=== ex_muldiv_unit ===
Figure 1. The metal 4 layer (ex_muldiv_unit).
Cells faint in the background.
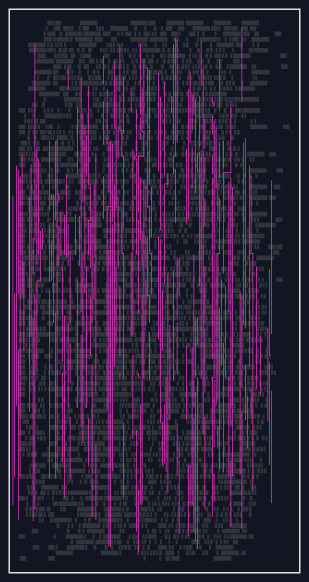

### config.mk
export PLATFORM = sky130hd
export DESIGN_NAME = ex_muldiv_unit
export DESIGN_NICKNAME = d
export VERILOG_FILES = /design/src/rtl/ex_muldiv_unit.sv
export SDC_FILE = /design/constraint.sdc
export NUM_CORES = 1
export LEC_CHECK = 0
export ABC_AREA = 1
export CORE_ASPECT_RATIO = 2
export CORE_MARGIN = 4
export CORE_UTILIZATION = 50
export CTS_CLUSTER_DIAMETER = 80
export CTS_CLUSTER_SIZE = 25
export DETAILED_ROUTE_END_ITERATION = 10
export PLACE_DENSITY = 0.79
export SLEW_MARGIN = 20
export SYNTH_ARGS = -nofsm -noshare
export SYNTH_HDL_FRONTEND = slang
export SYNTH_SLANG_ARGS = --single-unit
### constraint.sdc
create_clock -name clk -period 5.75 [get_ports clk]
set_clock_uncertainty 0.1 [all_clocks]
set_input_delay 1.15 -clock clk [delete_from_list [all_inputs] [get_ports clk]]
set_output_delay 1.15 -clock clk [all_outputs]
set_load 0.02 [all_outputs]
### src/rtl/ex_muldiv_unit.sv
// ex_muldiv_unit: iterative RV32M multiply/divide unit with fixed 34-cycle latency
module ex_muldiv_unit #(
    parameter int XLEN = 32
) (
    input  logic            clk,
    input  logic            rst,
    input  logic            start,
    input  logic [2:0]      op,
    input  logic [XLEN-1:0] a,
    input  logic [XLEN-1:0] b,
    input  logic            flush,
    output logic            busy,
    output logic            done,
    output logic [XLEN-1:0] result
);
    localparam logic [1:0] S_IDLE = 2'd0;
    localparam logic [1:0] S_CALC = 2'd1;
    localparam logic [1:0] S_FIX  = 2'd2;
    localparam logic [1:0] S_DONE = 2'd3;

    logic [1:0]        state_q, state_d;
    logic [4:0]        cnt_q, cnt_d;
    logic [2:0]        op_q, op_d;
    logic [XLEN-1:0]   mag_a_q, mag_a_d, mag_b_q, mag_b_d, result_q, result_d;
    logic [2*XLEN-1:0] acc_q, acc_d;
    logic              sa_q, sa_d, sb_q, sb_d, dz_q, dz_d;

    logic              accept, signed_a, signed_b, sgn_a_in, sgn_b_in;
    logic [XLEN-1:0]   mag_a_in, mag_b_in, quo, rem, fix_res;
    logic [XLEN:0]     mul_sum, div_sh, div_diff;
    logic [2*XLEN-1:0] mul_next, div_next, prod;

    // Operand decode at accept time: signedness per funct3, then magnitudes
    always_comb begin
        accept   = (state_q == S_IDLE || state_q == S_DONE) && start && !flush;
        signed_a = op[2] ? ~op[0] : (op[1:0] != 2'b11);
        signed_b = op[2] ? ~op[0] : ~op[1];
        sgn_a_in = a[XLEN-1] & signed_a;
        sgn_b_in = b[XLEN-1] & signed_b;
        mag_a_in = sgn_a_in ? -a : a;
        mag_b_in = sgn_b_in ? -b : b;
    end

    // One iteration of shift-add multiply and restoring divide, plus sign fix-up
    always_comb begin
        mul_sum  = {1'b0, acc_q[2*XLEN-1:XLEN]} + (acc_q[0] ? {1'b0, mag_a_q} : '0);
        mul_next = {mul_sum, acc_q[XLEN-1:1]};
        div_sh   = acc_q[2*XLEN-1:XLEN-1];
        div_diff = div_sh - {1'b0, mag_b_q};
        div_next = div_diff[XLEN] ? {div_sh[XLEN-1:0], acc_q[XLEN-2:0], 1'b0}
                                  : {div_diff[XLEN-1:0], acc_q[XLEN-2:0], 1'b1};
        prod     = (sa_q ^ sb_q) ? -acc_q : acc_q;
        quo      = acc_q[XLEN-1:0];
        rem      = acc_q[2*XLEN-1:XLEN];
        fix_res  = !op_q[2] ? ((op_q[1:0] == 2'b00) ? prod[XLEN-1:0] : prod[2*XLEN-1:XLEN])
                 : op_q[1]  ? (sa_q ? -rem : rem)
                 : dz_q     ? '1
                 : ((sa_q ^ sb_q) ? -quo : quo);
    end

    // Next-state: flush wins, then accept, then CALC/FIX/DONE sequencing
    always_comb begin
        state_d  = state_q;
        cnt_d    = cnt_q;
        op_d     = op_q;
        mag_a_d  = mag_a_q;
        mag_b_d  = mag_b_q;
        sa_d     = sa_q;
        sb_d     = sb_q;
        dz_d     = dz_q;
        acc_d    = acc_q;
        result_d = result_q;
        if (flush) begin
            state_d = S_IDLE;
        end else if (accept) begin
            state_d = S_CALC;
            cnt_d   = '0;
            op_d    = op;
            mag_a_d = mag_a_in;
            mag_b_d = mag_b_in;
            sa_d    = sgn_a_in;
            sb_d    = sgn_b_in;
            dz_d    = (b == '0);
            acc_d   = {{XLEN{1'b0}}, op[2] ? mag_a_in : mag_b_in};
        end else if (state_q == S_CALC) begin
            acc_d   = op_q[2] ? div_next : mul_next;
            cnt_d   = cnt_q + 5'd1;
            state_d = (cnt_q == 5'd31) ? S_FIX : S_CALC;
        end else if (state_q == S_FIX) begin
            result_d = fix_res;
            state_d  = S_DONE;
        end else if (state_q == S_DONE) begin
            state_d = S_IDLE;
        end
    end

    // State and datapath registers
    always_ff @(posedge clk or posedge rst) begin
        if (rst) begin
            state_q  <= S_IDLE;
            cnt_q    <= '0;
            op_q     <= '0;
            mag_a_q  <= '0;
            mag_b_q  <= '0;
            sa_q     <= 1'b0;
            sb_q     <= 1'b0;
            dz_q     <= 1'b0;
            acc_q    <= '0;
            result_q <= '0;
        end else begin
            state_q  <= state_d;
            cnt_q    <= cnt_d;
            op_q     <= op_d;
            mag_a_q  <= mag_a_d;
            mag_b_q  <= mag_b_d;
            sa_q     <= sa_d;
            sb_q     <= sb_d;
            dz_q     <= dz_d;
            acc_q    <= acc_d;
            result_q <= result_d;
        end
    end

    assign busy   = (state_q == S_CALC) || (state_q == S_FIX);
    assign done   = (state_q == S_DONE);
    assign result = result_q;
endmodule

=== rr_arbiter ===
[src/rtl/vc_arb_pkg.sv]
// rtl/vc_arb_pkg.sv - shared types and bit-vector helpers for the round-robin arbiter
// Purpose: FSM state type plus the prefix-OR and one-hot-to-index helpers used by
//          the grant picker. The helpers work on a fixed maximum width. Callers
//          zero-extend their vectors into that width and size-cast the result back.
// Ports:   none (package)
package vc_arb_pkg;

    localparam int ARB_MAX_REQ = 64;
    localparam int ARB_IDX_W   = 6;

    typedef enum logic {
        ARB_IDLE    = 1'b0,
        ARB_GRANTED = 1'b1
    } arb_state_e;

    // Inclusive prefix-OR: t[i] = |v[i:0]
    function automatic logic [ARB_MAX_REQ-1:0] prefix_or(input logic [ARB_MAX_REQ-1:0] v);
        logic [ARB_MAX_REQ-1:0] t;
        t[0] = v[0];
        for (int i = 1; i < ARB_MAX_REQ; i++) begin
            t[i] = t[i-1] | v[i];
        end
        return t;
    endfunction

    // OR of the indices of all set bits; exact for a one-hot input, 0 for all-zero
    function automatic logic [ARB_IDX_W-1:0] onehot2idx(input logic [ARB_MAX_REQ-1:0] oh);
        logic [ARB_IDX_W-1:0] idx;
        idx = '0;
        for (int i = 0; i < ARB_MAX_REQ; i++) begin
            if (oh[i]) begin
                idx = idx | ARB_IDX_W'(i);
            end
        end
        return idx;
    endfunction

endpackage

[src/rtl/rr_arb_pick.sv]
// rtl/rr_arb_pick.sv - combinational round-robin pick of the lowest request at or above ptr
// Purpose: choose the lowest set request bit at index >= ptr, wrapping to the
//          lowest set bit overall when nothing at or above ptr is requesting.
// Ports:   req    [N_REQ-1:0]  candidate request vector
//          ptr    [IDX_W-1:0]  priority pointer (highest-priority index)
//          onehot [N_REQ-1:0]  one-hot winner, 0 when no request
//          idx    [IDX_W-1:0]  binary index of the winner, 0 when no request
//          any                 at least one request present
module rr_arb_pick
    import vc_arb_pkg::*;
#(
    parameter int N_REQ = 8,
    parameter int IDX_W = $clog2(N_REQ)
) (
    input  logic [N_REQ-1:0] req,
    input  logic [IDX_W-1:0] ptr,
    output logic [N_REQ-1:0] onehot,
    output logic [IDX_W-1:0] idx,
    output logic             any
);

    logic [N_REQ-1:0] mask;
    logic [N_REQ-1:0] masked;
    logic [N_REQ-1:0] therm_m;
    logic [N_REQ-1:0] therm_r;
    logic [N_REQ-1:0] oh_m;
    logic [N_REQ-1:0] oh_r;

    // mask = ~((1<<ptr)-1): keep bits at or above the pointer
    always_comb begin
        mask = '0;
        for (int i = 0; i < N_REQ; i++) begin
            mask[i] = (IDX_W'(i) >= ptr);
        end
    end

    assign masked  = req & mask;
    assign therm_m = N_REQ'(prefix_or(ARB_MAX_REQ'(masked)));
    assign therm_r = N_REQ'(prefix_or(ARB_MAX_REQ'(req)));

    // The first 1 of a thermometer code is the lowest set bit of its source
    assign oh_m = therm_m & ~(therm_m << 1);
    assign oh_r = therm_r & ~(therm_r << 1);

    assign onehot = (|masked) ? oh_m : oh_r;
    assign idx    = IDX_W'(onehot2idx(ARB_MAX_REQ'(onehot)));
    assign any    = |req;

endmodule

[src/rtl/rr_arbiter.sv]
// rtl/rr_arbiter.sv - work-conserving round-robin arbiter with hold timeout
// Purpose: registered one-hot grant over N_REQ requesters. A grant is held until
//          the owner releases it, the owner drops its request, or MAX_HOLD cycles
//          have passed (0 = no limit). Handover to another requester takes no
//          idle cycle.
// Ports:   clk, rst_n (async active-low)
//          req         [N_REQ-1:0]  request vector
//          release_i                owner finished (single-cycle pulse)
//          grant       [N_REQ-1:0]  registered one-hot grant
//          grant_valid              grant is non-zero
//          grant_idx   [IDX_W-1:0]  binary index of the grant, 0 when idle
module rr_arbiter
    import vc_arb_pkg::*;
#(
    parameter int N_REQ    = 8,
    parameter int MAX_HOLD = 16
) (
    input  logic                     clk,
    input  logic                     rst_n,
    input  logic [N_REQ-1:0]         req,
    input  logic                     release_i,
    output logic [N_REQ-1:0]         grant,
    output logic                     grant_valid,
    output logic [$clog2(N_REQ)-1:0] grant_idx
);

    localparam int IDX_W  = $clog2(N_REQ);
    localparam int HOLD_W = (MAX_HOLD == 0) ? 1 : $clog2(MAX_HOLD + 1);
    // Saturation value; with no limit the counter just parks at all-ones
    localparam logic [HOLD_W-1:0] HOLD_SAT = (MAX_HOLD == 0) ? {HOLD_W{1'b1}}
                                                             : HOLD_W'(MAX_HOLD - 1);

    arb_state_e        state_q, state_d;
    logic [N_REQ-1:0]  grant_q, grant_d;
    logic [IDX_W-1:0]  idx_q, idx_d;
    logic [IDX_W-1:0]  ptr_q, ptr_d;
    logic [HOLD_W-1:0] hold_q, hold_d;

    logic [N_REQ-1:0]  cand_req;
    logic [N_REQ-1:0]  pick_oh;
    logic [IDX_W-1:0]  pick_idx;
    logic              pick_any;

    // Excluding the current owner lets one picker serve both IDLE (grant_q is 0)
    // and handover from GRANTED.
    assign cand_req = req & ~grant_q;

    rr_arb_pick #(
        .N_REQ (N_REQ),
        .IDX_W (IDX_W)
    ) u_pick (
        .req    (cand_req),
        .ptr    (ptr_q),
        .onehot (pick_oh),
        .idx    (pick_idx),
        .any    (pick_any)
    );

    logic             owner_req;
    logic             timeout;
    logic             rel;
    logic             load;
    logic [N_REQ-1:0] load_oh;
    logic [IDX_W-1:0] load_idx;

    always_comb begin
        state_d  = state_q;
        grant_d  = grant_q;
        idx_d    = idx_q;
        ptr_d    = ptr_q;
        hold_d   = hold_q;
        load     = 1'b0;
        load_oh  = pick_oh;
        load_idx = pick_idx;

        owner_req = req[idx_q];
        timeout   = (MAX_HOLD != 0) && (hold_q == HOLD_SAT);
        rel       = release_i | ~owner_req | timeout;

        case (state_q)
            ARB_IDLE: begin
                load = pick_any;
            end
            ARB_GRANTED: begin
                if (rel) begin
                    if (pick_any) begin
                        load = 1'b1;
                    end else if (owner_req) begin
                        // Nobody else waiting: re-grant the owner and restart its hold window
                        load     = 1'b1;
                        load_oh  = grant_q;
                        load_idx = idx_q;
                    end else begin
                        state_d = ARB_IDLE;
                        grant_d = '0;
                        idx_d   = '0;
                        hold_d  = '0;
                    end
                end else if (hold_q != HOLD_SAT) begin
                    hold_d = hold_q + HOLD_W'(1);
                end
            end
            default: begin
                state_d = ARB_IDLE;
                grant_d = '0;
                idx_d   = '0;
                hold_d  = '0;
            end
        endcase

        if (load) begin
            state_d = ARB_GRANTED;
            grant_d = load_oh;
            idx_d   = load_idx;
            hold_d  = '0;
            // Winner drops to lowest priority
            ptr_d   = (load_idx == IDX_W'(N_REQ - 1)) ? '0 : load_idx + IDX_W'(1);
        end
    end

    always_ff @(posedge clk or negedge rst_n) begin
        if (!rst_n) begin
            state_q <= ARB_IDLE;
            grant_q <= '0;
            idx_q   <= '0;
            ptr_q   <= '0;
            hold_q  <= '0;
        end else begin
            state_q <= state_d;
            grant_q <= grant_d;
            idx_q   <= idx_d;
            ptr_q   <= ptr_d;
            hold_q  <= hold_d;
        end
    end

    assign grant       = grant_q;
    assign grant_valid = |grant_q;
    assign grant_idx   = idx_q;

    a_grant_onehot0 : assert property (@(posedge clk) disable iff (!rst_n) $onehot0(grant_q));
    a_valid_match   : assert property (@(posedge clk) disable iff (!rst_n) grant_valid == (|grant_q));
    a_idx_match     : assert property (@(posedge clk) disable iff (!rst_n) !grant_valid || grant_q[idx_q]);

endmodule

[config.mk]
export PLATFORM = sky130hd
export DESIGN_NAME = rr_arbiter
export DESIGN_NICKNAME = d
export VERILOG_FILES = /design/src/rtl/vc_arb_pkg.sv /design/src/rtl/rr_arb_pick.sv /design/src/rtl/rr_arbiter.sv
export SDC_FILE = /design/constraint.sdc
export NUM_CORES = 1
export LEC_CHECK = 0
export CAP_MARGIN = 20
export CELL_PAD_IN_SITES_DETAIL_PLACEMENT = 1
export CELL_PAD_IN_SITES_GLOBAL_PLACEMENT = 1
export CORE_ASPECT_RATIO = 0.8
export CORE_MARGIN = 2
export CORE_UTILIZATION = 40
export DETAILED_ROUTE_END_ITERATION = 7
export PLACE_DENSITY_LB_ADDON = 0.15
export SYNTH_ARGS = -nofsm -noshare
export SYNTH_HDL_FRONTEND = slang
export SYNTH_SLANG_ARGS = --single-unit
[constraint.sdc]
create_clock -name clk -period 5.3 [get_ports clk]
set_input_delay 0.795 -clock clk [delete_from_list [all_inputs] [get_ports clk]]
set_output_delay 0.795 -clock clk [all_outputs]
set_load 0.03 [all_outputs]
Figure 2. Register map, names as in the netlist (rr_arbiter).
Other sequential cells in the stronger grey, the rest of the logic in the fainter grey.
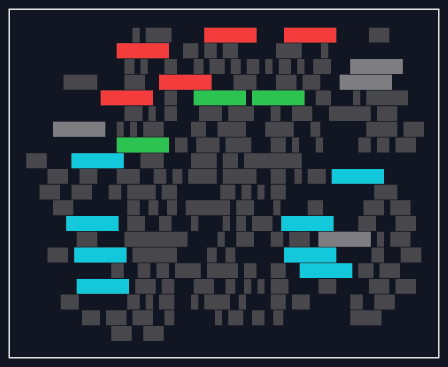
`hold_q` -> red  # placed flops 5
`grant` -> cyan  # placed flops 8
`ptr_q` -> green  # placed flops 3
Seq/total area: 0.267
utilization of the core after routing: 0.497
flip-flop and latch power: 0.310 mW

==> job_summary.md, rr_arbiter <==
### Yosys + OpenROAD results

| Metric | Value |
|---|---|
| Total met2 wirelength after detailed routing | `2.00 mm` |
| Final Skew | `8.38 ps` |
| Final Max Slew Viols | `0` |
| Cts bufs inserted | `3` |
| Outcome | `complete, no violations` |
| Count of H-tree levels built during CTS | `1` |
| Cell count listed in synth_stat.txt | `153` |
| Share of synthesized cell area in full adder, half adder and majority cells | `0.0318` |
| Vertical die dimension | `60.1 um` |
| Core Footprint | `0.00378 mm^2` |
| Number of cells produced by synthesis | `153` |
| Worst hold path depth | `1` |
| Xor/xnor cell area share of the yosys netlist | `0` |
| Global-route track usage on met1 | `0.303` |
| P_clk | `0.157 mW` |
| Library cell with the largest summed area after synthesis | `sky130_fd_sc_hd__dfrtp_1` |
| Sequential cell area | `500 um^2` |
| Wl on met1 | `2.06 mm` |
rr_arbiter: worst max path at each step:
stage | to | cells after the start
CTS | ptr_q[0] | 10
floorplan | ptr_q[2] | 9
finish | ptr_q[0] | 10
global placement | ptr_q[2] | 9
detailed placement | ptr_q[2] | 9
global route | ptr_q[2] | 10
rr_arbiter: state kept, by name (all words and copies together), names as in the netlist:
signal and count:
ptr_q 3, grant_idx 3, hold_q 5, grant 8
state_q 1
rr_arbiter: per-stage QoR:
step | instances | hold WS [ps]
final | 228 | 510
after global routing | 228 | 533
after CTS | 228 | 514
after detailed placement | 224 | 486
after global placement | 224 | 480
after floorplan | 153 | 465
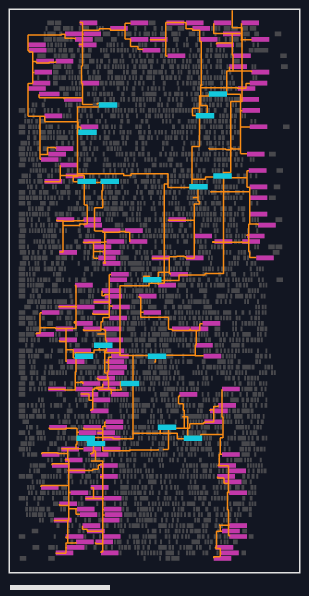
Figure 3: ex_muldiv_unit, clock wires, drivers and flops.
The bar under the picture is 50 um long.
clock wires -> orange  # length 2640 um
clock-net drivers -> cyan  # count 17
flip-flops -> magenta  # count 173
routed clock nets = 18
P_clk: 1.30 mW
clk latency late pin: 470 ps
share of total power in the clock network: 0.093

Notes on Figure 1 above:
share of all routed wire = 13%
longest straight run = 182 um
wire length on this layer = 10800 um

==> job_summary.md, ex_muldiv_unit <==
### Yosys + OpenROAD results

| Metric | Value |
|---|---|
| Post-synthesis mux area share | `0.000542` |
| Antenna viol nets, final | `0` |
| Final period util | `0.748` |
| Overall routing resource usage | `0.404` |
| Post-synthesis simple-gate area fraction | `0.425` |
| Primary FF master, synth | `sky130_fd_sc_hd__dfrtp_1` |
| Leak pwr | `11.1 nW` |
| Gp weighted congestion | `1.18` |
| Tot Pwr | `14.0 mW` |
| Setup TNS | `0 ps` |
| Outcome | `complete, no violations` |
| Core Footprint | `0.0365 mm^2` |
| Number of cells produced by synthesis | `3206` |
| Combinational cell power | `10.1 mW` |
| Critical Path, Cell by Cell | `clkdlybuf4s50_1, o21ai_1, nand2_1, inv_1, nand2_1, xor2_1, a21oi_1, nand2_1, nand2_1, inv_1` |
| Number of signal-net inverters in the final layout | `467` |
| Library cell with the largest summed area after synthesis | `sky130_fd_sc_hd__dfrtp_1` |
| Final Max Slew Viols | `0` |
| Amount of wire on met3 after detailed routing | `7.71 mm` |
ex_muldiv_unit: flip-flops by register name (all words and copies together), names as in the netlist:
| name | cells |
|---|---|
| op_q | 3 |
| mag_a_q | 32 |
| mag_b_q | 32 |
| sb_q | 1 |
| acc_q | 64 |
| sa_q | 1 |
| dz_q | 1 |
| state_q | 2 |
| result | 32 |
| cnt_q | 5 |

==> layout pictures side by side <==
Routed metal per tile.
shot_01.png
15 x 12 tiles, from dark blue (low) to red (high), scaled to the fullest tile. Values are wire area over tile area, all layers added.
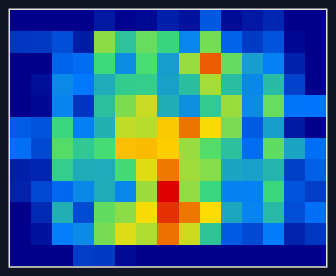
shot_02.png
14 x 28 tiles, from dark blue (low) to red (high), scaled to the fullest tile. Values are wire area over tile area, all layers added.
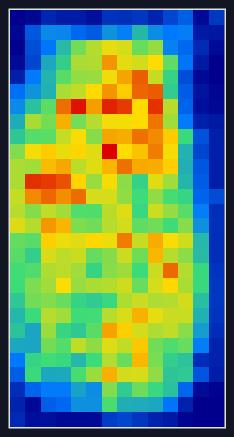
shot_01.png -> rr_arbiter
shot_02.png -> ex_muldiv_unit


=== dds_sweep_ctrl ===
Figure 4. Clock wires, drivers and flops (dds_sweep_ctrl).
The bar under the picture is 50 um long.
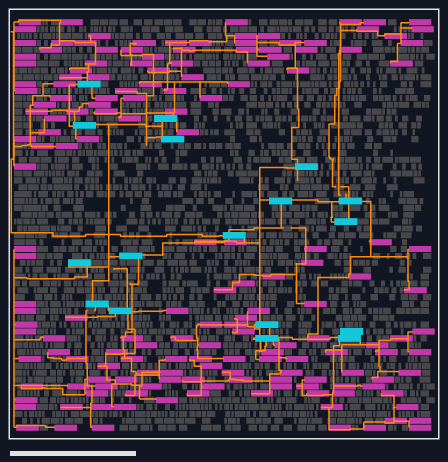

### src/rtl/dds_sweep_ctrl.sv
// DDS frequency-sweep scheduler: steps the tuning word from start to stop with a per-word dwell.
// Optional phase-aligned stepping (wait for acc_wrap before each load) is enabled by PHASE_ALIGN_EN.
module dds_sweep_ctrl #(
    parameter int FTW_W   = 32,
    parameter int DWELL_W = 16
) (
    input  logic               clk,
    input  logic               resetn,
    input  logic               start,
    input  logic               abort,
    input  logic [FTW_W-1:0]   start_ftw,
    input  logic [FTW_W-1:0]   stop_ftw,
    input  logic [FTW_W-1:0]   step_ftw,
    input  logic [DWELL_W-1:0] dwell,
    input  logic [1:0]         mode,
    input  logic               acc_wrap,
    output logic [FTW_W-1:0]   ftw,
    output logic               ftw_load,
    output logic               busy,
    output logic               done,
    output logic               err
);

`ifdef PHASE_ALIGN_EN
    typedef enum logic [1:0] {
        S_IDLE      = 2'd0,
        S_HOLD      = 2'd1,
        S_WAIT_WRAP = 2'd2,
        S_FINISH    = 2'd3
    } state_t;
`else
    typedef enum logic [1:0] {
        S_IDLE   = 2'd0,
        S_HOLD   = 2'd1,
        S_FINISH = 2'd3
    } state_t;
`endif

    localparam logic [DWELL_W-1:0] CNT_ONE  = {{(DWELL_W-1){1'b0}}, 1'b1};
    localparam logic [DWELL_W-1:0] CNT_ZERO = {DWELL_W{1'b0}};
    localparam logic [FTW_W-1:0]   FTW_ZERO = {FTW_W{1'b0}};

    // One step toward tgt, computed one bit wider so carry/borrow past the range clamps to tgt.
    function automatic logic [FTW_W-1:0] clamp_step(
        input logic [FTW_W-1:0] cur,
        input logic [FTW_W-1:0] stp,
        input logic [FTW_W-1:0] tgt,
        input logic             up
    );
        logic [FTW_W:0] res;
        if (up) begin
            res = {1'b0, cur} + {1'b0, stp};
            if (res[FTW_W] || (res[FTW_W-1:0] >= tgt)) clamp_step = tgt;
            else                                       clamp_step = res[FTW_W-1:0];
        end else begin
            res = {1'b0, cur} - {1'b0, stp};
            if (res[FTW_W] || (res[FTW_W-1:0] <= tgt)) clamp_step = tgt;
            else                                       clamp_step = res[FTW_W-1:0];
        end
    endfunction

    state_t             r_state,  w_state_n;
    logic [FTW_W-1:0]   r_ftw,    w_ftw_n;
    logic               r_ftw_load, w_ftw_load_n;
    logic               r_busy,   w_busy_n;
    logic               r_done,   w_done_n;
    logic               r_err,    w_err_n;
    logic [DWELL_W-1:0] r_cnt,    w_cnt_n;
    logic [FTW_W-1:0]   r_start,  w_start_n;
    logic [FTW_W-1:0]   r_stop,   w_stop_n;
    logic [FTW_W-1:0]   r_step,   w_step_n;
    logic [DWELL_W-1:0] r_dwell,  w_dwell_n;
    logic [1:0]         r_mode,   w_mode_n;
    logic               r_up,     w_up_n;

    logic w_expire;
    logic w_at_end;
    logic w_reject;
    logic w_do_adv;

    assign w_expire = (r_cnt >= r_dwell);
    assign w_at_end = (r_ftw == r_stop);
    assign w_reject = (mode == 2'd3) || ((step_ftw == FTW_ZERO) && (start_ftw != stop_ftw));

`ifndef PHASE_ALIGN_EN
    logic w_unused_acc_wrap;
    assign w_unused_acc_wrap = acc_wrap;
`endif

    // Decide whether the current word's hold is over and the next action should happen now.
    always_comb begin
        w_do_adv = 1'b0;
        case (r_state)
`ifdef PHASE_ALIGN_EN
            S_HOLD:      w_do_adv = w_expire & acc_wrap;
            S_WAIT_WRAP: w_do_adv = acc_wrap;
`else
            S_HOLD:      w_do_adv = w_expire;
`endif
            default:     w_do_adv = 1'b0;
        endcase
    end

    // Next-state and next-output logic; all outputs are registered from these values.
    always_comb begin
        w_state_n    = r_state;
        w_ftw_n      = r_ftw;
        w_ftw_load_n = 1'b0;
        w_busy_n     = r_busy;
        w_done_n     = 1'b0;
        w_err_n      = 1'b0;
        w_cnt_n      = r_cnt;
        w_start_n    = r_start;
        w_stop_n     = r_stop;
        w_step_n     = r_step;
        w_dwell_n    = r_dwell;
        w_mode_n     = r_mode;
        w_up_n       = r_up;

        if (abort) begin
            w_state_n = S_IDLE;
            w_busy_n  = 1'b0;
        end else begin
            case (r_state)
                S_IDLE: begin
                    if (start && w_reject) begin
                        w_done_n = 1'b1;
                        w_err_n  = 1'b1;
                    end else if (start) begin
                        w_start_n    = start_ftw;
                        w_stop_n     = stop_ftw;
                        w_step_n     = step_ftw;
                        w_dwell_n    = (dwell == CNT_ZERO) ? CNT_ONE : dwell;
                        w_mode_n     = mode;
                        w_up_n       = (stop_ftw >= start_ftw);
                        w_ftw_n      = start_ftw;
                        w_ftw_load_n = 1'b1;
                        w_busy_n     = 1'b1;
                        w_cnt_n      = CNT_ONE;
                        w_state_n    = S_HOLD;
                    end else begin
                        w_state_n = S_IDLE;
                    end
                end
`ifdef PHASE_ALIGN_EN
                S_HOLD, S_WAIT_WRAP: begin
`else
                S_HOLD: begin
`endif
                    if (w_do_adv && !w_at_end) begin
                        w_ftw_n      = clamp_step(r_ftw, r_step, r_stop, r_up);
                        w_ftw_load_n = 1'b1;
                        w_cnt_n      = CNT_ONE;
                        w_state_n    = S_HOLD;
                    end else if (w_do_adv) begin
                        // Endpoint: repeat and bounce only reload when the range is non-degenerate.
                        w_cnt_n   = CNT_ONE;
                        w_state_n = S_HOLD;
                        case (r_mode)
                            2'd1: begin
                                if (r_start != r_stop) begin
                                    w_ftw_n      = r_start;
                                    w_ftw_load_n = 1'b1;
                                end else begin
                                    w_ftw_n = r_ftw;
                                end
                            end
                            2'd2: begin
                                w_start_n = r_stop;
                                w_stop_n  = r_start;
                                w_up_n    = ~r_up;
                                if (r_start != r_stop) begin
                                    w_ftw_n      = clamp_step(r_ftw, r_step, r_start, ~r_up);
                                    w_ftw_load_n = 1'b1;
                                end else begin
                                    w_ftw_n = r_ftw;
                                end
                            end
                            default: begin
                                w_state_n = S_FINISH;
                                w_done_n  = 1'b1;
                                w_busy_n  = 1'b0;
                            end
                        endcase
`ifdef PHASE_ALIGN_EN
                    end else if (w_expire) begin
                        w_state_n = S_WAIT_WRAP;
`endif
                    end else begin
                        w_cnt_n = r_cnt + CNT_ONE;
                    end
                end
                S_FINISH: w_state_n = S_IDLE;
                default:  w_state_n = S_IDLE;
            endcase
        end
    end

    // State, configuration and output registers.
    always_ff @(posedge clk or negedge resetn) begin
        if (!resetn) begin
            r_state    <= S_IDLE;
            r_ftw      <= FTW_ZERO;
            r_ftw_load <= 1'b0;
            r_busy     <= 1'b0;
            r_done     <= 1'b0;
            r_err      <= 1'b0;
            r_cnt      <= CNT_ZERO;
            r_start    <= FTW_ZERO;
            r_stop     <= FTW_ZERO;
            r_step     <= FTW_ZERO;
            r_dwell    <= CNT_ONE;
            r_mode     <= 2'd0;
            r_up       <= 1'b1;
        end else begin
            r_state    <= w_state_n;
            r_ftw      <= w_ftw_n;
            r_ftw_load <= w_ftw_load_n;
            r_busy     <= w_busy_n;
            r_done     <= w_done_n;
            r_err      <= w_err_n;
            r_cnt      <= w_cnt_n;
            r_start    <= w_start_n;
            r_stop     <= w_stop_n;
            r_step     <= w_step_n;
            r_dwell    <= w_dwell_n;
            r_mode     <= w_mode_n;
            r_up       <= w_up_n;
        end
    end

    assign ftw      = r_ftw;
    assign ftw_load = r_ftw_load;
    assign busy     = r_busy;
    assign done     = r_done;
    assign err      = r_err;

endmodule

### config.mk
export PLATFORM = sky130hd
export DESIGN_NAME = dds_sweep_ctrl
export DESIGN_NICKNAME = d
export VERILOG_FILES = /design/src/rtl/dds_sweep_ctrl.sv
export SDC_FILE = /design/constraint.sdc
export NUM_CORES = 1
export LEC_CHECK = 0
export CAP_MARGIN = 0
export CORE_UTILIZATION = 65
export CTS_BUF_LIST = sky130_fd_sc_hd__clkbuf_8 sky130_fd_sc_hd__clkbuf_16
export CTS_CLUSTER_DIAMETER = 200
export DETAILED_ROUTE_END_ITERATION = 8
export PLACE_DENSITY = 0.85
export SYNTH_ARGS = -nofsm -noshare
export SYNTH_HDL_FRONTEND = slang
export SYNTH_SLANG_ARGS = --single-unit
export TNS_END_PERCENT = 50
### constraint.sdc
create_clock -name clk -period 10.8 [get_ports clk]
set_clock_uncertainty 0.15 [all_clocks]
set_input_delay 2.16 -clock clk [delete_from_list [all_inputs] [get_ports clk]]
set_output_delay 2.16 -clock clk [all_outputs]
set_load 0.005 [all_outputs]
=== usb_phy_tx_flat ===
`config.mk`:
```
export PLATFORM = sky130hd
export DESIGN_NAME = usb_phy_tx_flat
export DESIGN_NICKNAME = d
export VERILOG_FILES = /design/src/rtl/usb_phy_tx_if.sv /design/src/rtl/usb_phy_tx.sv /design/src/flat_wrapper.sv
export SDC_FILE = /design/constraint.sdc
export NUM_CORES = 1
export LEC_CHECK = 0
export CAP_MARGIN = 15
export CORE_MARGIN = 8
export CORE_UTILIZATION = 50
export DETAILED_ROUTE_END_ITERATION = 12
export GPL_ROUTABILITY_DRIVEN = 0
export GPL_TIMING_DRIVEN = 0
export PLACE_DENSITY = 0.77
export SYNTH_ARGS = -nofsm -noshare
export SYNTH_HDL_FRONTEND = slang
export SYNTH_SLANG_ARGS = --single-unit
```
`constraint.sdc`:
```
create_clock -name clk -period 2.3 [get_ports clk]
set_clock_uncertainty 0.2 [all_clocks]
set_input_delay 0.23 -clock clk [delete_from_list [all_inputs] [get_ports clk]]
set_output_delay 0.23 -clock clk [all_outputs]
set_load 0.02 [all_outputs]
```
`src/rtl/usb_phy_tx_if.sv`:
```
// usb_phy_tx_if -- byte stream from the USB link layer into the PHY transmitter.
//   tx_lp_sop    : first byte (PID) of a packet
//   tx_lp_eop    : last byte of a packet
//   tx_lp_valid  : data/sop/eop valid this cycle
//   tx_lp_data   : packet byte, sent LSB first
//   tx_lp_cancle : abort the packet in flight
//   tx_lp_ready  : PHY can take a byte (accepted on valid && ready)
interface usb_phy_tx_if;
  logic       tx_lp_sop;
  logic       tx_lp_eop;
  logic       tx_lp_valid;
  logic [7:0] tx_lp_data;
  logic       tx_lp_cancle;
  logic       tx_lp_ready;

  modport master (
    output tx_lp_sop, tx_lp_eop, tx_lp_valid, tx_lp_data, tx_lp_cancle,
    input  tx_lp_ready
  );

  modport slave (
    input  tx_lp_sop, tx_lp_eop, tx_lp_valid, tx_lp_data, tx_lp_cancle,
    output tx_lp_ready
  );
endinterface

```
`src/rtl/usb_phy_tx.sv`:
```
// usb_phy_tx -- full-speed USB transmit PHY: SYNC generation, NRZI encoding,
// bit stuffing and EOP signalling from a byte stream.
//   clk         : single clock, rising edge
//   rst         : asynchronous active-high reset
//   lp          : usb_phy_tx_if.slave byte stream from the link
//   dp, dn      : line drive values (J = 1/0, K = 0/1, SE0 = 0/0)
//   d_oe        : line driver enable, high while a packet is on the wire
//   tx_underrun : one-cycle pulse when a packet is aborted for lack of data
//
// state | meaning
// IDLE  | line J, driver off, waiting for a sop byte
// SYNC  | sending the 0x80 sync pattern (KJKJKJKK)
// DATA  | sending packet bytes, NRZI + bit stuffing
// EOP   | SE0 for two bit times, then J for one bit time
module usb_phy_tx #(
  parameter int CLK_PER_BIT = 4
) (
  input  logic           clk,
  input  logic           rst,
  usb_phy_tx_if.slave    lp,
  output logic           dp,
  output logic           dn,
  output logic           d_oe,
  output logic           tx_underrun
);

  localparam int TW = $clog2(CLK_PER_BIT);
  localparam logic [TW-1:0] TMR_LOAD = TW'(CLK_PER_BIT - 1);

  typedef enum logic [1:0] {IDLE, SYNC, DATA, EOP} state_t;

  state_t         state, state_nxt;
  logic [TW-1:0]  timer;
  logic           line_j;
  logic [7:0]     shift_reg;
  logic [3:0]     shift_cnt;
  logic           shift_eop;
  logic [7:0]     hold_reg;
  logic           hold_full;
  logic           hold_eop;
  logic [2:0]     ones_cnt;
  logic [1:0]     eop_cnt;
  logic           cancel_pend;
  logic           rdy_en;

  logic bit_tick, accept, in_pkt, cancel_now;
  logic start, do_stuff, do_shift, do_load, go_eop, do_underrun;
  logic emit, emit_bit, hold_wr, cancel_set;

  // rdy_en keeps ready low through reset and for the cycle it is released
  assign lp.tx_lp_ready = rdy_en && !hold_full && (state != EOP);

  assign accept     = lp.tx_lp_valid && lp.tx_lp_ready;
  assign in_pkt     = (state == SYNC) || (state == DATA);
  assign bit_tick   = (state != IDLE) && (timer == '0);
  assign cancel_now = cancel_pend || (lp.tx_lp_cancle && in_pkt);

  always_ff @(posedge clk or posedge rst) begin
    if (rst) state <= IDLE;
    else     state <= state_nxt;
  end

  // Next bit is chosen at each bit boundary: a pending stuff bit beats
  // everything but cancel, the holding byte is only pulled once the
  // shifter is fully drained.
  always_comb begin
    state_nxt   = state;
    start       = 1'b0;
    do_stuff    = 1'b0;
    do_shift    = 1'b0;
    do_load     = 1'b0;
    go_eop      = 1'b0;
    do_underrun = 1'b0;
    dp          = 1'b1;
    dn          = 1'b0;
    d_oe        = 1'b0;
    case (state)
      IDLE: begin
        // a sop byte arriving together with cancel is dropped
        if (accept && lp.tx_lp_sop && !lp.tx_lp_cancle) begin
          start     = 1'b1;
          state_nxt = SYNC;
        end
      end
      SYNC, DATA: begin
        dp   = line_j;
        dn   = ~line_j;
        d_oe = 1'b1;
        if (bit_tick) begin
          if (cancel_now)              go_eop = 1'b1;
          else if (ones_cnt == 3'd6)   do_stuff = 1'b1;
          else if (shift_cnt != 4'd0)  do_shift = 1'b1;
          else if (shift_eop)          go_eop = 1'b1;
          else if (hold_full) begin
            do_load   = 1'b1;
            state_nxt = DATA;
          end else begin
            go_eop      = 1'b1;
            do_underrun = 1'b1;
          end
          if (go_eop) state_nxt = EOP;
        end
      end
      EOP: begin
        d_oe = 1'b1;
        dp   = (eop_cnt == 2'd2);
        dn   = 1'b0;
        if (bit_tick && eop_cnt == 2'd2) state_nxt = IDLE;
      end
      default: state_nxt = IDLE;
    endcase
  end

  assign emit       = do_stuff || do_shift || do_load;
  assign emit_bit   = do_stuff ? 1'b0 : (do_shift ? shift_reg[0] : hold_reg[0]);
  assign hold_wr    = accept && (state == DATA) && !cancel_now && !go_eop;
  assign cancel_set = lp.tx_lp_cancle && in_pkt && !go_eop;

  always_ff @(posedge clk or posedge rst) begin
    if (rst) begin
      timer       <= '0;
      line_j      <= 1'b1;
      shift_reg   <= 8'h00;
      shift_cnt   <= 4'd0;
      shift_eop   <= 1'b0;
      hold_reg    <= 8'h00;
      hold_full   <= 1'b0;
      hold_eop    <= 1'b0;
      ones_cnt    <= 3'd0;
      eop_cnt     <= 2'd0;
      cancel_pend <= 1'b0;
      rdy_en      <= 1'b0;
      tx_underrun <= 1'b0;
    end else begin
      rdy_en      <= 1'b1;
      tx_underrun <= do_underrun;

      if (state != IDLE) timer <= bit_tick ? TMR_LOAD : timer - TW'(1);

      // The first sync bit (a 0, so K) goes on the line right away; the
      // shifter keeps the other seven sync bits and the PID waits in hold.
      if (start) begin
        timer       <= TMR_LOAD;
        line_j      <= 1'b0;
        ones_cnt    <= 3'd0;
        shift_reg   <= 8'h40;
        shift_cnt   <= 4'd7;
        shift_eop   <= 1'b0;
        hold_reg    <= lp.tx_lp_data;
        hold_full   <= 1'b1;
        hold_eop    <= lp.tx_lp_eop;
        cancel_pend <= 1'b0;
      end

      if (emit) begin
        if (!emit_bit) begin
          line_j   <= ~line_j;
          ones_cnt <= 3'd0;
        end else begin
          ones_cnt <= ones_cnt + 3'd1;
        end
      end

      if (do_shift) begin
        shift_reg <= {1'b0, shift_reg[7:1]};
        shift_cnt <= shift_cnt - 4'd1;
      end

      if (do_load) begin
        shift_reg <= {1'b0, hold_reg[7:1]};
        shift_cnt <= 4'd7;
        shift_eop <= hold_eop;
        hold_full <= 1'b0;
      end

      if (hold_wr) begin
        hold_reg  <= lp.tx_lp_data;
        hold_full <= 1'b1;
        hold_eop  <= lp.tx_lp_eop;
      end

      if (cancel_set) cancel_pend <= 1'b1;

      if (go_eop) begin
        hold_full   <= 1'b0;
        shift_cnt   <= 4'd0;
        shift_eop   <= 1'b0;
        cancel_pend <= 1'b0;
        ones_cnt    <= 3'd0;
        eop_cnt     <= 2'd0;
      end

      if (state == EOP && bit_tick) begin
        if (eop_cnt == 2'd2) begin
          eop_cnt <= 2'd0;
          line_j  <= 1'b1;
        end else begin
          eop_cnt <= eop_cnt + 2'd1;
        end
      end
    end
  end

endmodule

```
`src/flat_wrapper.sv`:
```
// flat-port wrapper written by rule: the top's interface ports become plain ports
module usb_phy_tx_flat 
#(
  parameter int CLK_PER_BIT = 4
)
  (clk, rst, dp, dn, d_oe, tx_underrun, lp_tx_lp_sop, lp_tx_lp_eop, lp_tx_lp_valid, lp_tx_lp_data, lp_tx_lp_cancle, lp_tx_lp_ready);
  usb_phy_tx_if lp_i ();
  input  logic clk;
  input  logic rst;
  output logic dp;
  output logic dn;
  output logic d_oe;
  output logic tx_underrun;
  input wire logic [$bits(lp_i.tx_lp_sop)-1:0] lp_tx_lp_sop;
  input wire logic [$bits(lp_i.tx_lp_eop)-1:0] lp_tx_lp_eop;
  input wire logic [$bits(lp_i.tx_lp_valid)-1:0] lp_tx_lp_valid;
  input wire logic [$bits(lp_i.tx_lp_data)-1:0] lp_tx_lp_data;
  input wire logic [$bits(lp_i.tx_lp_cancle)-1:0] lp_tx_lp_cancle;
  output wire logic [$bits(lp_i.tx_lp_ready)-1:0] lp_tx_lp_ready;
  assign lp_i.tx_lp_sop = lp_tx_lp_sop;
  assign lp_i.tx_lp_eop = lp_tx_lp_eop;
  assign lp_i.tx_lp_valid = lp_tx_lp_valid;
  assign lp_i.tx_lp_data = lp_tx_lp_data;
  assign lp_i.tx_lp_cancle = lp_tx_lp_cancle;
  assign lp_tx_lp_ready = lp_i.tx_lp_ready;
  usb_phy_tx #(.CLK_PER_BIT(CLK_PER_BIT)) u_core (.clk(clk), .rst(rst), .lp(lp_i), .dp(dp), .dn(dn), .d_oe(d_oe), .tx_underrun(tx_underrun));
endmodule
```
=== selector_sequencer_flat ===
===== config.mk =====
export PLATFORM = sky130hd
export DESIGN_NAME = selector_sequencer_flat
export DESIGN_NICKNAME = d
export VERILOG_FILES = /design/src/rtl/selector_sequencer_if.sv /design/src/rtl/selector_sequencer.sv /design/src/flat_wrapper.sv
export SDC_FILE = /design/constraint.sdc
export NUM_CORES = 1
export LEC_CHECK = 0
export ABC_CLOCK_PERIOD_IN_PS = 2500
export CAP_MARGIN = 40
export CORE_AREA = 2 2 70 72
export DETAILED_ROUTE_END_ITERATION = 12
export DIE_AREA = 0 0 72 74
export DONT_BUFFER_PORTS = 1
export PLACE_DENSITY_LB_ADDON = 0.15
export SLEW_MARGIN = 10
export SYNTH_ARGS = -nofsm -noshare
export SYNTH_HDL_FRONTEND = slang
export SYNTH_SLANG_ARGS = --single-unit

===== constraint.sdc =====
create_clock -name clk -period 2.5 [get_ports clk]
set_input_delay 0.375 -clock clk [delete_from_list [all_inputs] [get_ports clk]]
set_output_delay 0.375 -clock clk [all_outputs]
set_load 0.02 [all_outputs]

===== src/rtl/selector_sequencer_if.sv =====
// rtl/selector_sequencer_if.sv - requester and selector-side signals of the selector sequencer
interface selector_sequencer_if #(
    parameter int N_REQ  = 4,
    parameter int ADDR_W = 12
);
    localparam int ID_W = $clog2(N_REQ);

    logic [N_REQ-1:0]        req_valid;
    logic [N_REQ*ADDR_W-1:0] req_addr;
    logic [N_REQ-1:0]        req_ready;
    logic [N_REQ-1:0]        done;
    logic [ADDR_W-1:0]       sel_addr;
    logic                    sel_en;
    logic                    busy;
    logic [ID_W-1:0]         active_id;

    modport master (
        output req_valid, req_addr,
        input  req_ready, done, sel_addr, sel_en, busy, active_id
    );

    modport slave (
        input  req_valid, req_addr,
        output req_ready, done, sel_addr, sel_en, busy, active_id
    );
endinterface


===== src/rtl/selector_sequencer.sv =====
// rtl/selector_sequencer.sv - round-robin owner of a one-hot line selector with setup/hold/turnaround timing
module selector_sequencer #(
    parameter int N_REQ        = 4,
    parameter int ADDR_W       = 12,
    parameter int SETUP_CYCLES = 4,
    parameter int HOLD_CYCLES  = 8
) (
    input  logic              clk,
    input  logic              rst,
    selector_sequencer_if.slave bus
);
    localparam int ID_W    = $clog2(N_REQ);
    localparam int MAX_CYC = (SETUP_CYCLES > HOLD_CYCLES) ? SETUP_CYCLES : HOLD_CYCLES;
    localparam int CNT_W   = (MAX_CYC > 1) ? $clog2(MAX_CYC) : 1;

    typedef enum logic [1:0] {IDLE, SETUP, ACTIVE, GAP} state_t;

    state_t             state_q, state_d;
    logic [CNT_W-1:0]   cnt_q, cnt_d;
    logic [ID_W-1:0]    ptr_q, ptr_d;
    logic [ID_W-1:0]    id_q, id_d;
    logic [ADDR_W-1:0]  addr_q, addr_d;
    logic               en_q, en_d;
    logic               busy_q, busy_d;
    logic [N_REQ-1:0]   ready_q, ready_d;
    logic [N_REQ-1:0]   done_q, done_d;

    logic               win_found;
    logic [ID_W-1:0]    win_id;
    logic [ADDR_W-1:0]  addr_arr [N_REQ];

    for (genvar g = 0; g < N_REQ; g++) begin : g_addr
        assign addr_arr[g] = bus.req_addr[g*ADDR_W +: ADDR_W];
    end

    // Rotating priority: first valid requester at or after the pointer wins.
    always_comb begin
        int idx;
        logic [ID_W-1:0] cand;
        win_found = 1'b0;
        win_id    = '0;
        idx       = 0;
        cand      = '0;
        for (int i = 0; i < N_REQ; i++) begin
            idx = int'(ptr_q) + i;
            if (idx >= N_REQ) begin
                idx = idx - N_REQ;
            end
            cand = ID_W'(idx);
            if (!win_found && bus.req_valid[cand]) begin
                win_found = 1'b1;
                win_id    = cand;
            end
        end
    end

    always_comb begin
        state_d = state_q;
        cnt_d   = cnt_q;
        ptr_d   = ptr_q;
        id_d    = id_q;
        addr_d  = addr_q;
        busy_d  = busy_q;
        en_d    = 1'b0;
        ready_d = '0;
        done_d  = '0;
        case (state_q)
            IDLE: begin
                busy_d = win_found;
                if (win_found) begin
                    state_d         = SETUP;
                    cnt_d           = CNT_W'(SETUP_CYCLES - 1);
                    id_d            = win_id;
                    addr_d          = addr_arr[win_id];
                    ready_d[win_id] = 1'b1;
                    ptr_d           = (int'(win_id) == N_REQ - 1) ? '0 : win_id + 1'b1;
                end
            end
            SETUP: begin
                if (cnt_q == '0) begin
                    state_d = ACTIVE;
                    cnt_d   = CNT_W'(HOLD_CYCLES - 1);
                    en_d    = 1'b1;
                end else begin
                    cnt_d = cnt_q - 1'b1;
                end
            end
            ACTIVE: begin
                if (cnt_q == '0) begin
                    state_d      = GAP;
                    done_d[id_q] = 1'b1;
                end else begin
                    cnt_d = cnt_q - 1'b1;
                    en_d  = 1'b1;
                end
            end
            GAP: begin
                state_d = IDLE;
                busy_d  = 1'b0;
            end
            default: begin
                state_d = IDLE;
                busy_d  = 1'b0;
            end
        endcase
    end

    // Reset also discards any in-flight transaction, so no done pulse escapes.
    always_ff @(posedge clk) begin
        if (rst) begin
            state_q <= IDLE;
            cnt_q   <= '0;
            ptr_q   <= '0;
            id_q    <= '0;
            addr_q  <= '0;
            en_q    <= 1'b0;
            busy_q  <= 1'b0;
            ready_q <= '0;
            done_q  <= '0;
        end else begin
            state_q <= state_d;
            cnt_q   <= cnt_d;
            ptr_q   <= ptr_d;
            id_q    <= id_d;
            addr_q  <= addr_d;
            en_q    <= en_d;
            busy_q  <= busy_d;
            ready_q <= ready_d;
            done_q  <= done_d;
        end
    end

    assign bus.req_ready = ready_q;
    assign bus.done      = done_q;
    assign bus.sel_addr  = addr_q;
    assign bus.sel_en    = en_q;
    assign bus.busy      = busy_q;
    assign bus.active_id = id_q;
endmodule


===== src/flat_wrapper.sv =====
// flat-port wrapper written by rule: the top's interface ports become plain ports
module selector_sequencer_flat 
#(
    parameter int N_REQ        = 4,
    parameter int ADDR_W       = 12,
    parameter int SETUP_CYCLES = 4,
    parameter int HOLD_CYCLES  = 8
)
  (clk, rst, bus_req_valid, bus_req_addr, bus_req_ready, bus_done, bus_sel_addr, bus_sel_en, bus_busy, bus_active_id);
  selector_sequencer_if #(.N_REQ(N_REQ), .ADDR_W(ADDR_W)) bus_i ();
  input  logic clk;
  input  logic rst;
  input wire logic [$bits(bus_i.req_valid)-1:0] bus_req_valid;
  input wire logic [$bits(bus_i.req_addr)-1:0] bus_req_addr;
  output wire logic [$bits(bus_i.req_ready)-1:0] bus_req_ready;
  output wire logic [$bits(bus_i.done)-1:0] bus_done;
  output wire logic [$bits(bus_i.sel_addr)-1:0] bus_sel_addr;
  output wire logic [$bits(bus_i.sel_en)-1:0] bus_sel_en;
  output wire logic [$bits(bus_i.busy)-1:0] bus_busy;
  output wire logic [$bits(bus_i.active_id)-1:0] bus_active_id;
  assign bus_i.req_valid = bus_req_valid;
  assign bus_i.req_addr = bus_req_addr;
  assign bus_req_ready = bus_i.req_ready;
  assign bus_done = bus_i.done;
  assign bus_sel_addr = bus_i.sel_addr;
  assign bus_sel_en = bus_i.sel_en;
  assign bus_busy = bus_i.busy;
  assign bus_active_id = bus_i.active_id;
  selector_sequencer #(.N_REQ(N_REQ), .ADDR_W(ADDR_W), .SETUP_CYCLES(SETUP_CYCLES), .HOLD_CYCLES(HOLD_CYCLES)) u_core (.clk(clk), .rst(rst), .bus(bus_i));
endmodule

Figure 5. Clock wiring as the flow saved it (usb_phy_tx_flat).
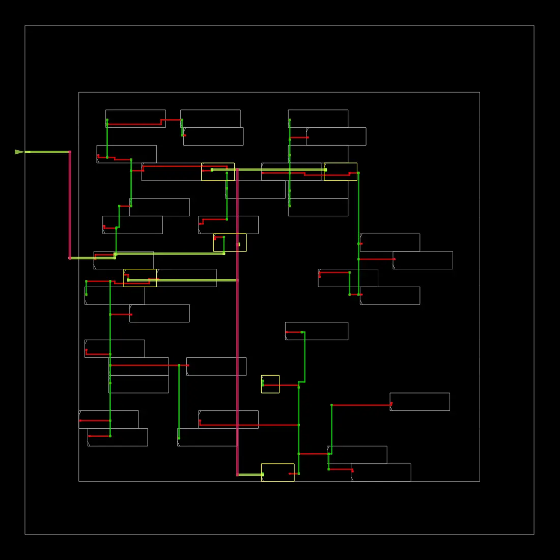
count of flip-flops and latches: 35
P_clk: 0.410 mW
clk latency late pin: 280 ps
number of clock-tree buffers in the layout: 5

==> job_summary.md, usb_phy_tx_flat <==
### Yosys + OpenROAD results

| Metric | Value |
|---|---|
| Crit end category | `flip-flop` |
| Sequential cell area | `877 um^2` |
| Crit path from | `u_core.state[0]` |
| ClkCell Share | `0.0316` |
| Post-detailed-routing wire length | `4.13 mm` |
| Count of H-tree levels built during CTS | `2` |
| Endpoint of the worst register-to-register path | `u_core.hold_reg[5]` |
| Post-synth regs | `35` |
| Via count of the first global-routing pass | `1411` |
| Chip area | `0.00612 mm^2` |
| Worst voltage drop across the vdd grid | `0.594 mV` |
| Proportion of netlist area held by the largest area contributor | `0.439` |
| Crit Path Max Fanout | `8` |
| Max_slew headroom | `0.639` |
| Commonest Layout Cell | `sky130_fd_sc_hd__dfrtp_1` |
| Power Density | `1130 mW/mm^2` |
| Netlist area before placement | `0.00194 mm^2` |
| OpenROAD warnings | `30` |
| Leak pwr | `1.16 nW` |
| Outcome | `complete, no violations` |
| Internal power summed over all cells | `1.70 mW` |
| Number of rows created at floorplan | `22` |
| Number of signal-net inverters in the final layout | `15` |
usb_phy_tx_flat: critical path: stages (launching register included):
cell and delay, ps:
sky130_fd_sc_hd__dfrtp_1 390, sky130_fd_sc_hd__inv_2 90, sky130_fd_sc_hd__ha_4 270, sky130_fd_sc_hd__buf_6 120, sky130_fd_sc_hd__and3b_2 220, sky130_fd_sc_hd__nand4_1 110, sky130_fd_sc_hd__a41o_4 260, sky130_fd_sc_hd__clkbuf_16 160
sky130_fd_sc_hd__mux2_4 290
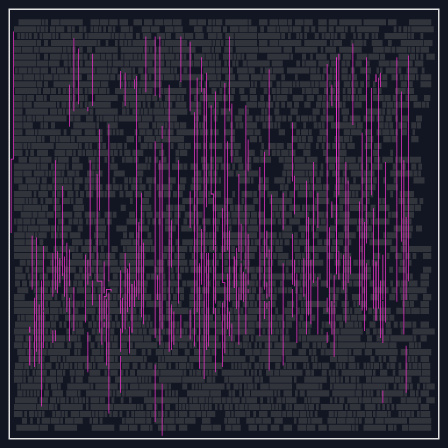
Figure 6: dds_sweep_ctrl, the metal 4 layer.
Cells faint in the background.
nets with wire on the layer = 151
wire length on this layer = 5380 um

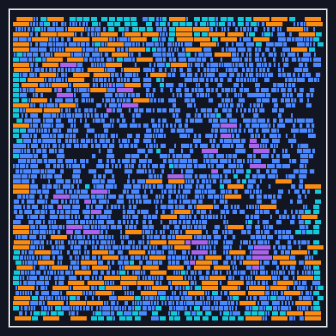
Figure 7: dds_sweep_ctrl, cell classes on the final placement.
clock drivers and dummy loads -> purple  # cells 32
remaining buffers and delay cells -> cyan  # cells 175
registers -> orange  # cells 169
remaining logic cells -> blue  # cells 2096

About Figure 4:
clock wires -> orange  # length 2760 um
flip-flops -> magenta  # count 169
clock-net drivers -> cyan  # count 17
routed clock nets = 18
clk latency late pin: 460 ps
P_clk: 0.668 mW
share of total power in the clock network: 0.107

==> job_summary.md, dds_sweep_ctrl <==
### Yosys + OpenROAD results

| Metric | Value |
|---|---|
| Amount of wire on met3 after detailed routing | `6.79 mm` |
| Clk sinks | `169` |
| Register share after synthesis | `0.232` |
| Number of design-rule violations left by the first detailed-router iteration | `2721` |
| Proportion of netlist area held by the largest area contributor | `0.229` |
| Data arrival time at the worst-slack endpoint | `7530 ps` |
| Via count of the first global-routing pass | `18.6k` |
| Dominant class by area | `logic gates` |
| Crit Path Max Fanout | `12` |
| Multi-input logic area | `0.0127 mm^2` |
| Worst reg2reg setup slack | `3510 ps` |
| Startpoint of the lowest-slack hold path | `r_dwell[0]` |
| Gp weighted congestion | `1.03` |
| Post-synth regs | `169` |
| Outcome | `complete, no violations` |
| Total met2 wirelength after detailed routing | `29.3 mm` |
| Post-layout min period | `7290 ps` |
| Tot Pwr | `6.24 mW` |
| Worst hold margin | `400 ps` |
| ClkCell Share | `0.0297` |
| Final period util | `0.675` |
| Setup TNS | `0 ps` |
-- dds_sweep_ctrl: metrics by stage --
step	setup slack (ps)	cell area, um^2	cells
after floorplan	5800	18200	2408
after global placement	3940	19800	2812
after detailed placement	3870	19800	2812
after CTS	3820	20400	2844
after global routing	3370	20400	2844
final	3510	20400	2844
-- dds_sweep_ctrl: worst max-delay path: cells and delay by family, from the launching register on --
| kind | cells | cell delay (ps) |
|---|---|---|
| compound gates | 10 | 3020 |
| simple gates | 6 | 2280 |
| fa+ha+maj | 3 | 930 |
| flops | 1 | 470 |
| xor+xnor | 1 | 200 |
| buf+inv | 2 | 140 |
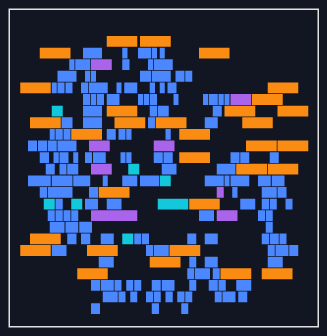
Figure 8: selector_sequencer_flat, cell classes on the final placement.
remaining logic cells -> blue  # cells 159
remaining buffers and delay cells -> cyan  # cells 7
registers -> orange  # cells 31
clock drivers and dummy loads -> purple  # cells 8

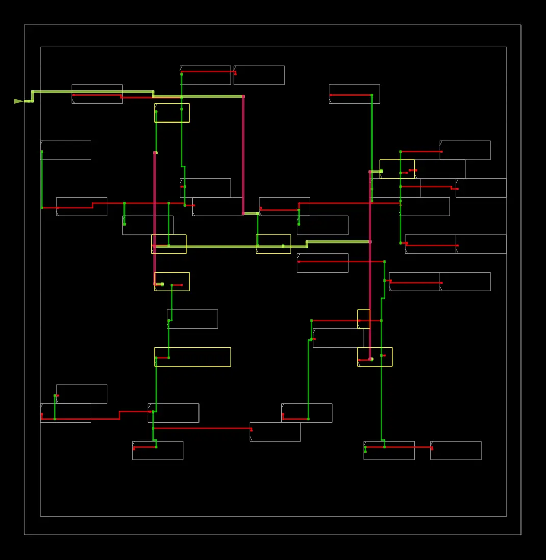
Figure 9: selector_sequencer_flat, clock wiring as the flow saved it.
Final Skew: 3.63 ps
count of flip-flops and latches: 31
number of clock-tree buffers in the layout: 6
clk latency late pin: 280 ps

==> job_summary.md, selector_sequencer_flat <==
### Yosys + OpenROAD results

| Metric | Value |
|---|---|
| Combinational cell power | `1.07 mW` |
| Final period util | `0.874` |
| Proportion of netlist area held by the largest area contributor | `0.356` |
| Total buffers and inverters traversed by the critical path | `1` |
| P_clk | `0.517 mW` |
| Post-synthesis simple-gate area fraction | `0.261` |
| Chip area estimate from yosys synthesis | `0.00174 mm^2` |
| Required time at the worst-slack endpoint | `2680 ps` |
| Xor/xnor cell area share of the yosys netlist | `0` |
| Number of antenna violations at the first check in global routing | `0` |
| Startpoint of the lowest-slack hold path | `rst` |
| Flop pwr share | `0.377` |
| Number of filler cells placed in the layout | `454` |
| Crit path from | `u_core.ptr_q[0]` |
| Share of synthesized cell area in full adder, half adder and majority cells | `0.0790` |
| ClkCell Share | `0.0606` |
| Proportion of total power due to net switching | `0.423` |
| Non-clock buffers | `7` |
| Critical path destination | `u_core.bus.sel_addr[9]` |
| Buffer count from post-CTS setup fixing | `0` |
| Clk sinks | `31` |
| Net switching power figure | `1.08 mW` |
| Outcome | `complete, no violations` |
| Compound-cell area share of the yosys netlist | `0.237` |
| Data arrival time at the worst-slack endpoint | `2360 ps` |
==> selector_sequencer_flat: through the flow <==
step	worst slack (ps)	hold slack [ps]	utilization	instances	instance area [um^2]
floorplan	506	447	-	203	1740
global placement	337	449	0.392	248	1800
detailed placement	272	451	0.397	251	1820
CTS	312	142	0.422	259	1940
global route	171	132	0.422	259	1940
finish	314	152	0.422	259	1940
==> selector_sequencer_flat: routing by layer <==
layer | vias to the layer above | track usage | wire, um
li1 | 762 | - | -
met1 | 723 | 0.218 | 2010
met2 | 62 | 0.285 | 2040
met3 | 10 | 0.0745 | 429
met4 | 0 | 0.0797 | 90
met5 | - | 0 | 0

=== mc_seq ===
Figure 10. Clock wires, drivers and flops (mc_seq).
The bar under the picture is 10 um long.
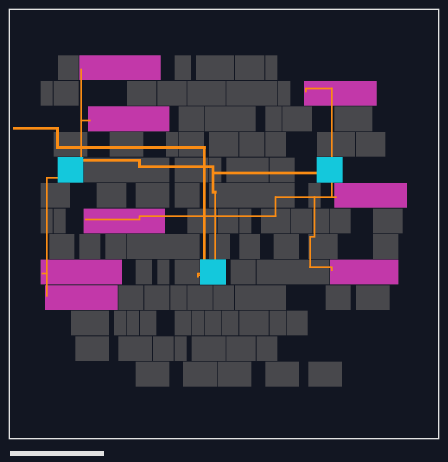

--- src/rtl/mc_seq.sv ---
// mc_seq -- machine-cycle sequencer for an 8051-style core.
//
// Every machine cycle is six non-stalled clocks (phases S1..S6). An
// instruction starts with a FETCH cycle. The opcode is decoded once at
// FETCH S2 into the number of remaining machine cycles, and EXEC cycles
// follow until that count runs out. When MC_SEQ_INT_EN is defined, a
// pending interrupt can be taken at the end of an instruction. It then
// inserts a two-cycle ISLOT (vector-call slot) before the next fetch.
//
// Configuration macro: MC_SEQ_INT_EN
//   defined   -> interrupt slot implemented (int_req sampled, int_ack driven)
//   undefined -> int_req ignored, int_ack tied low, ISLOT never entered
//
// Ports:
//   clk      in   system clock, rising-edge active
//   rst      in   synchronous active-high reset (has priority over stall)
//   stall    in   freeze every register; strobes are held low while set
//   IR[7:0]  in   instruction register contents, valid from S2 of FETCH
//   int_req  in   prioritised interrupt request level
//   state    out  current phase, S1..S6 encoded 3'd1..3'd6
//   cycles   out  machine cycles remaining after the current one
//   IR_en    out  instruction-register load strobe (FETCH S1)
//   PC_inc   out  program-counter increment strobe (FETCH S1)
//   int_ack  out  interrupt vector-call strobe (first ISLOT S1)
//   first    out  high for the whole first cycle of an instruction or slot
module mc_seq (
  input  logic       clk,
  input  logic       rst,
  input  logic       stall,
  input  logic [7:0] IR,
  input  logic       int_req,
  output logic [2:0] state,
  output logic [1:0] cycles,
  output logic       IR_en,
  output logic       PC_inc,
  output logic       int_ack,
  output logic       first
);

  typedef enum logic [1:0] {
    FETCH = 2'd0,
    EXEC  = 2'd1,
    ISLOT = 2'd2
  } fsm_t;

  // Instruction length minus one, in machine cycles.
  function automatic logic [1:0] decode_len(input logic [7:0] op);
    logic [1:0] len_m1;
    len_m1 = 2'd0;
    if ((op == 8'h84) || (op == 8'hA4)) begin
      len_m1 = 2'd3;
    end else if ((op[4:0] == 5'b00001) || (op[4:0] == 5'b10001)) begin
      len_m1 = 2'd1;
    end else if (((op >= 8'hB4) && (op <= 8'hBF)) ||
                 ((op >= 8'hD8) && (op <= 8'hDF))) begin
      len_m1 = 2'd1;
    end else begin
      case (op)
        8'h02, 8'h12, 8'h22, 8'h32,
        8'h10, 8'h20, 8'h30, 8'h40, 8'h50, 8'h60, 8'h70, 8'h80,
        8'h73, 8'h83, 8'h93, 8'h90, 8'hA3, 8'hC0, 8'hD0, 8'hD5,
        8'h43, 8'h53, 8'h63,
        8'hE0, 8'hE2, 8'hE3, 8'hF0, 8'hF2, 8'hF3: len_m1 = 2'd1;
        default:                                  len_m1 = 2'd0;
      endcase
    end
    return len_m1;
  endfunction

  logic [2:0] phase_r,  phase_s;
  logic [1:0] cycles_r, cycles_s;
  fsm_t       fsm_r,    fsm_s;
  logic       first_r,  first_s;
  logic       reti_r,   reti_s;    // current instruction is RETI
  logic       int_take_s;
  logic       fetch_stb_s;
  logic       ack_stb_s;

`ifdef MC_SEQ_INT_EN
  // An interrupt may not follow RETI or another slot directly.
  assign int_take_s = int_req && (fsm_r != ISLOT) && !reti_r;
  assign int_ack    = ack_stb_s;
`else
  logic int_unused_s;
  assign int_take_s   = 1'b0;
  assign int_ack      = 1'b0;
  assign int_unused_s = int_req ^ reti_r ^ ack_stb_s;
`endif

  // Next-state logic: phase advance, length decode and cycle transitions.
  always_comb begin
    phase_s  = phase_r;
    cycles_s = cycles_r;
    fsm_s    = fsm_r;
    first_s  = first_r;
    reti_s   = reti_r;
    case (phase_r)
      3'd1, 3'd2, 3'd3, 3'd4, 3'd5: begin
        phase_s = phase_r + 3'd1;
        // The length is captured only here, so later IR changes are ignored.
        if ((fsm_r == FETCH) && (phase_r == 3'd2)) begin
          cycles_s = decode_len(IR);
          reti_s   = (IR == 8'h32);
        end else begin
          cycles_s = cycles_r;
        end
      end
      3'd6: begin
        phase_s = 3'd1;
        if (cycles_r != 2'd0) begin
          cycles_s = cycles_r - 2'd1;
          first_s  = 1'b0;
          if (fsm_r == ISLOT) begin
            fsm_s = ISLOT;
          end else begin
            fsm_s = EXEC;
          end
        end else if (int_take_s) begin
          fsm_s    = ISLOT;
          cycles_s = 2'd1;
          first_s  = 1'b1;
        end else begin
          fsm_s    = FETCH;
          cycles_s = 2'd0;
          first_s  = 1'b1;
        end
      end
      default: begin
        // An illegal phase encoding restarts cleanly at a fresh fetch.
        phase_s  = 3'd1;
        cycles_s = 2'd0;
        fsm_s    = FETCH;
        first_s  = 1'b1;
      end
    endcase
  end

  // Strobe decode: only on S1 of a first cycle, suppressed by stall and rst.
  always_comb begin
    fetch_stb_s = 1'b0;
    ack_stb_s   = 1'b0;
    if ((phase_r == 3'd1) && first_r && !stall && !rst) begin
      case (fsm_r)
        FETCH: begin
          fetch_stb_s = 1'b1;
          ack_stb_s   = 1'b0;
        end
        ISLOT: begin
          fetch_stb_s = 1'b0;
          ack_stb_s   = 1'b1;
        end
        default: begin
          fetch_stb_s = 1'b0;
          ack_stb_s   = 1'b0;
        end
      endcase
    end else begin
      fetch_stb_s = 1'b0;
      ack_stb_s   = 1'b0;
    end
  end

  // State register: reset wins over stall, stall freezes everything.
  always_ff @(posedge clk) begin
    if (rst) begin
      phase_r  <= 3'd1;
      cycles_r <= 2'd0;
      fsm_r    <= FETCH;
      first_r  <= 1'b1;
      reti_r   <= 1'b0;
    end else if (!stall) begin
      phase_r  <= phase_s;
      cycles_r <= cycles_s;
      fsm_r    <= fsm_s;
      first_r  <= first_s;
      reti_r   <= reti_s;
    end else begin
      phase_r  <= phase_r;
      cycles_r <= cycles_r;
      fsm_r    <= fsm_r;
      first_r  <= first_r;
      reti_r   <= reti_r;
    end
  end

  assign state  = phase_r;
  assign cycles = cycles_r;
  assign first  = first_r;
  assign IR_en  = fetch_stb_s;
  assign PC_inc = fetch_stb_s;

endmodule

--- config.mk ---
export PLATFORM = sky130hd
export DESIGN_NAME = mc_seq
export DESIGN_NICKNAME = d
export VERILOG_FILES = /design/src/rtl/mc_seq.sv
export SDC_FILE = /design/constraint.sdc
export NUM_CORES = 1
export LEC_CHECK = 0
export CAP_MARGIN = 20
export CORE_MARGIN = 3
export CORE_UTILIZATION = 38
export CTS_CLUSTER_SIZE = 40
export DETAILED_ROUTE_END_ITERATION = 7
export GPL_TIMING_DRIVEN = 0
export PLACE_DENSITY = 0.72
export SETUP_SLACK_MARGIN = 0.4
export SLEW_MARGIN = 30
export SYNTH_ARGS = -nofsm -noshare
export SYNTH_HDL_FRONTEND = slang
export SYNTH_SLANG_ARGS = --single-unit
--- constraint.sdc ---
create_clock -name clk -period 1.5 [get_ports clk]
set_input_delay 0.15 -clock clk [delete_from_list [all_inputs] [get_ports clk]]
set_output_delay 0.15 -clock clk [all_outputs]
set_load 0.005 [all_outputs]
=== fft_butterfly_operand_fetch_flat ===
## config.mk

```make
export PLATFORM = sky130hd
export DESIGN_NAME = fft_butterfly_operand_fetch_flat
export DESIGN_NICKNAME = d
export VERILOG_FILES = /design/src/rtl/fft_butterfly_operand_fetch_if.sv /design/src/rtl/fft_butterfly_operand_fetch.sv /design/src/flat_wrapper.sv
export SDC_FILE = /design/constraint.sdc
export NUM_CORES = 1
export LEC_CHECK = 0
export CORE_MARGIN = 3
export CORE_UTILIZATION = 48
export CTS_CLUSTER_SIZE = 10
export DETAILED_ROUTE_END_ITERATION = 7
export PLACE_DENSITY = 0.86
export SETUP_SLACK_MARGIN = 0.15
export SYNTH_ARGS = -nofsm -noshare
export SYNTH_HDL_FRONTEND = slang
export SYNTH_SLANG_ARGS = --single-unit
export TNS_END_PERCENT = 10
```

## constraint.sdc

```tcl
create_clock -name clk -period 8.2 [get_ports clk]
set_input_delay 0.82 -clock clk [delete_from_list [all_inputs] [get_ports clk]]
set_output_delay 0.82 -clock clk [all_outputs]
set_load 0.02 [all_outputs]
```

## src/rtl/fft_butterfly_operand_fetch_if.sv

```systemverilog
// Handshake and memory-port bundle for the FFT butterfly operand fetcher.
// The master is the fetch unit; the slave is the memory/butterfly environment.
interface fft_butterfly_operand_fetch_if #(
  parameter int unsigned N_LOG2 = 5,
  parameter int unsigned MEM_W  = 24
);
  localparam int unsigned TwW = (N_LOG2 > 1) ? N_LOG2 - 1 : 1;

  logic              start;
  logic [1:0]        precision_mode;
  logic              mem_rd_en;
  logic [N_LOG2-1:0] mem_rd_addr_a;
  logic [N_LOG2-1:0] mem_rd_addr_b;
  logic [MEM_W-1:0]  mem_rd_data_a;
  logic [MEM_W-1:0]  mem_rd_data_b;
  logic [TwW-1:0]    tw_addr;
  logic [MEM_W-1:0]  tw_data;
  logic              wb_idle;
  logic              out_valid;
  logic              out_ready;
  logic [15:0]       out_a;
  logic [15:0]       out_b;
  logic [15:0]       out_w;
  logic [N_LOG2-1:0] out_addr_a;
  logic [N_LOG2-1:0] out_addr_b;
  logic [1:0]        out_mode;
  logic              busy;
  logic              done;

  modport master (
    input  start, precision_mode, mem_rd_data_a, mem_rd_data_b, tw_data, wb_idle, out_ready,
    output mem_rd_en, mem_rd_addr_a, mem_rd_addr_b, tw_addr, out_valid, out_a, out_b, out_w,
           out_addr_a, out_addr_b, out_mode, busy, done
  );

  modport slave (
    output start, precision_mode, mem_rd_data_a, mem_rd_data_b, tw_data, wb_idle, out_ready,
    input  mem_rd_en, mem_rd_addr_a, mem_rd_addr_b, tw_addr, out_valid, out_a, out_b, out_w,
           out_addr_a, out_addr_b, out_mode, busy, done
  );
endinterface

```

## src/rtl/fft_butterfly_operand_fetch.sv

```systemverilog
// Radix-2 in-place DIT FFT sequencer: walks stages/butterflies, fetches A/B/twiddle words and
// unpacks them into operands for the selected butterfly precision, one butterfly at a time.
module fft_butterfly_operand_fetch #(
  parameter int unsigned N_LOG2 = 5,
  parameter int unsigned MEM_W  = 24
) (
  input logic clk,
  input logic rst_n,
  fft_butterfly_operand_fetch_if.master bus
);
  localparam int unsigned TwW = (N_LOG2 > 1) ? N_LOG2 - 1 : 1;
  localparam int unsigned SW  = $clog2(N_LOG2) + 1;
  localparam logic [TwW-1:0] JLast = TwW'((1 << N_LOG2) / 2 - 1);
  localparam logic [SW-1:0]  SLast = SW'(N_LOG2 - 1);
  localparam logic [N_LOG2-1:0] One = N_LOG2'(1);

  typedef enum logic [2:0] {StIdle, StRd, StCap, StOut, StDrain} state_e;

  state_e            r_state, w_state_nxt;
  logic [SW-1:0]     r_s, w_s_nxt;
  logic [TwW-1:0]    r_j, w_j_nxt;
  logic              r_drain_wait, w_drain_wait_nxt;
  logic [1:0]        r_mode, w_mode_nxt;
  logic              r_done, w_done_nxt;
  logic [15:0]       r_out_a, w_out_a_nxt;
  logic [15:0]       r_out_b, w_out_b_nxt;
  logic [15:0]       r_out_w, w_out_w_nxt;
  logic [N_LOG2-1:0] r_out_addr_a, w_out_addr_a_nxt;
  logic [N_LOG2-1:0] r_out_addr_b, w_out_addr_b_nxt;

  logic [N_LOG2-1:0] w_j_ext, w_half, w_pos, w_addr_a, w_addr_b, w_k_full;
  logic              w_rd_en, w_add_fp8, w_mul_fp8;

  // Butterfly addressing for stage s: groups of 2*half, A in the lower half, B in the upper.
  always_comb begin
    w_j_ext  = N_LOG2'(r_j);
    w_half   = One << r_s;
    w_pos    = w_j_ext & (w_half - One);
    w_addr_a = ((w_j_ext >> r_s) << (r_s + 1'b1)) | w_pos;
    w_addr_b = w_addr_a + w_half;
    w_k_full = w_pos << (N_LOG2'(N_LOG2 - 1) - N_LOG2'(r_s));
  end

  // Adder operands are FP8 in modes 00/11; multiplier operands are FP8 in modes 00/10.
  assign w_add_fp8 = (r_mode[1] == r_mode[0]);
  assign w_mul_fp8 = ~r_mode[0];
  assign w_rd_en   = (r_state == StRd);

  always_comb begin
    w_state_nxt      = r_state;
    w_s_nxt          = r_s;
    w_j_nxt          = r_j;
    w_drain_wait_nxt = r_drain_wait;
    w_mode_nxt       = r_mode;
    w_done_nxt       = 1'b0;
    w_out_a_nxt      = r_out_a;
    w_out_b_nxt      = r_out_b;
    w_out_w_nxt      = r_out_w;
    w_out_addr_a_nxt = r_out_addr_a;
    w_out_addr_b_nxt = r_out_addr_b;
    unique case (r_state)
      StIdle: begin
        if (bus.start && !r_done) begin
          w_mode_nxt  = bus.precision_mode;
          w_s_nxt     = '0;
          w_j_nxt     = '0;
          w_state_nxt = StRd;
        end
      end
      StRd: w_state_nxt = StCap;
      StCap: begin
        w_out_a_nxt = w_add_fp8 ? bus.mem_rd_data_a[MEM_W-1 -: 16]
                                : {8'h00, bus.mem_rd_data_a[7:0]};
        w_out_b_nxt = w_mul_fp8 ? bus.mem_rd_data_b[MEM_W-1 -: 16]
                                : {8'h00, bus.mem_rd_data_b[7:0]};
        w_out_w_nxt = w_mul_fp8 ? bus.tw_data[MEM_W-1 -: 16]
                                : {8'h00, bus.tw_data[7:0]};
        w_out_addr_a_nxt = w_addr_a;
        w_out_addr_b_nxt = w_addr_b;
        w_state_nxt      = StOut;
      end
      StOut: begin
        if (bus.out_ready) begin
          if (r_j == JLast) begin
            w_drain_wait_nxt = 1'b1;
            w_state_nxt      = StDrain;
          end else begin
            w_j_nxt     = r_j + 1'b1;
            w_state_nxt = StRd;
          end
        end
      end
      StDrain: begin
        // First drain cycle ignores wb_idle so the last write of the stage can land.
        if (r_drain_wait) begin
          w_drain_wait_nxt = 1'b0;
        end else if (bus.wb_idle) begin
          if (r_s == SLast) begin
            w_done_nxt  = 1'b1;
            w_state_nxt = StIdle;
          end else begin
            w_s_nxt     = r_s + 1'b1;
            w_j_nxt     = '0;
            w_state_nxt = StRd;
          end
        end
      end
      default: w_state_nxt = StIdle;
    endcase
  end

  always_ff @(posedge clk or negedge rst_n) begin
    if (!rst_n) begin
      r_state      <= StIdle;
      r_s          <= '0;
      r_j          <= '0;
      r_drain_wait <= 1'b0;
      r_mode       <= 2'b00;
      r_done       <= 1'b0;
      r_out_a      <= '0;
      r_out_b      <= '0;
      r_out_w      <= '0;
      r_out_addr_a <= '0;
      r_out_addr_b <= '0;
    end else begin
      r_state      <= w_state_nxt;
      r_s          <= w_s_nxt;
      r_j          <= w_j_nxt;
      r_drain_wait <= w_drain_wait_nxt;
      r_mode       <= w_mode_nxt;
      r_done       <= w_done_nxt;
      r_out_a      <= w_out_a_nxt;
      r_out_b      <= w_out_b_nxt;
      r_out_w      <= w_out_w_nxt;
      r_out_addr_a <= w_out_addr_a_nxt;
      r_out_addr_b <= w_out_addr_b_nxt;
    end
  end

  assign bus.mem_rd_en     = w_rd_en;
  assign bus.mem_rd_addr_a = w_rd_en ? w_addr_a : '0;
  assign bus.mem_rd_addr_b = w_rd_en ? w_addr_b : '0;
  assign bus.tw_addr       = w_rd_en ? TwW'(w_k_full) : '0;
  assign bus.out_valid     = (r_state == StOut);
  assign bus.out_a         = r_out_a;
  assign bus.out_b         = r_out_b;
  assign bus.out_w         = r_out_w;
  assign bus.out_addr_a    = r_out_addr_a;
  assign bus.out_addr_b    = r_out_addr_b;
  assign bus.out_mode      = r_mode;
  assign bus.busy          = (r_state != StIdle);
  assign bus.done          = r_done;
endmodule

```

## src/flat_wrapper.sv

```systemverilog
// flat-port wrapper written by rule: the top's interface ports become plain ports
module fft_butterfly_operand_fetch_flat 
#(
  parameter int unsigned N_LOG2 = 5,
  parameter int unsigned MEM_W  = 24
)
  (clk, rst_n, bus_start, bus_precision_mode, bus_mem_rd_data_a, bus_mem_rd_data_b, bus_tw_data, bus_wb_idle, bus_out_ready, bus_mem_rd_en, bus_mem_rd_addr_a, bus_mem_rd_addr_b, bus_tw_addr, bus_out_valid, bus_out_a, bus_out_b, bus_out_w, bus_out_addr_a, bus_out_addr_b, bus_out_mode, bus_busy, bus_done);
  fft_butterfly_operand_fetch_if #(.N_LOG2(N_LOG2), .MEM_W(MEM_W)) bus_i ();
  input logic clk;
  input logic rst_n;
  input wire logic [$bits(bus_i.start)-1:0] bus_start;
  input wire logic [$bits(bus_i.precision_mode)-1:0] bus_precision_mode;
  input wire logic [$bits(bus_i.mem_rd_data_a)-1:0] bus_mem_rd_data_a;
  input wire logic [$bits(bus_i.mem_rd_data_b)-1:0] bus_mem_rd_data_b;
  input wire logic [$bits(bus_i.tw_data)-1:0] bus_tw_data;
  input wire logic [$bits(bus_i.wb_idle)-1:0] bus_wb_idle;
  input wire logic [$bits(bus_i.out_ready)-1:0] bus_out_ready;
  output wire logic [$bits(bus_i.mem_rd_en)-1:0] bus_mem_rd_en;
  output wire logic [$bits(bus_i.mem_rd_addr_a)-1:0] bus_mem_rd_addr_a;
  output wire logic [$bits(bus_i.mem_rd_addr_b)-1:0] bus_mem_rd_addr_b;
  output wire logic [$bits(bus_i.tw_addr)-1:0] bus_tw_addr;
  output wire logic [$bits(bus_i.out_valid)-1:0] bus_out_valid;
  output wire logic [$bits(bus_i.out_a)-1:0] bus_out_a;
  output wire logic [$bits(bus_i.out_b)-1:0] bus_out_b;
  output wire logic [$bits(bus_i.out_w)-1:0] bus_out_w;
  output wire logic [$bits(bus_i.out_addr_a)-1:0] bus_out_addr_a;
  output wire logic [$bits(bus_i.out_addr_b)-1:0] bus_out_addr_b;
  output wire logic [$bits(bus_i.out_mode)-1:0] bus_out_mode;
  output wire logic [$bits(bus_i.busy)-1:0] bus_busy;
  output wire logic [$bits(bus_i.done)-1:0] bus_done;
  assign bus_i.start = bus_start;
  assign bus_i.precision_mode = bus_precision_mode;
  assign bus_i.mem_rd_data_a = bus_mem_rd_data_a;
  assign bus_i.mem_rd_data_b = bus_mem_rd_data_b;
  assign bus_i.tw_data = bus_tw_data;
  assign bus_i.wb_idle = bus_wb_idle;
  assign bus_i.out_ready = bus_out_ready;
  assign bus_mem_rd_en = bus_i.mem_rd_en;
  assign bus_mem_rd_addr_a = bus_i.mem_rd_addr_a;
  assign bus_mem_rd_addr_b = bus_i.mem_rd_addr_b;
  assign bus_tw_addr = bus_i.tw_addr;
  assign bus_out_valid = bus_i.out_valid;
  assign bus_out_a = bus_i.out_a;
  assign bus_out_b = bus_i.out_b;
  assign bus_out_w = bus_i.out_w;
  assign bus_out_addr_a = bus_i.out_addr_a;
  assign bus_out_addr_b = bus_i.out_addr_b;
  assign bus_out_mode = bus_i.out_mode;
  assign bus_busy = bus_i.busy;
  assign bus_done = bus_i.done;
  fft_butterfly_operand_fetch #(.N_LOG2(N_LOG2), .MEM_W(MEM_W)) u_core (.clk(clk), .rst_n(rst_n), .bus(bus_i));
endmodule
```

=== lfsr_prpg_gen ===
### src/rtl/prpg_pkg.sv
// Shared constants for the pseudo-random pattern generator: feedback modes,
// maximal-length tap masks (Fibonacci and Galois forms) and the count width.
package prpg_pkg;

    localparam logic PRPG_FIB = 1'b0;
    localparam logic PRPG_GAL = 1'b1;

    // Galois masks toggle on the shifted-out bit, so bit N-1 is always set.
    // The Fibonacci mask of the same polynomial is bit 0 plus the Galois
    // mask (without bit N-1) shifted up by one.
    localparam logic [3:0]  PRPG_FIB_TAPS_4  = 4'h3;
    localparam logic [3:0]  PRPG_GAL_TAPS_4  = 4'h9;
    localparam logic [7:0]  PRPG_FIB_TAPS_8  = 8'h71;
    localparam logic [7:0]  PRPG_GAL_TAPS_8  = 8'hB8;
    localparam logic [15:0] PRPG_FIB_TAPS_16 = 16'h6801;
    localparam logic [15:0] PRPG_GAL_TAPS_16 = 16'hB400;
    localparam logic [31:0] PRPG_FIB_TAPS_32 = 32'h0040_0007;
    localparam logic [31:0] PRPG_GAL_TAPS_32 = 32'h8020_0003;

    function automatic int prpg_cw(input int win_len);
        return $clog2(win_len + 1);
    endfunction

endpackage

### src/rtl/prpg_window_stat.sv
// Window statistics: counts ones of the serial stream over WIN_LEN enabled
// cycles and publishes the total of each completed window with a valid pulse.
module prpg_window_stat
    import prpg_pkg::*;
#(
    parameter int WIN_LEN = 15,
    parameter int CW      = prpg_cw(WIN_LEN)
) (
    input  logic          clk,
    input  logic          reset,
    input  logic          load,
    input  logic          enable,
    input  logic          sbit,
    output logic [CW-1:0] count,
    output logic [CW-1:0] num,
    output logic          valid
);

    localparam logic [CW-1:0] LAST = CW'(WIN_LEN - 1);

    logic [CW-1:0] wcnt;
    logic [CW-1:0] sum;

    assign sum = count + CW'(sbit);

    always_ff @(posedge clk) begin
        if (reset) begin
            wcnt  <= '0;
            count <= '0;
            num   <= '0;
            valid <= 1'b0;
        end else if (load) begin
            wcnt  <= '0;
            count <= '0;
            num   <= '0;
            valid <= 1'b0;
        end else if (enable) begin
            if (wcnt == LAST) begin
                // the last bit of the window belongs to the reported total
                num   <= sum;
                count <= '0;
                wcnt  <= '0;
                valid <= 1'b1;
            end else begin
                count <= sum;
                wcnt  <= wcnt + 1'b1;
                valid <= 1'b0;
            end
        end else begin
            valid <= 1'b0;
        end
    end

endmodule

### src/rtl/lfsr_prpg_gen.sv
// N-bit Fibonacci/Galois PRPG with seed load, window stats and period detect.
// Define PRPG_ZERO_GUARD_EN to replace a zero seed/state with 1 (no lock-up).
module lfsr_prpg_gen
    import prpg_pkg::*;
#(
    parameter int           N        = 4,
    parameter logic [N-1:0] FIB_TAPS = PRPG_FIB_TAPS_4[N-1:0],
    parameter logic [N-1:0] GAL_TAPS = PRPG_GAL_TAPS_4[N-1:0],
    parameter int           WIN_LEN  = (1 << N) - 1,
    parameter int           CW       = prpg_cw(WIN_LEN)
) (
    input  logic          clk,
    input  logic          reset,
    input  logic          load,
    input  logic [N-1:0]  seed,
    input  logic          mode,
    input  logic          enable,
    output logic [N-1:0]  state,
    output logic          serial,
    output logic [CW-1:0] count,
    output logic [CW-1:0] num,
    output logic          valid,
    output logic          period_done
);

    logic [N-1:0] seed_q;
    logic [N-1:0] seed_eff;
    logic [N-1:0] nxt;
    logic         mode_q;

    always_comb begin
        seed_eff = seed;
`ifdef PRPG_ZERO_GUARD_EN
        if (seed == '0) seed_eff = N'(1);
`endif
    end

    always_comb begin
        nxt = state;
        if (mode_q == PRPG_GAL) begin
            nxt = {1'b0, state[N-1:1]} ^ ({N{state[0]}} & GAL_TAPS);
        end else begin
            nxt = {^(state & FIB_TAPS), state[N-1:1]};
        end
`ifdef PRPG_ZERO_GUARD_EN
        // the zero state is only reachable through reset; leave it at once
        if (state == '0) nxt = N'(1);
`endif
    end

    always_ff @(posedge clk) begin
        if (reset) begin
            state       <= '0;
            seed_q      <= '0;
            mode_q      <= PRPG_FIB;
            period_done <= 1'b0;
        end else if (load) begin
            state       <= seed_eff;
            seed_q      <= seed_eff;
            mode_q      <= mode;
            period_done <= 1'b0;
        end else if (enable) begin
            state       <= nxt;
            period_done <= (nxt == seed_q);
        end else begin
            period_done <= 1'b0;
        end
    end

    assign serial = state[0];

    prpg_window_stat #(
        .WIN_LEN (WIN_LEN),
        .CW      (CW)
    ) u_stat (
        .clk    (clk),
        .reset  (reset),
        .load   (load),
        .enable (enable),
        .sbit   (serial),
        .count  (count),
        .num    (num),
        .valid  (valid)
    );

endmodule

### config.mk
export PLATFORM = sky130hd
export DESIGN_NAME = lfsr_prpg_gen
export DESIGN_NICKNAME = d
export VERILOG_FILES = /design/src/rtl/prpg_pkg.sv /design/src/rtl/prpg_window_stat.sv /design/src/rtl/lfsr_prpg_gen.sv
export SDC_FILE = /design/constraint.sdc
export NUM_CORES = 1
export LEC_CHECK = 0
export ABC_AREA = 1
export CAP_MARGIN = 10
export CORE_MARGIN = 2
export CORE_UTILIZATION = 49
export CTS_CLUSTER_SIZE = 24
export DETAILED_ROUTE_END_ITERATION = 8
export HOLD_SLACK_MARGIN = 0.06
export PLACE_DENSITY = 0.89
export SYNTH_ARGS = -nofsm -noshare
export SYNTH_HDL_FRONTEND = slang
export SYNTH_HIERARCHICAL = 1
export SYNTH_SLANG_ARGS = --single-unit
### constraint.sdc
create_clock -name clk -period 1.71 [get_ports clk]
set_clock_uncertainty 0.15 [all_clocks]
set_input_delay 0.342 -clock clk [delete_from_list [all_inputs] [get_ports clk]]
set_output_delay 0.342 -clock clk [all_outputs]
set_load 0.05 [all_outputs]
=== seg7_scan_ctrl ===
$ cat config.mk
export PLATFORM = sky130hd
export DESIGN_NAME = seg7_scan_ctrl
export DESIGN_NICKNAME = d
export VERILOG_FILES = /design/src/rtl/seg7_scan_ctrl.sv
export SDC_FILE = /design/constraint.sdc
export NUM_CORES = 1
export LEC_CHECK = 0
export CAP_MARGIN = 20
export CORE_ASPECT_RATIO = 0.75
export CORE_MARGIN = 1
export CORE_UTILIZATION = 52
export DETAILED_ROUTE_END_ITERATION = 8
export PLACE_DENSITY = 0.76
export SYNTH_ARGS = -nofsm -noshare
export SYNTH_HDL_FRONTEND = slang
export SYNTH_SLANG_ARGS = --single-unit
$ cat constraint.sdc
create_clock -name CLK_100MHz -period 3.8 [get_ports CLK_100MHz]
set_input_delay 0.76 -clock CLK_100MHz [delete_from_list [all_inputs] [get_ports CLK_100MHz]]
set_output_delay 0.76 -clock CLK_100MHz [all_outputs]
set_load 0.03 [all_outputs]
$ cat src/rtl/seg7_scan_ctrl.sv
// Seven-segment scan controller: double-buffered digit word, guarded digit slots, frame-aligned swap.
// Optional build macro LEADING_ZERO_BLANK_EN blanks leading zeros using a mask computed at load.
module seg7_scan_ctrl #(
  parameter int unsigned DIGITS      = 4,
  parameter int unsigned REFRESH_DIV = 100000,
  parameter int unsigned GUARD       = 2
) (
  input  logic                  CLK_100MHz,
  input  logic                  RST,
  input  logic                  i_ce,
  input  logic [4*DIGITS-1:0]   i_data,
  input  logic [DIGITS-1:0]     i_dp,
  input  logic                  i_valid,
  output logic                  o_ready,
  output logic [DIGITS-1:0]     o_an,
  output logic [6:0]            o_seg,
  output logic                  o_dp,
  output logic                  o_frame
);

  localparam int unsigned DW = 4 * DIGITS;
  localparam int unsigned CW = (REFRESH_DIV > 1) ? $clog2(REFRESH_DIV) : 1;
  localparam int unsigned IW = (DIGITS > 1) ? $clog2(DIGITS) : 1;

  localparam logic [1:0] S_IDLE  = 2'd0;
  localparam logic [1:0] S_GUARD = 2'd1;
  localparam logic [1:0] S_LIT   = 2'd2;

  logic [1:0]        state_q, state_d;
  logic [CW-1:0]     slot_q, slot_d;
  logic [IW-1:0]     idx_q, idx_d;
  logic [DW-1:0]     disp_q, disp_d, pend_q, pend_d;
  logic [DIGITS-1:0] disp_dp_q, disp_dp_d, pend_dp_q, pend_dp_d;
  logic              full_q, full_d;
  logic              ready_q, ready_d;
  logic              frame_q, frame_d;
  logic [DIGITS-1:0] an_q, an_d;
  logic [6:0]        seg_q, seg_d;
  logic              dp_q, dp_d;
  logic              xfer, wrap, load;
`ifdef LEADING_ZERO_BLANK_EN
  logic [DIGITS-1:0] mask_q, mask_d;
`endif

  function automatic logic [6:0] decode(input logic [3:0] c);
    case (c)
      4'h0: decode = 7'h40;
      4'h1: decode = 7'h79;
      4'h2: decode = 7'h24;
      4'h3: decode = 7'h30;
      4'h4: decode = 7'h19;
      4'h5: decode = 7'h12;
      4'h6: decode = 7'h02;
      4'h7: decode = 7'h78;
      4'h8: decode = 7'h00;
      4'h9: decode = 7'h10;
      4'hA: decode = 7'h3F;
      4'hB: decode = 7'h06;
      4'hC: decode = 7'h2F;
      4'hD: decode = 7'h23;
      default: decode = 7'h7F;
    endcase
  endfunction

`ifdef LEADING_ZERO_BLANK_EN
  // A zero is blanked while every digit above it is zero/blank with no dp at or above it.
  function automatic logic [DIGITS-1:0] lz_mask(input logic [DW-1:0] d, input logic [DIGITS-1:0] p);
    logic       ok;
    logic [3:0] c;
    lz_mask = '0;
    ok      = 1'b1;
    for (int n = int'(DIGITS) - 1; n > 0; n--) begin
      c          = d[4*n +: 4];
      lz_mask[n] = ok & (c == 4'h0) & ~p[n];
      ok         = ok & ((c == 4'h0) | (c >= 4'hE)) & ~p[n];
    end
  endfunction
`endif

  // Next-state, buffer and output computation.
  always_comb begin
    state_d   = state_q;
    slot_d    = slot_q;
    idx_d     = idx_q;
    disp_d    = disp_q;
    disp_dp_d = disp_dp_q;
    pend_d    = pend_q;
    pend_dp_d = pend_dp_q;
    full_d    = full_q;
    wrap      = 1'b0;
    load      = 1'b0;
    xfer      = i_valid & ready_q;

    if (i_ce) begin
      case (state_q)
        S_IDLE: begin
          if (xfer) begin
            disp_d    = i_data;
            disp_dp_d = i_dp;
            load      = 1'b1;
            state_d   = S_GUARD;
            slot_d    = '0;
            idx_d     = '0;
          end else if (full_q) begin
            disp_d    = pend_q;
            disp_dp_d = pend_dp_q;
            full_d    = 1'b0;
            load      = 1'b1;
            state_d   = S_GUARD;
            slot_d    = '0;
            idx_d     = '0;
          end
        end
        S_GUARD: begin
          if (slot_q == CW'(GUARD - 1)) state_d = S_LIT;
          slot_d = CW'(slot_q + 1'b1);
        end
        S_LIT: begin
          if (slot_q == CW'(REFRESH_DIV - 1)) begin
            slot_d  = '0;
            state_d = S_GUARD;
            if (idx_q == IW'(DIGITS - 1)) begin
              idx_d = '0;
              wrap  = 1'b1;
            end else begin
              idx_d = IW'(idx_q + 1'b1);
            end
          end else begin
            slot_d = CW'(slot_q + 1'b1);
          end
        end
        default: state_d = S_IDLE;
      endcase
    end

    // Pending word is promoted only at a frame wrap.
    if (wrap && full_q) begin
      disp_d    = pend_q;
      disp_dp_d = pend_dp_q;
      full_d    = 1'b0;
      load      = 1'b1;
    end
    if (xfer && !(i_ce && state_q == S_IDLE)) begin
      pend_d    = i_data;
      pend_dp_d = i_dp;
      full_d    = 1'b1;
    end

`ifdef LEADING_ZERO_BLANK_EN
    mask_d = load ? lz_mask(disp_d, disp_dp_d) : mask_q;
`endif

    ready_d = ~full_d;
    frame_d = wrap;
    an_d    = '1;
    seg_d   = 7'h7F;
    dp_d    = 1'b1;
    if (state_d == S_LIT) begin
      an_d[idx_d] = 1'b0;
      seg_d       = decode(disp_d[{idx_d, 2'b00} +: 4]);
      dp_d        = ~disp_dp_d[idx_d];
`ifdef LEADING_ZERO_BLANK_EN
      if (mask_d[idx_d]) seg_d = 7'h7F;
`endif
    end
  end

  always_ff @(posedge CLK_100MHz or posedge RST) begin
    if (RST) begin
      state_q   <= S_IDLE;
      slot_q    <= '0;
      idx_q     <= '0;
      disp_q    <= '1;
      disp_dp_q <= '0;
      pend_q    <= '0;
      pend_dp_q <= '0;
      full_q    <= 1'b0;
      ready_q   <= 1'b1;
      frame_q   <= 1'b0;
      an_q      <= '1;
      seg_q     <= 7'h7F;
      dp_q      <= 1'b1;
`ifdef LEADING_ZERO_BLANK_EN
      mask_q    <= '0;
`endif
    end else begin
      state_q   <= state_d;
      slot_q    <= slot_d;
      idx_q     <= idx_d;
      disp_q    <= disp_d;
      disp_dp_q <= disp_dp_d;
      pend_q    <= pend_d;
      pend_dp_q <= pend_dp_d;
      full_q    <= full_d;
      ready_q   <= ready_d;
      frame_q   <= frame_d;
      an_q      <= an_d;
      seg_q     <= seg_d;
      dp_q      <= dp_d;
`ifdef LEADING_ZERO_BLANK_EN
      mask_q    <= mask_d;
`endif
    end
  end

  assign o_ready = ready_q;
  assign o_frame = frame_q;
  assign o_an    = an_q;
  assign o_seg   = seg_q;
  assign o_dp    = dp_q;

endmodule

Figure 11. Cell classes on the final placement (lfsr_prpg_gen).
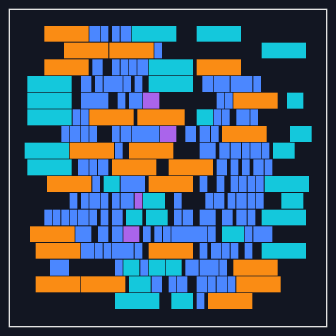
remaining buffers and delay cells -> cyan  # cells 29
registers -> orange  # cells 23
remaining logic cells -> blue  # cells 124
clock drivers and dummy loads -> purple  # cells 4
utilization of the core after routing: 0.709
Seq/total area: 0.300
post-route cell area: 0.00154 mm^2
Core Footprint: 0.00217 mm^2

==> job_summary.md, lfsr_prpg_gen <==
### Yosys + OpenROAD results

| Metric | Value |
|---|---|
| Outcome | `complete, no violations` |
| Required time at the worst-slack endpoint | `1810 ps` |
| Logic gate fraction of the total cell area | `0.353` |
| IO Count | `24` |
| Max Clk Rate | `0.645 GHz` |
| Flop pwr share | `0.560` |
| Count of flip-flops and latches | `23` |
| Number of design-rule violations left by the first detailed-router iteration | `37` |
| Crit. path cell count | `5` |
| Crit Path Max Fanout | `3` |
| Number of antenna violations at the first check in global routing | `0` |
| Placement-stage worst setup slack | `-5.00 ps` |
| Critical path destination | `u_stat/count[2]` |
| Number of gates resized after cts | `0` |
| Clock-pin slew of the registers on the worst-case setup and hold paths | `120 ps` |
-- lfsr_prpg_gen: cell families (layout without fill, tap and decap cells) --
group | Yosys count | count (layout)
adder cells (fa/ha/maj) | 2 | 2
AND/OR/NAND/NOR | 84 | 84
XOR/XNOR | 4 | 4
buffers and inverters | 20 | 49
flip-flops | 23 | 23
AND-OR/OR-AND | 18 | 18
-- lfsr_prpg_gen: state kept, by name (all words and copies together) (netlist names) --
register,cells
state,4
u_stat/valid,1
u_stat/wcnt,4
u_stat/count,4
period_done,1
u_stat/num,4
mode_q,1
seed_q,4
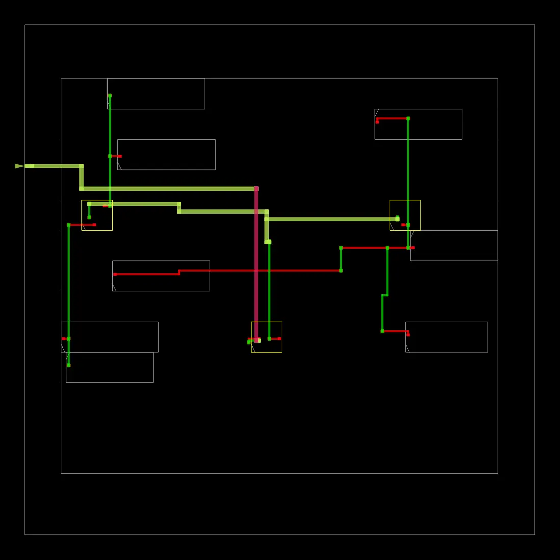
Figure 12: mc_seq, clock wiring as the flow saved it.
clk sinks: 8
cts bufs inserted: 3
P_clk: 0.175 mW
count of flip-flops and latches: 8
clk latency late pin: 270 ps

## Picture notes: Figure 10
clock-net drivers -> cyan  # count 3
flip-flops -> magenta  # count 8
clock wires -> orange  # length 162 um
routed clock nets = 4
share of total power in the clock network: 0.189
Final Skew: 13.3 ps

==> job_summary.md, mc_seq <==
### Yosys + OpenROAD results

| Metric | Value |
|---|---|
| Outcome | `finished, violations left` |
| Violated checks | `negative setup slack` |
| Dominant class by area | `logic gates` |
| Final Max Slew Viols | `0` |
| Max Clk Rate | `0.635 GHz` |
| Primary FF master, synth | `sky130_fd_sc_hd__dfxtp_1` |
| Count of H-tree levels built during CTS | `1` |
| Register share after synthesis | `0.269` |
| Number of rows created at floorplan | `13` |
| Cell depth of the worst flop-to-flop path | `7` |
| Worst voltage drop across the vdd grid | `0.637 mV` |
| Clock root cell | `sky130_fd_sc_hd__clkbuf_4` |
| Netlist area before placement | `596 um^2` |
| Post-synthesis simple-gate area fraction | `0.321` |
| Number of clock-tree buffers in the layout | `3` |
| Commonest Layout Cell | `sky130_fd_sc_hd__clkdlybuf4s50_1` |
| Final period util | `1.05` |
| Share of final-layout standard cells stronger than drive strength 1 | `0.388` |
| Post-route cell area | `976 um^2` |
| Compound-cell area share of the yosys netlist | `0.218` |
| PnR worst setup slack | `-73.7 ps` |
| Wirelength per Cell | `14.0 um` |
| Final setup violating endpoints | `3` |
==> mc_seq: critical path, stage by stage (launching register included) <==
cell	delay [ps]
sky130_fd_sc_hd__dfxtp_4	370
sky130_fd_sc_hd__inv_4	40
sky130_fd_sc_hd__ha_4	170
sky130_fd_sc_hd__nor4_4	290
sky130_fd_sc_hd__nor2_2	80
sky130_fd_sc_hd__or2_4	270
sky130_fd_sc_hd__a21oi_2	150
sky130_fd_sc_hd__a2111oi_2	80
==> mc_seq: routing by layer <==
layer  part of all wire  routed length, um
met1               0.47                777
met5                  0                  0
met3              0.064                106
met4             0.0078                 13
met2               0.46                759
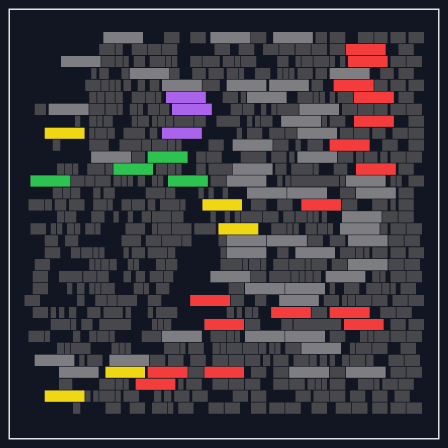
Figure 13: fft_butterfly_operand_fetch_flat, register map, names as in the netlist.
Other sequential cells in the stronger grey, the rest of the logic in the fainter grey.
`u_core.r_state` -> purple  # placed flops 3
`u_core.bus.out_a` -> red  # placed flops 16
`u_core.bus.out_addr_b` -> yellow  # placed flops 5
`u_core.r_s` -> green  # placed flops 4
not coloured = 45
Seq/total area: 0.315
sequential cell area: 0.00183 mm^2

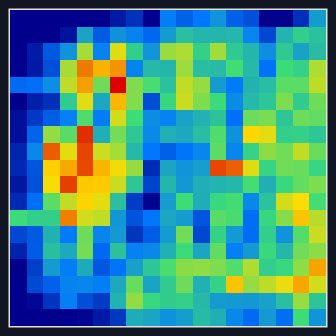
Figure 14: fft_butterfly_operand_fetch_flat, routed metal per tile.
19 x 19 tiles, from dark blue (low) to red (high), scaled to the fullest tile. Values are wire area over tile area, all layers added.
mean over tiles = 0.20
emptiest ninth of the die = lower left
tiles over half the peak = 32%

==> job_summary.md, fft_butterfly_operand_fetch_flat <==
### Yosys + OpenROAD results

| Metric | Value |
|---|---|
| Outcome | `complete, no violations` |
| Area added between synthesis and finish | `44.6%` |
| Crit path top cell by count | `sky130_fd_sc_hd__ha_1` |
| Number of filler cells placed in the layout | `565` |
| Number of cells produced by synthesis | `431` |
| PnR worst setup slack | `2600 ps` |
| Wl on met1 | `4.92 mm` |
| Avg Inst Size Synth | `9.30 um^2` |
| Max Clk Rate | `0.179 GHz` |
| Total buffers and inverters traversed by the critical path | `3` |
| Amount of wire on met3 after detailed routing | `869 um` |
| Worst hold path depth | `2` |
| Netlist area before placement | `0.00401 mm^2` |
| Residual DRC | `0` |
| Most common library cells after synthesis | `sky130_fd_sc_hd__nand2_1 (92), sky130_fd_sc_hd__dfrtp_1 (73), sky130_fd_sc_hd__o21ai_0 (41), sky130_fd_sc_hd__mux2i_1 (25), sky130_fd_sc_hd__nand3b_1 (19)` |
| Worst voltage drop across the vdd grid | `0.163 mV` |
| Number of antenna violations at the first check in global routing | `0` |
| Quantity of I/O buffers inserted on ports | `156` |
| P_clk | `0.314 mW` |
| Horizontal extent of the die | `97.4 um` |
| Antenna viol nets, final | `0` |
| Wirelength per Cell | `17.5 um` |
| Share of total power in the clock network | `0.161` |
[fft_butterfly_operand_fetch_flat: flip-flops by register name, indices dropped and copies added, names as in the netlist, 2 cells and up]
register and count:
u_core.bus.out_a 16, u_core.bus.out_b 16, u_core.bus.out_w 16, u_core.bus.out_addr_a 5
u_core.bus.out_addr_b 5, u_core.r_j 4, u_core.r_s 4, u_core.r_state 3
u_core.bus.out_mode 2
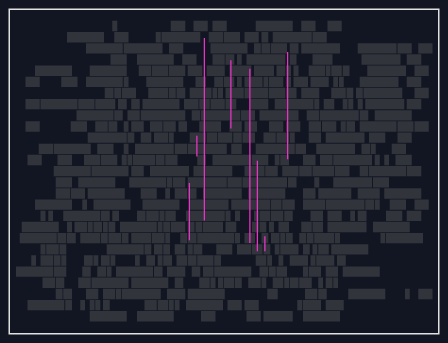
Figure 15: seg7_scan_ctrl, the metal 4 layer.
Cells faint in the background.
main direction = vertical
wire length on this layer = 172 um

==> job_summary.md, seg7_scan_ctrl <==
### Yosys + OpenROAD results

| Metric | Value |
|---|---|
| Share of total power in the clock network | `0.183` |
| Setup TNS | `0 ps` |
| Cell count listed in synth_stat.txt | `392` |
| Proportion of netlist area held by the largest area contributor | `0.288` |
| Most instantiated library cell after synthesis | `sky130_fd_sc_hd__dfrtp_1` |
| Netlist area before placement | `0.00408 mm^2` |
| Initial Utilization | `0.547` |
| Grt ovf | `0` |
| Clk sinks | `76` |
| Outcome | `complete, no violations` |
| Critical path destination | `o_seg[3]` |
| Final Skew | `9.83 ps` |
| Final Max Slew Viols | `0` |
| Largest delay share family, worst path | `simple AND/OR/NAND/NOR gates` |
| Logic gate fraction of the total cell area | `0.418` |
| Placed cell areas | `0.00462 mm^2` |
| Endpoint of the worst register-to-register path | `o_seg[3]` |
| Post-synthesis simple-gate area fraction | `0.170` |
| Number of rows created at floorplan | `27` |
| Placement-stage worst setup slack | `-79.5 ps` |
| Flop pwr share | `0.330` |
| Final period util | `0.978` |
| Crit end category | `flip-flop` |
| Number of well taps | `101` |
| Horizontal extent of the die | `104 um` |
| Critical Path, Cell by Cell | `ha_1, nand3_2, or4_4, or4_4, a221oi_2, mux2i_1, mux2i_1, inv_1, ha_1, mux2_4, a32oi_1` |
[seg7_scan_ctrl: repair_timing]
item,4_1_cts,5_1_grt
setup endpoints to repair,0,6
setup buffers,0,1
gates resized,0,17
hold endpoints to repair,0,0
hold buffers,0,0
[seg7_scan_ctrl: flip-flops by register name, summed over array words and instances (netlist names), 4 cells and up]
signal     cells
slot_q        17
disp_dp_q      4
disp_q        16
pend_q        16
pend_dp_q      4
o_an           4
o_seg          7


==> notes/layouts.md <==
Pictures saved along the way, in no particular order.

Register map, names as in the netlist.
Other sequential cells in the stronger grey, the rest of the logic in the fainter grey.
picture 1
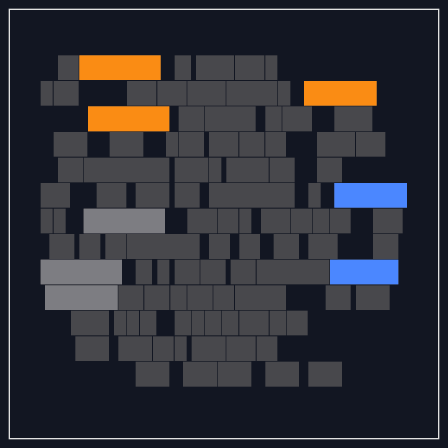
picture 2
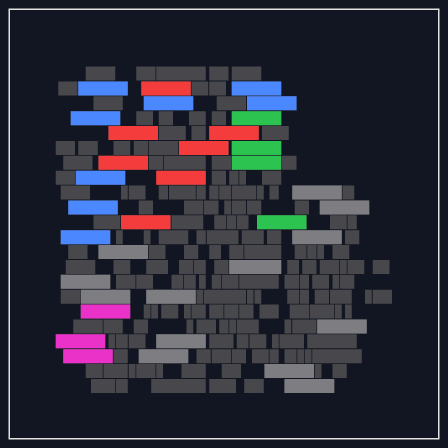
picture 3
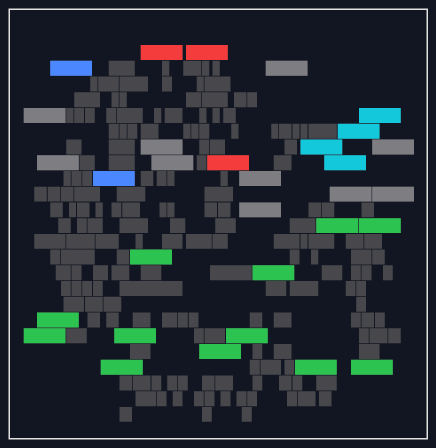
picture 1: mc_seq
picture 3: selector_sequencer_flat
picture 2: usb_phy_tx_flat
The one with the fewest cells is picture 1.

Key to picture 2:
`u_core.shift_reg` -> red  # placed flops 7
`u_core.ones_cnt` -> magenta  # placed flops 3
`u_core.hold_reg` -> blue  # placed flops 8
`u_core.shift_cnt` -> green  # placed flops 4
not coloured = 13


==> screenshots <==
Clock wiring as the flow saved it.
image #1
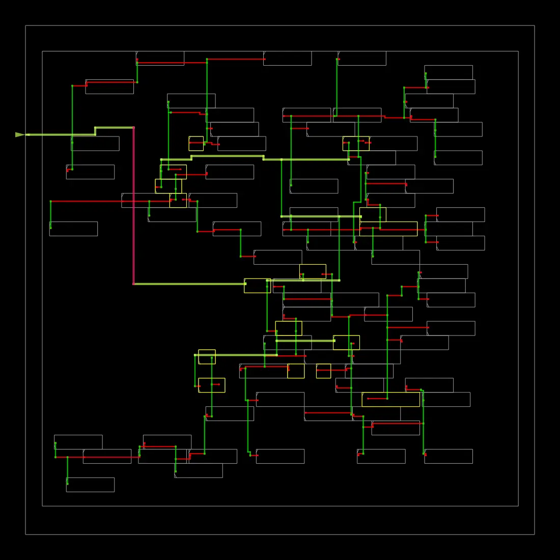
image #2
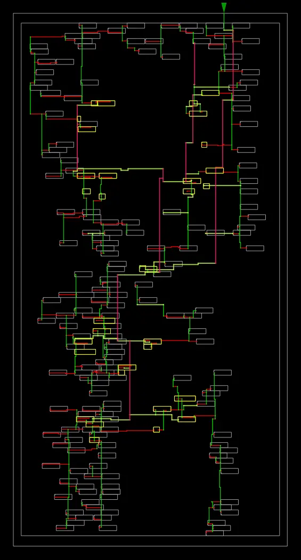
image #3
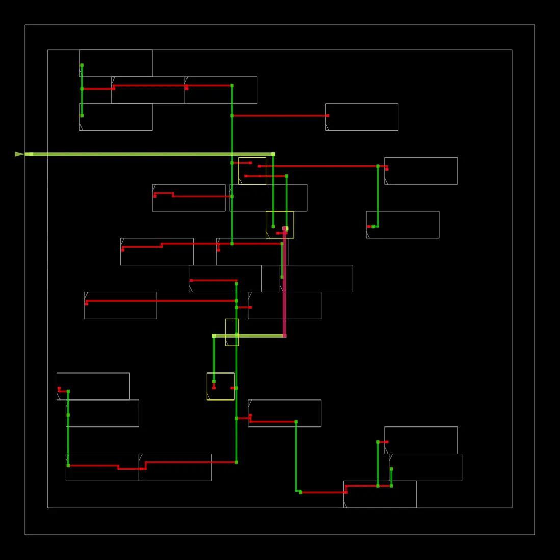
image #4
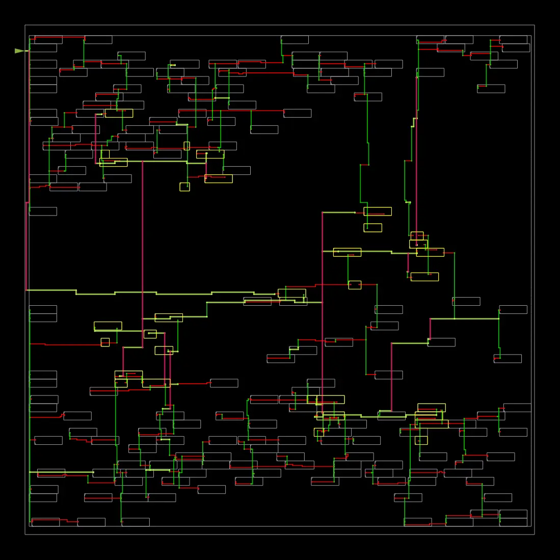
image #5
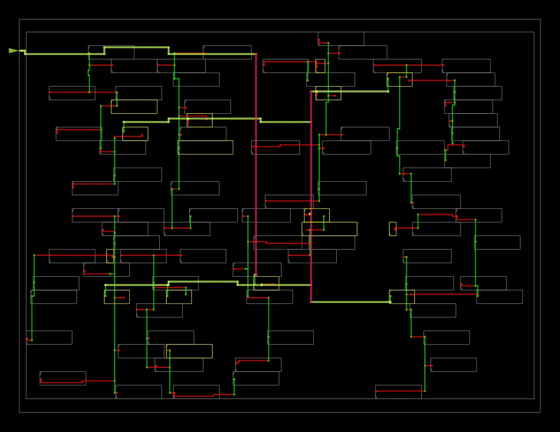
image #6
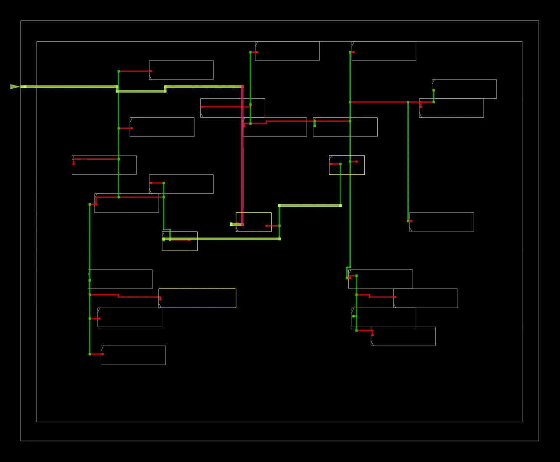
Image #3 is lfsr_prpg_gen.
Image #4 is dds_sweep_ctrl.
Image #2 is ex_muldiv_unit.
Image #1 is fft_butterfly_operand_fetch_flat.
Image #6 is rr_arbiter.
Image #5 is seg7_scan_ctrl.

No activity file was given, so power comes from the tool's default toggle rates.
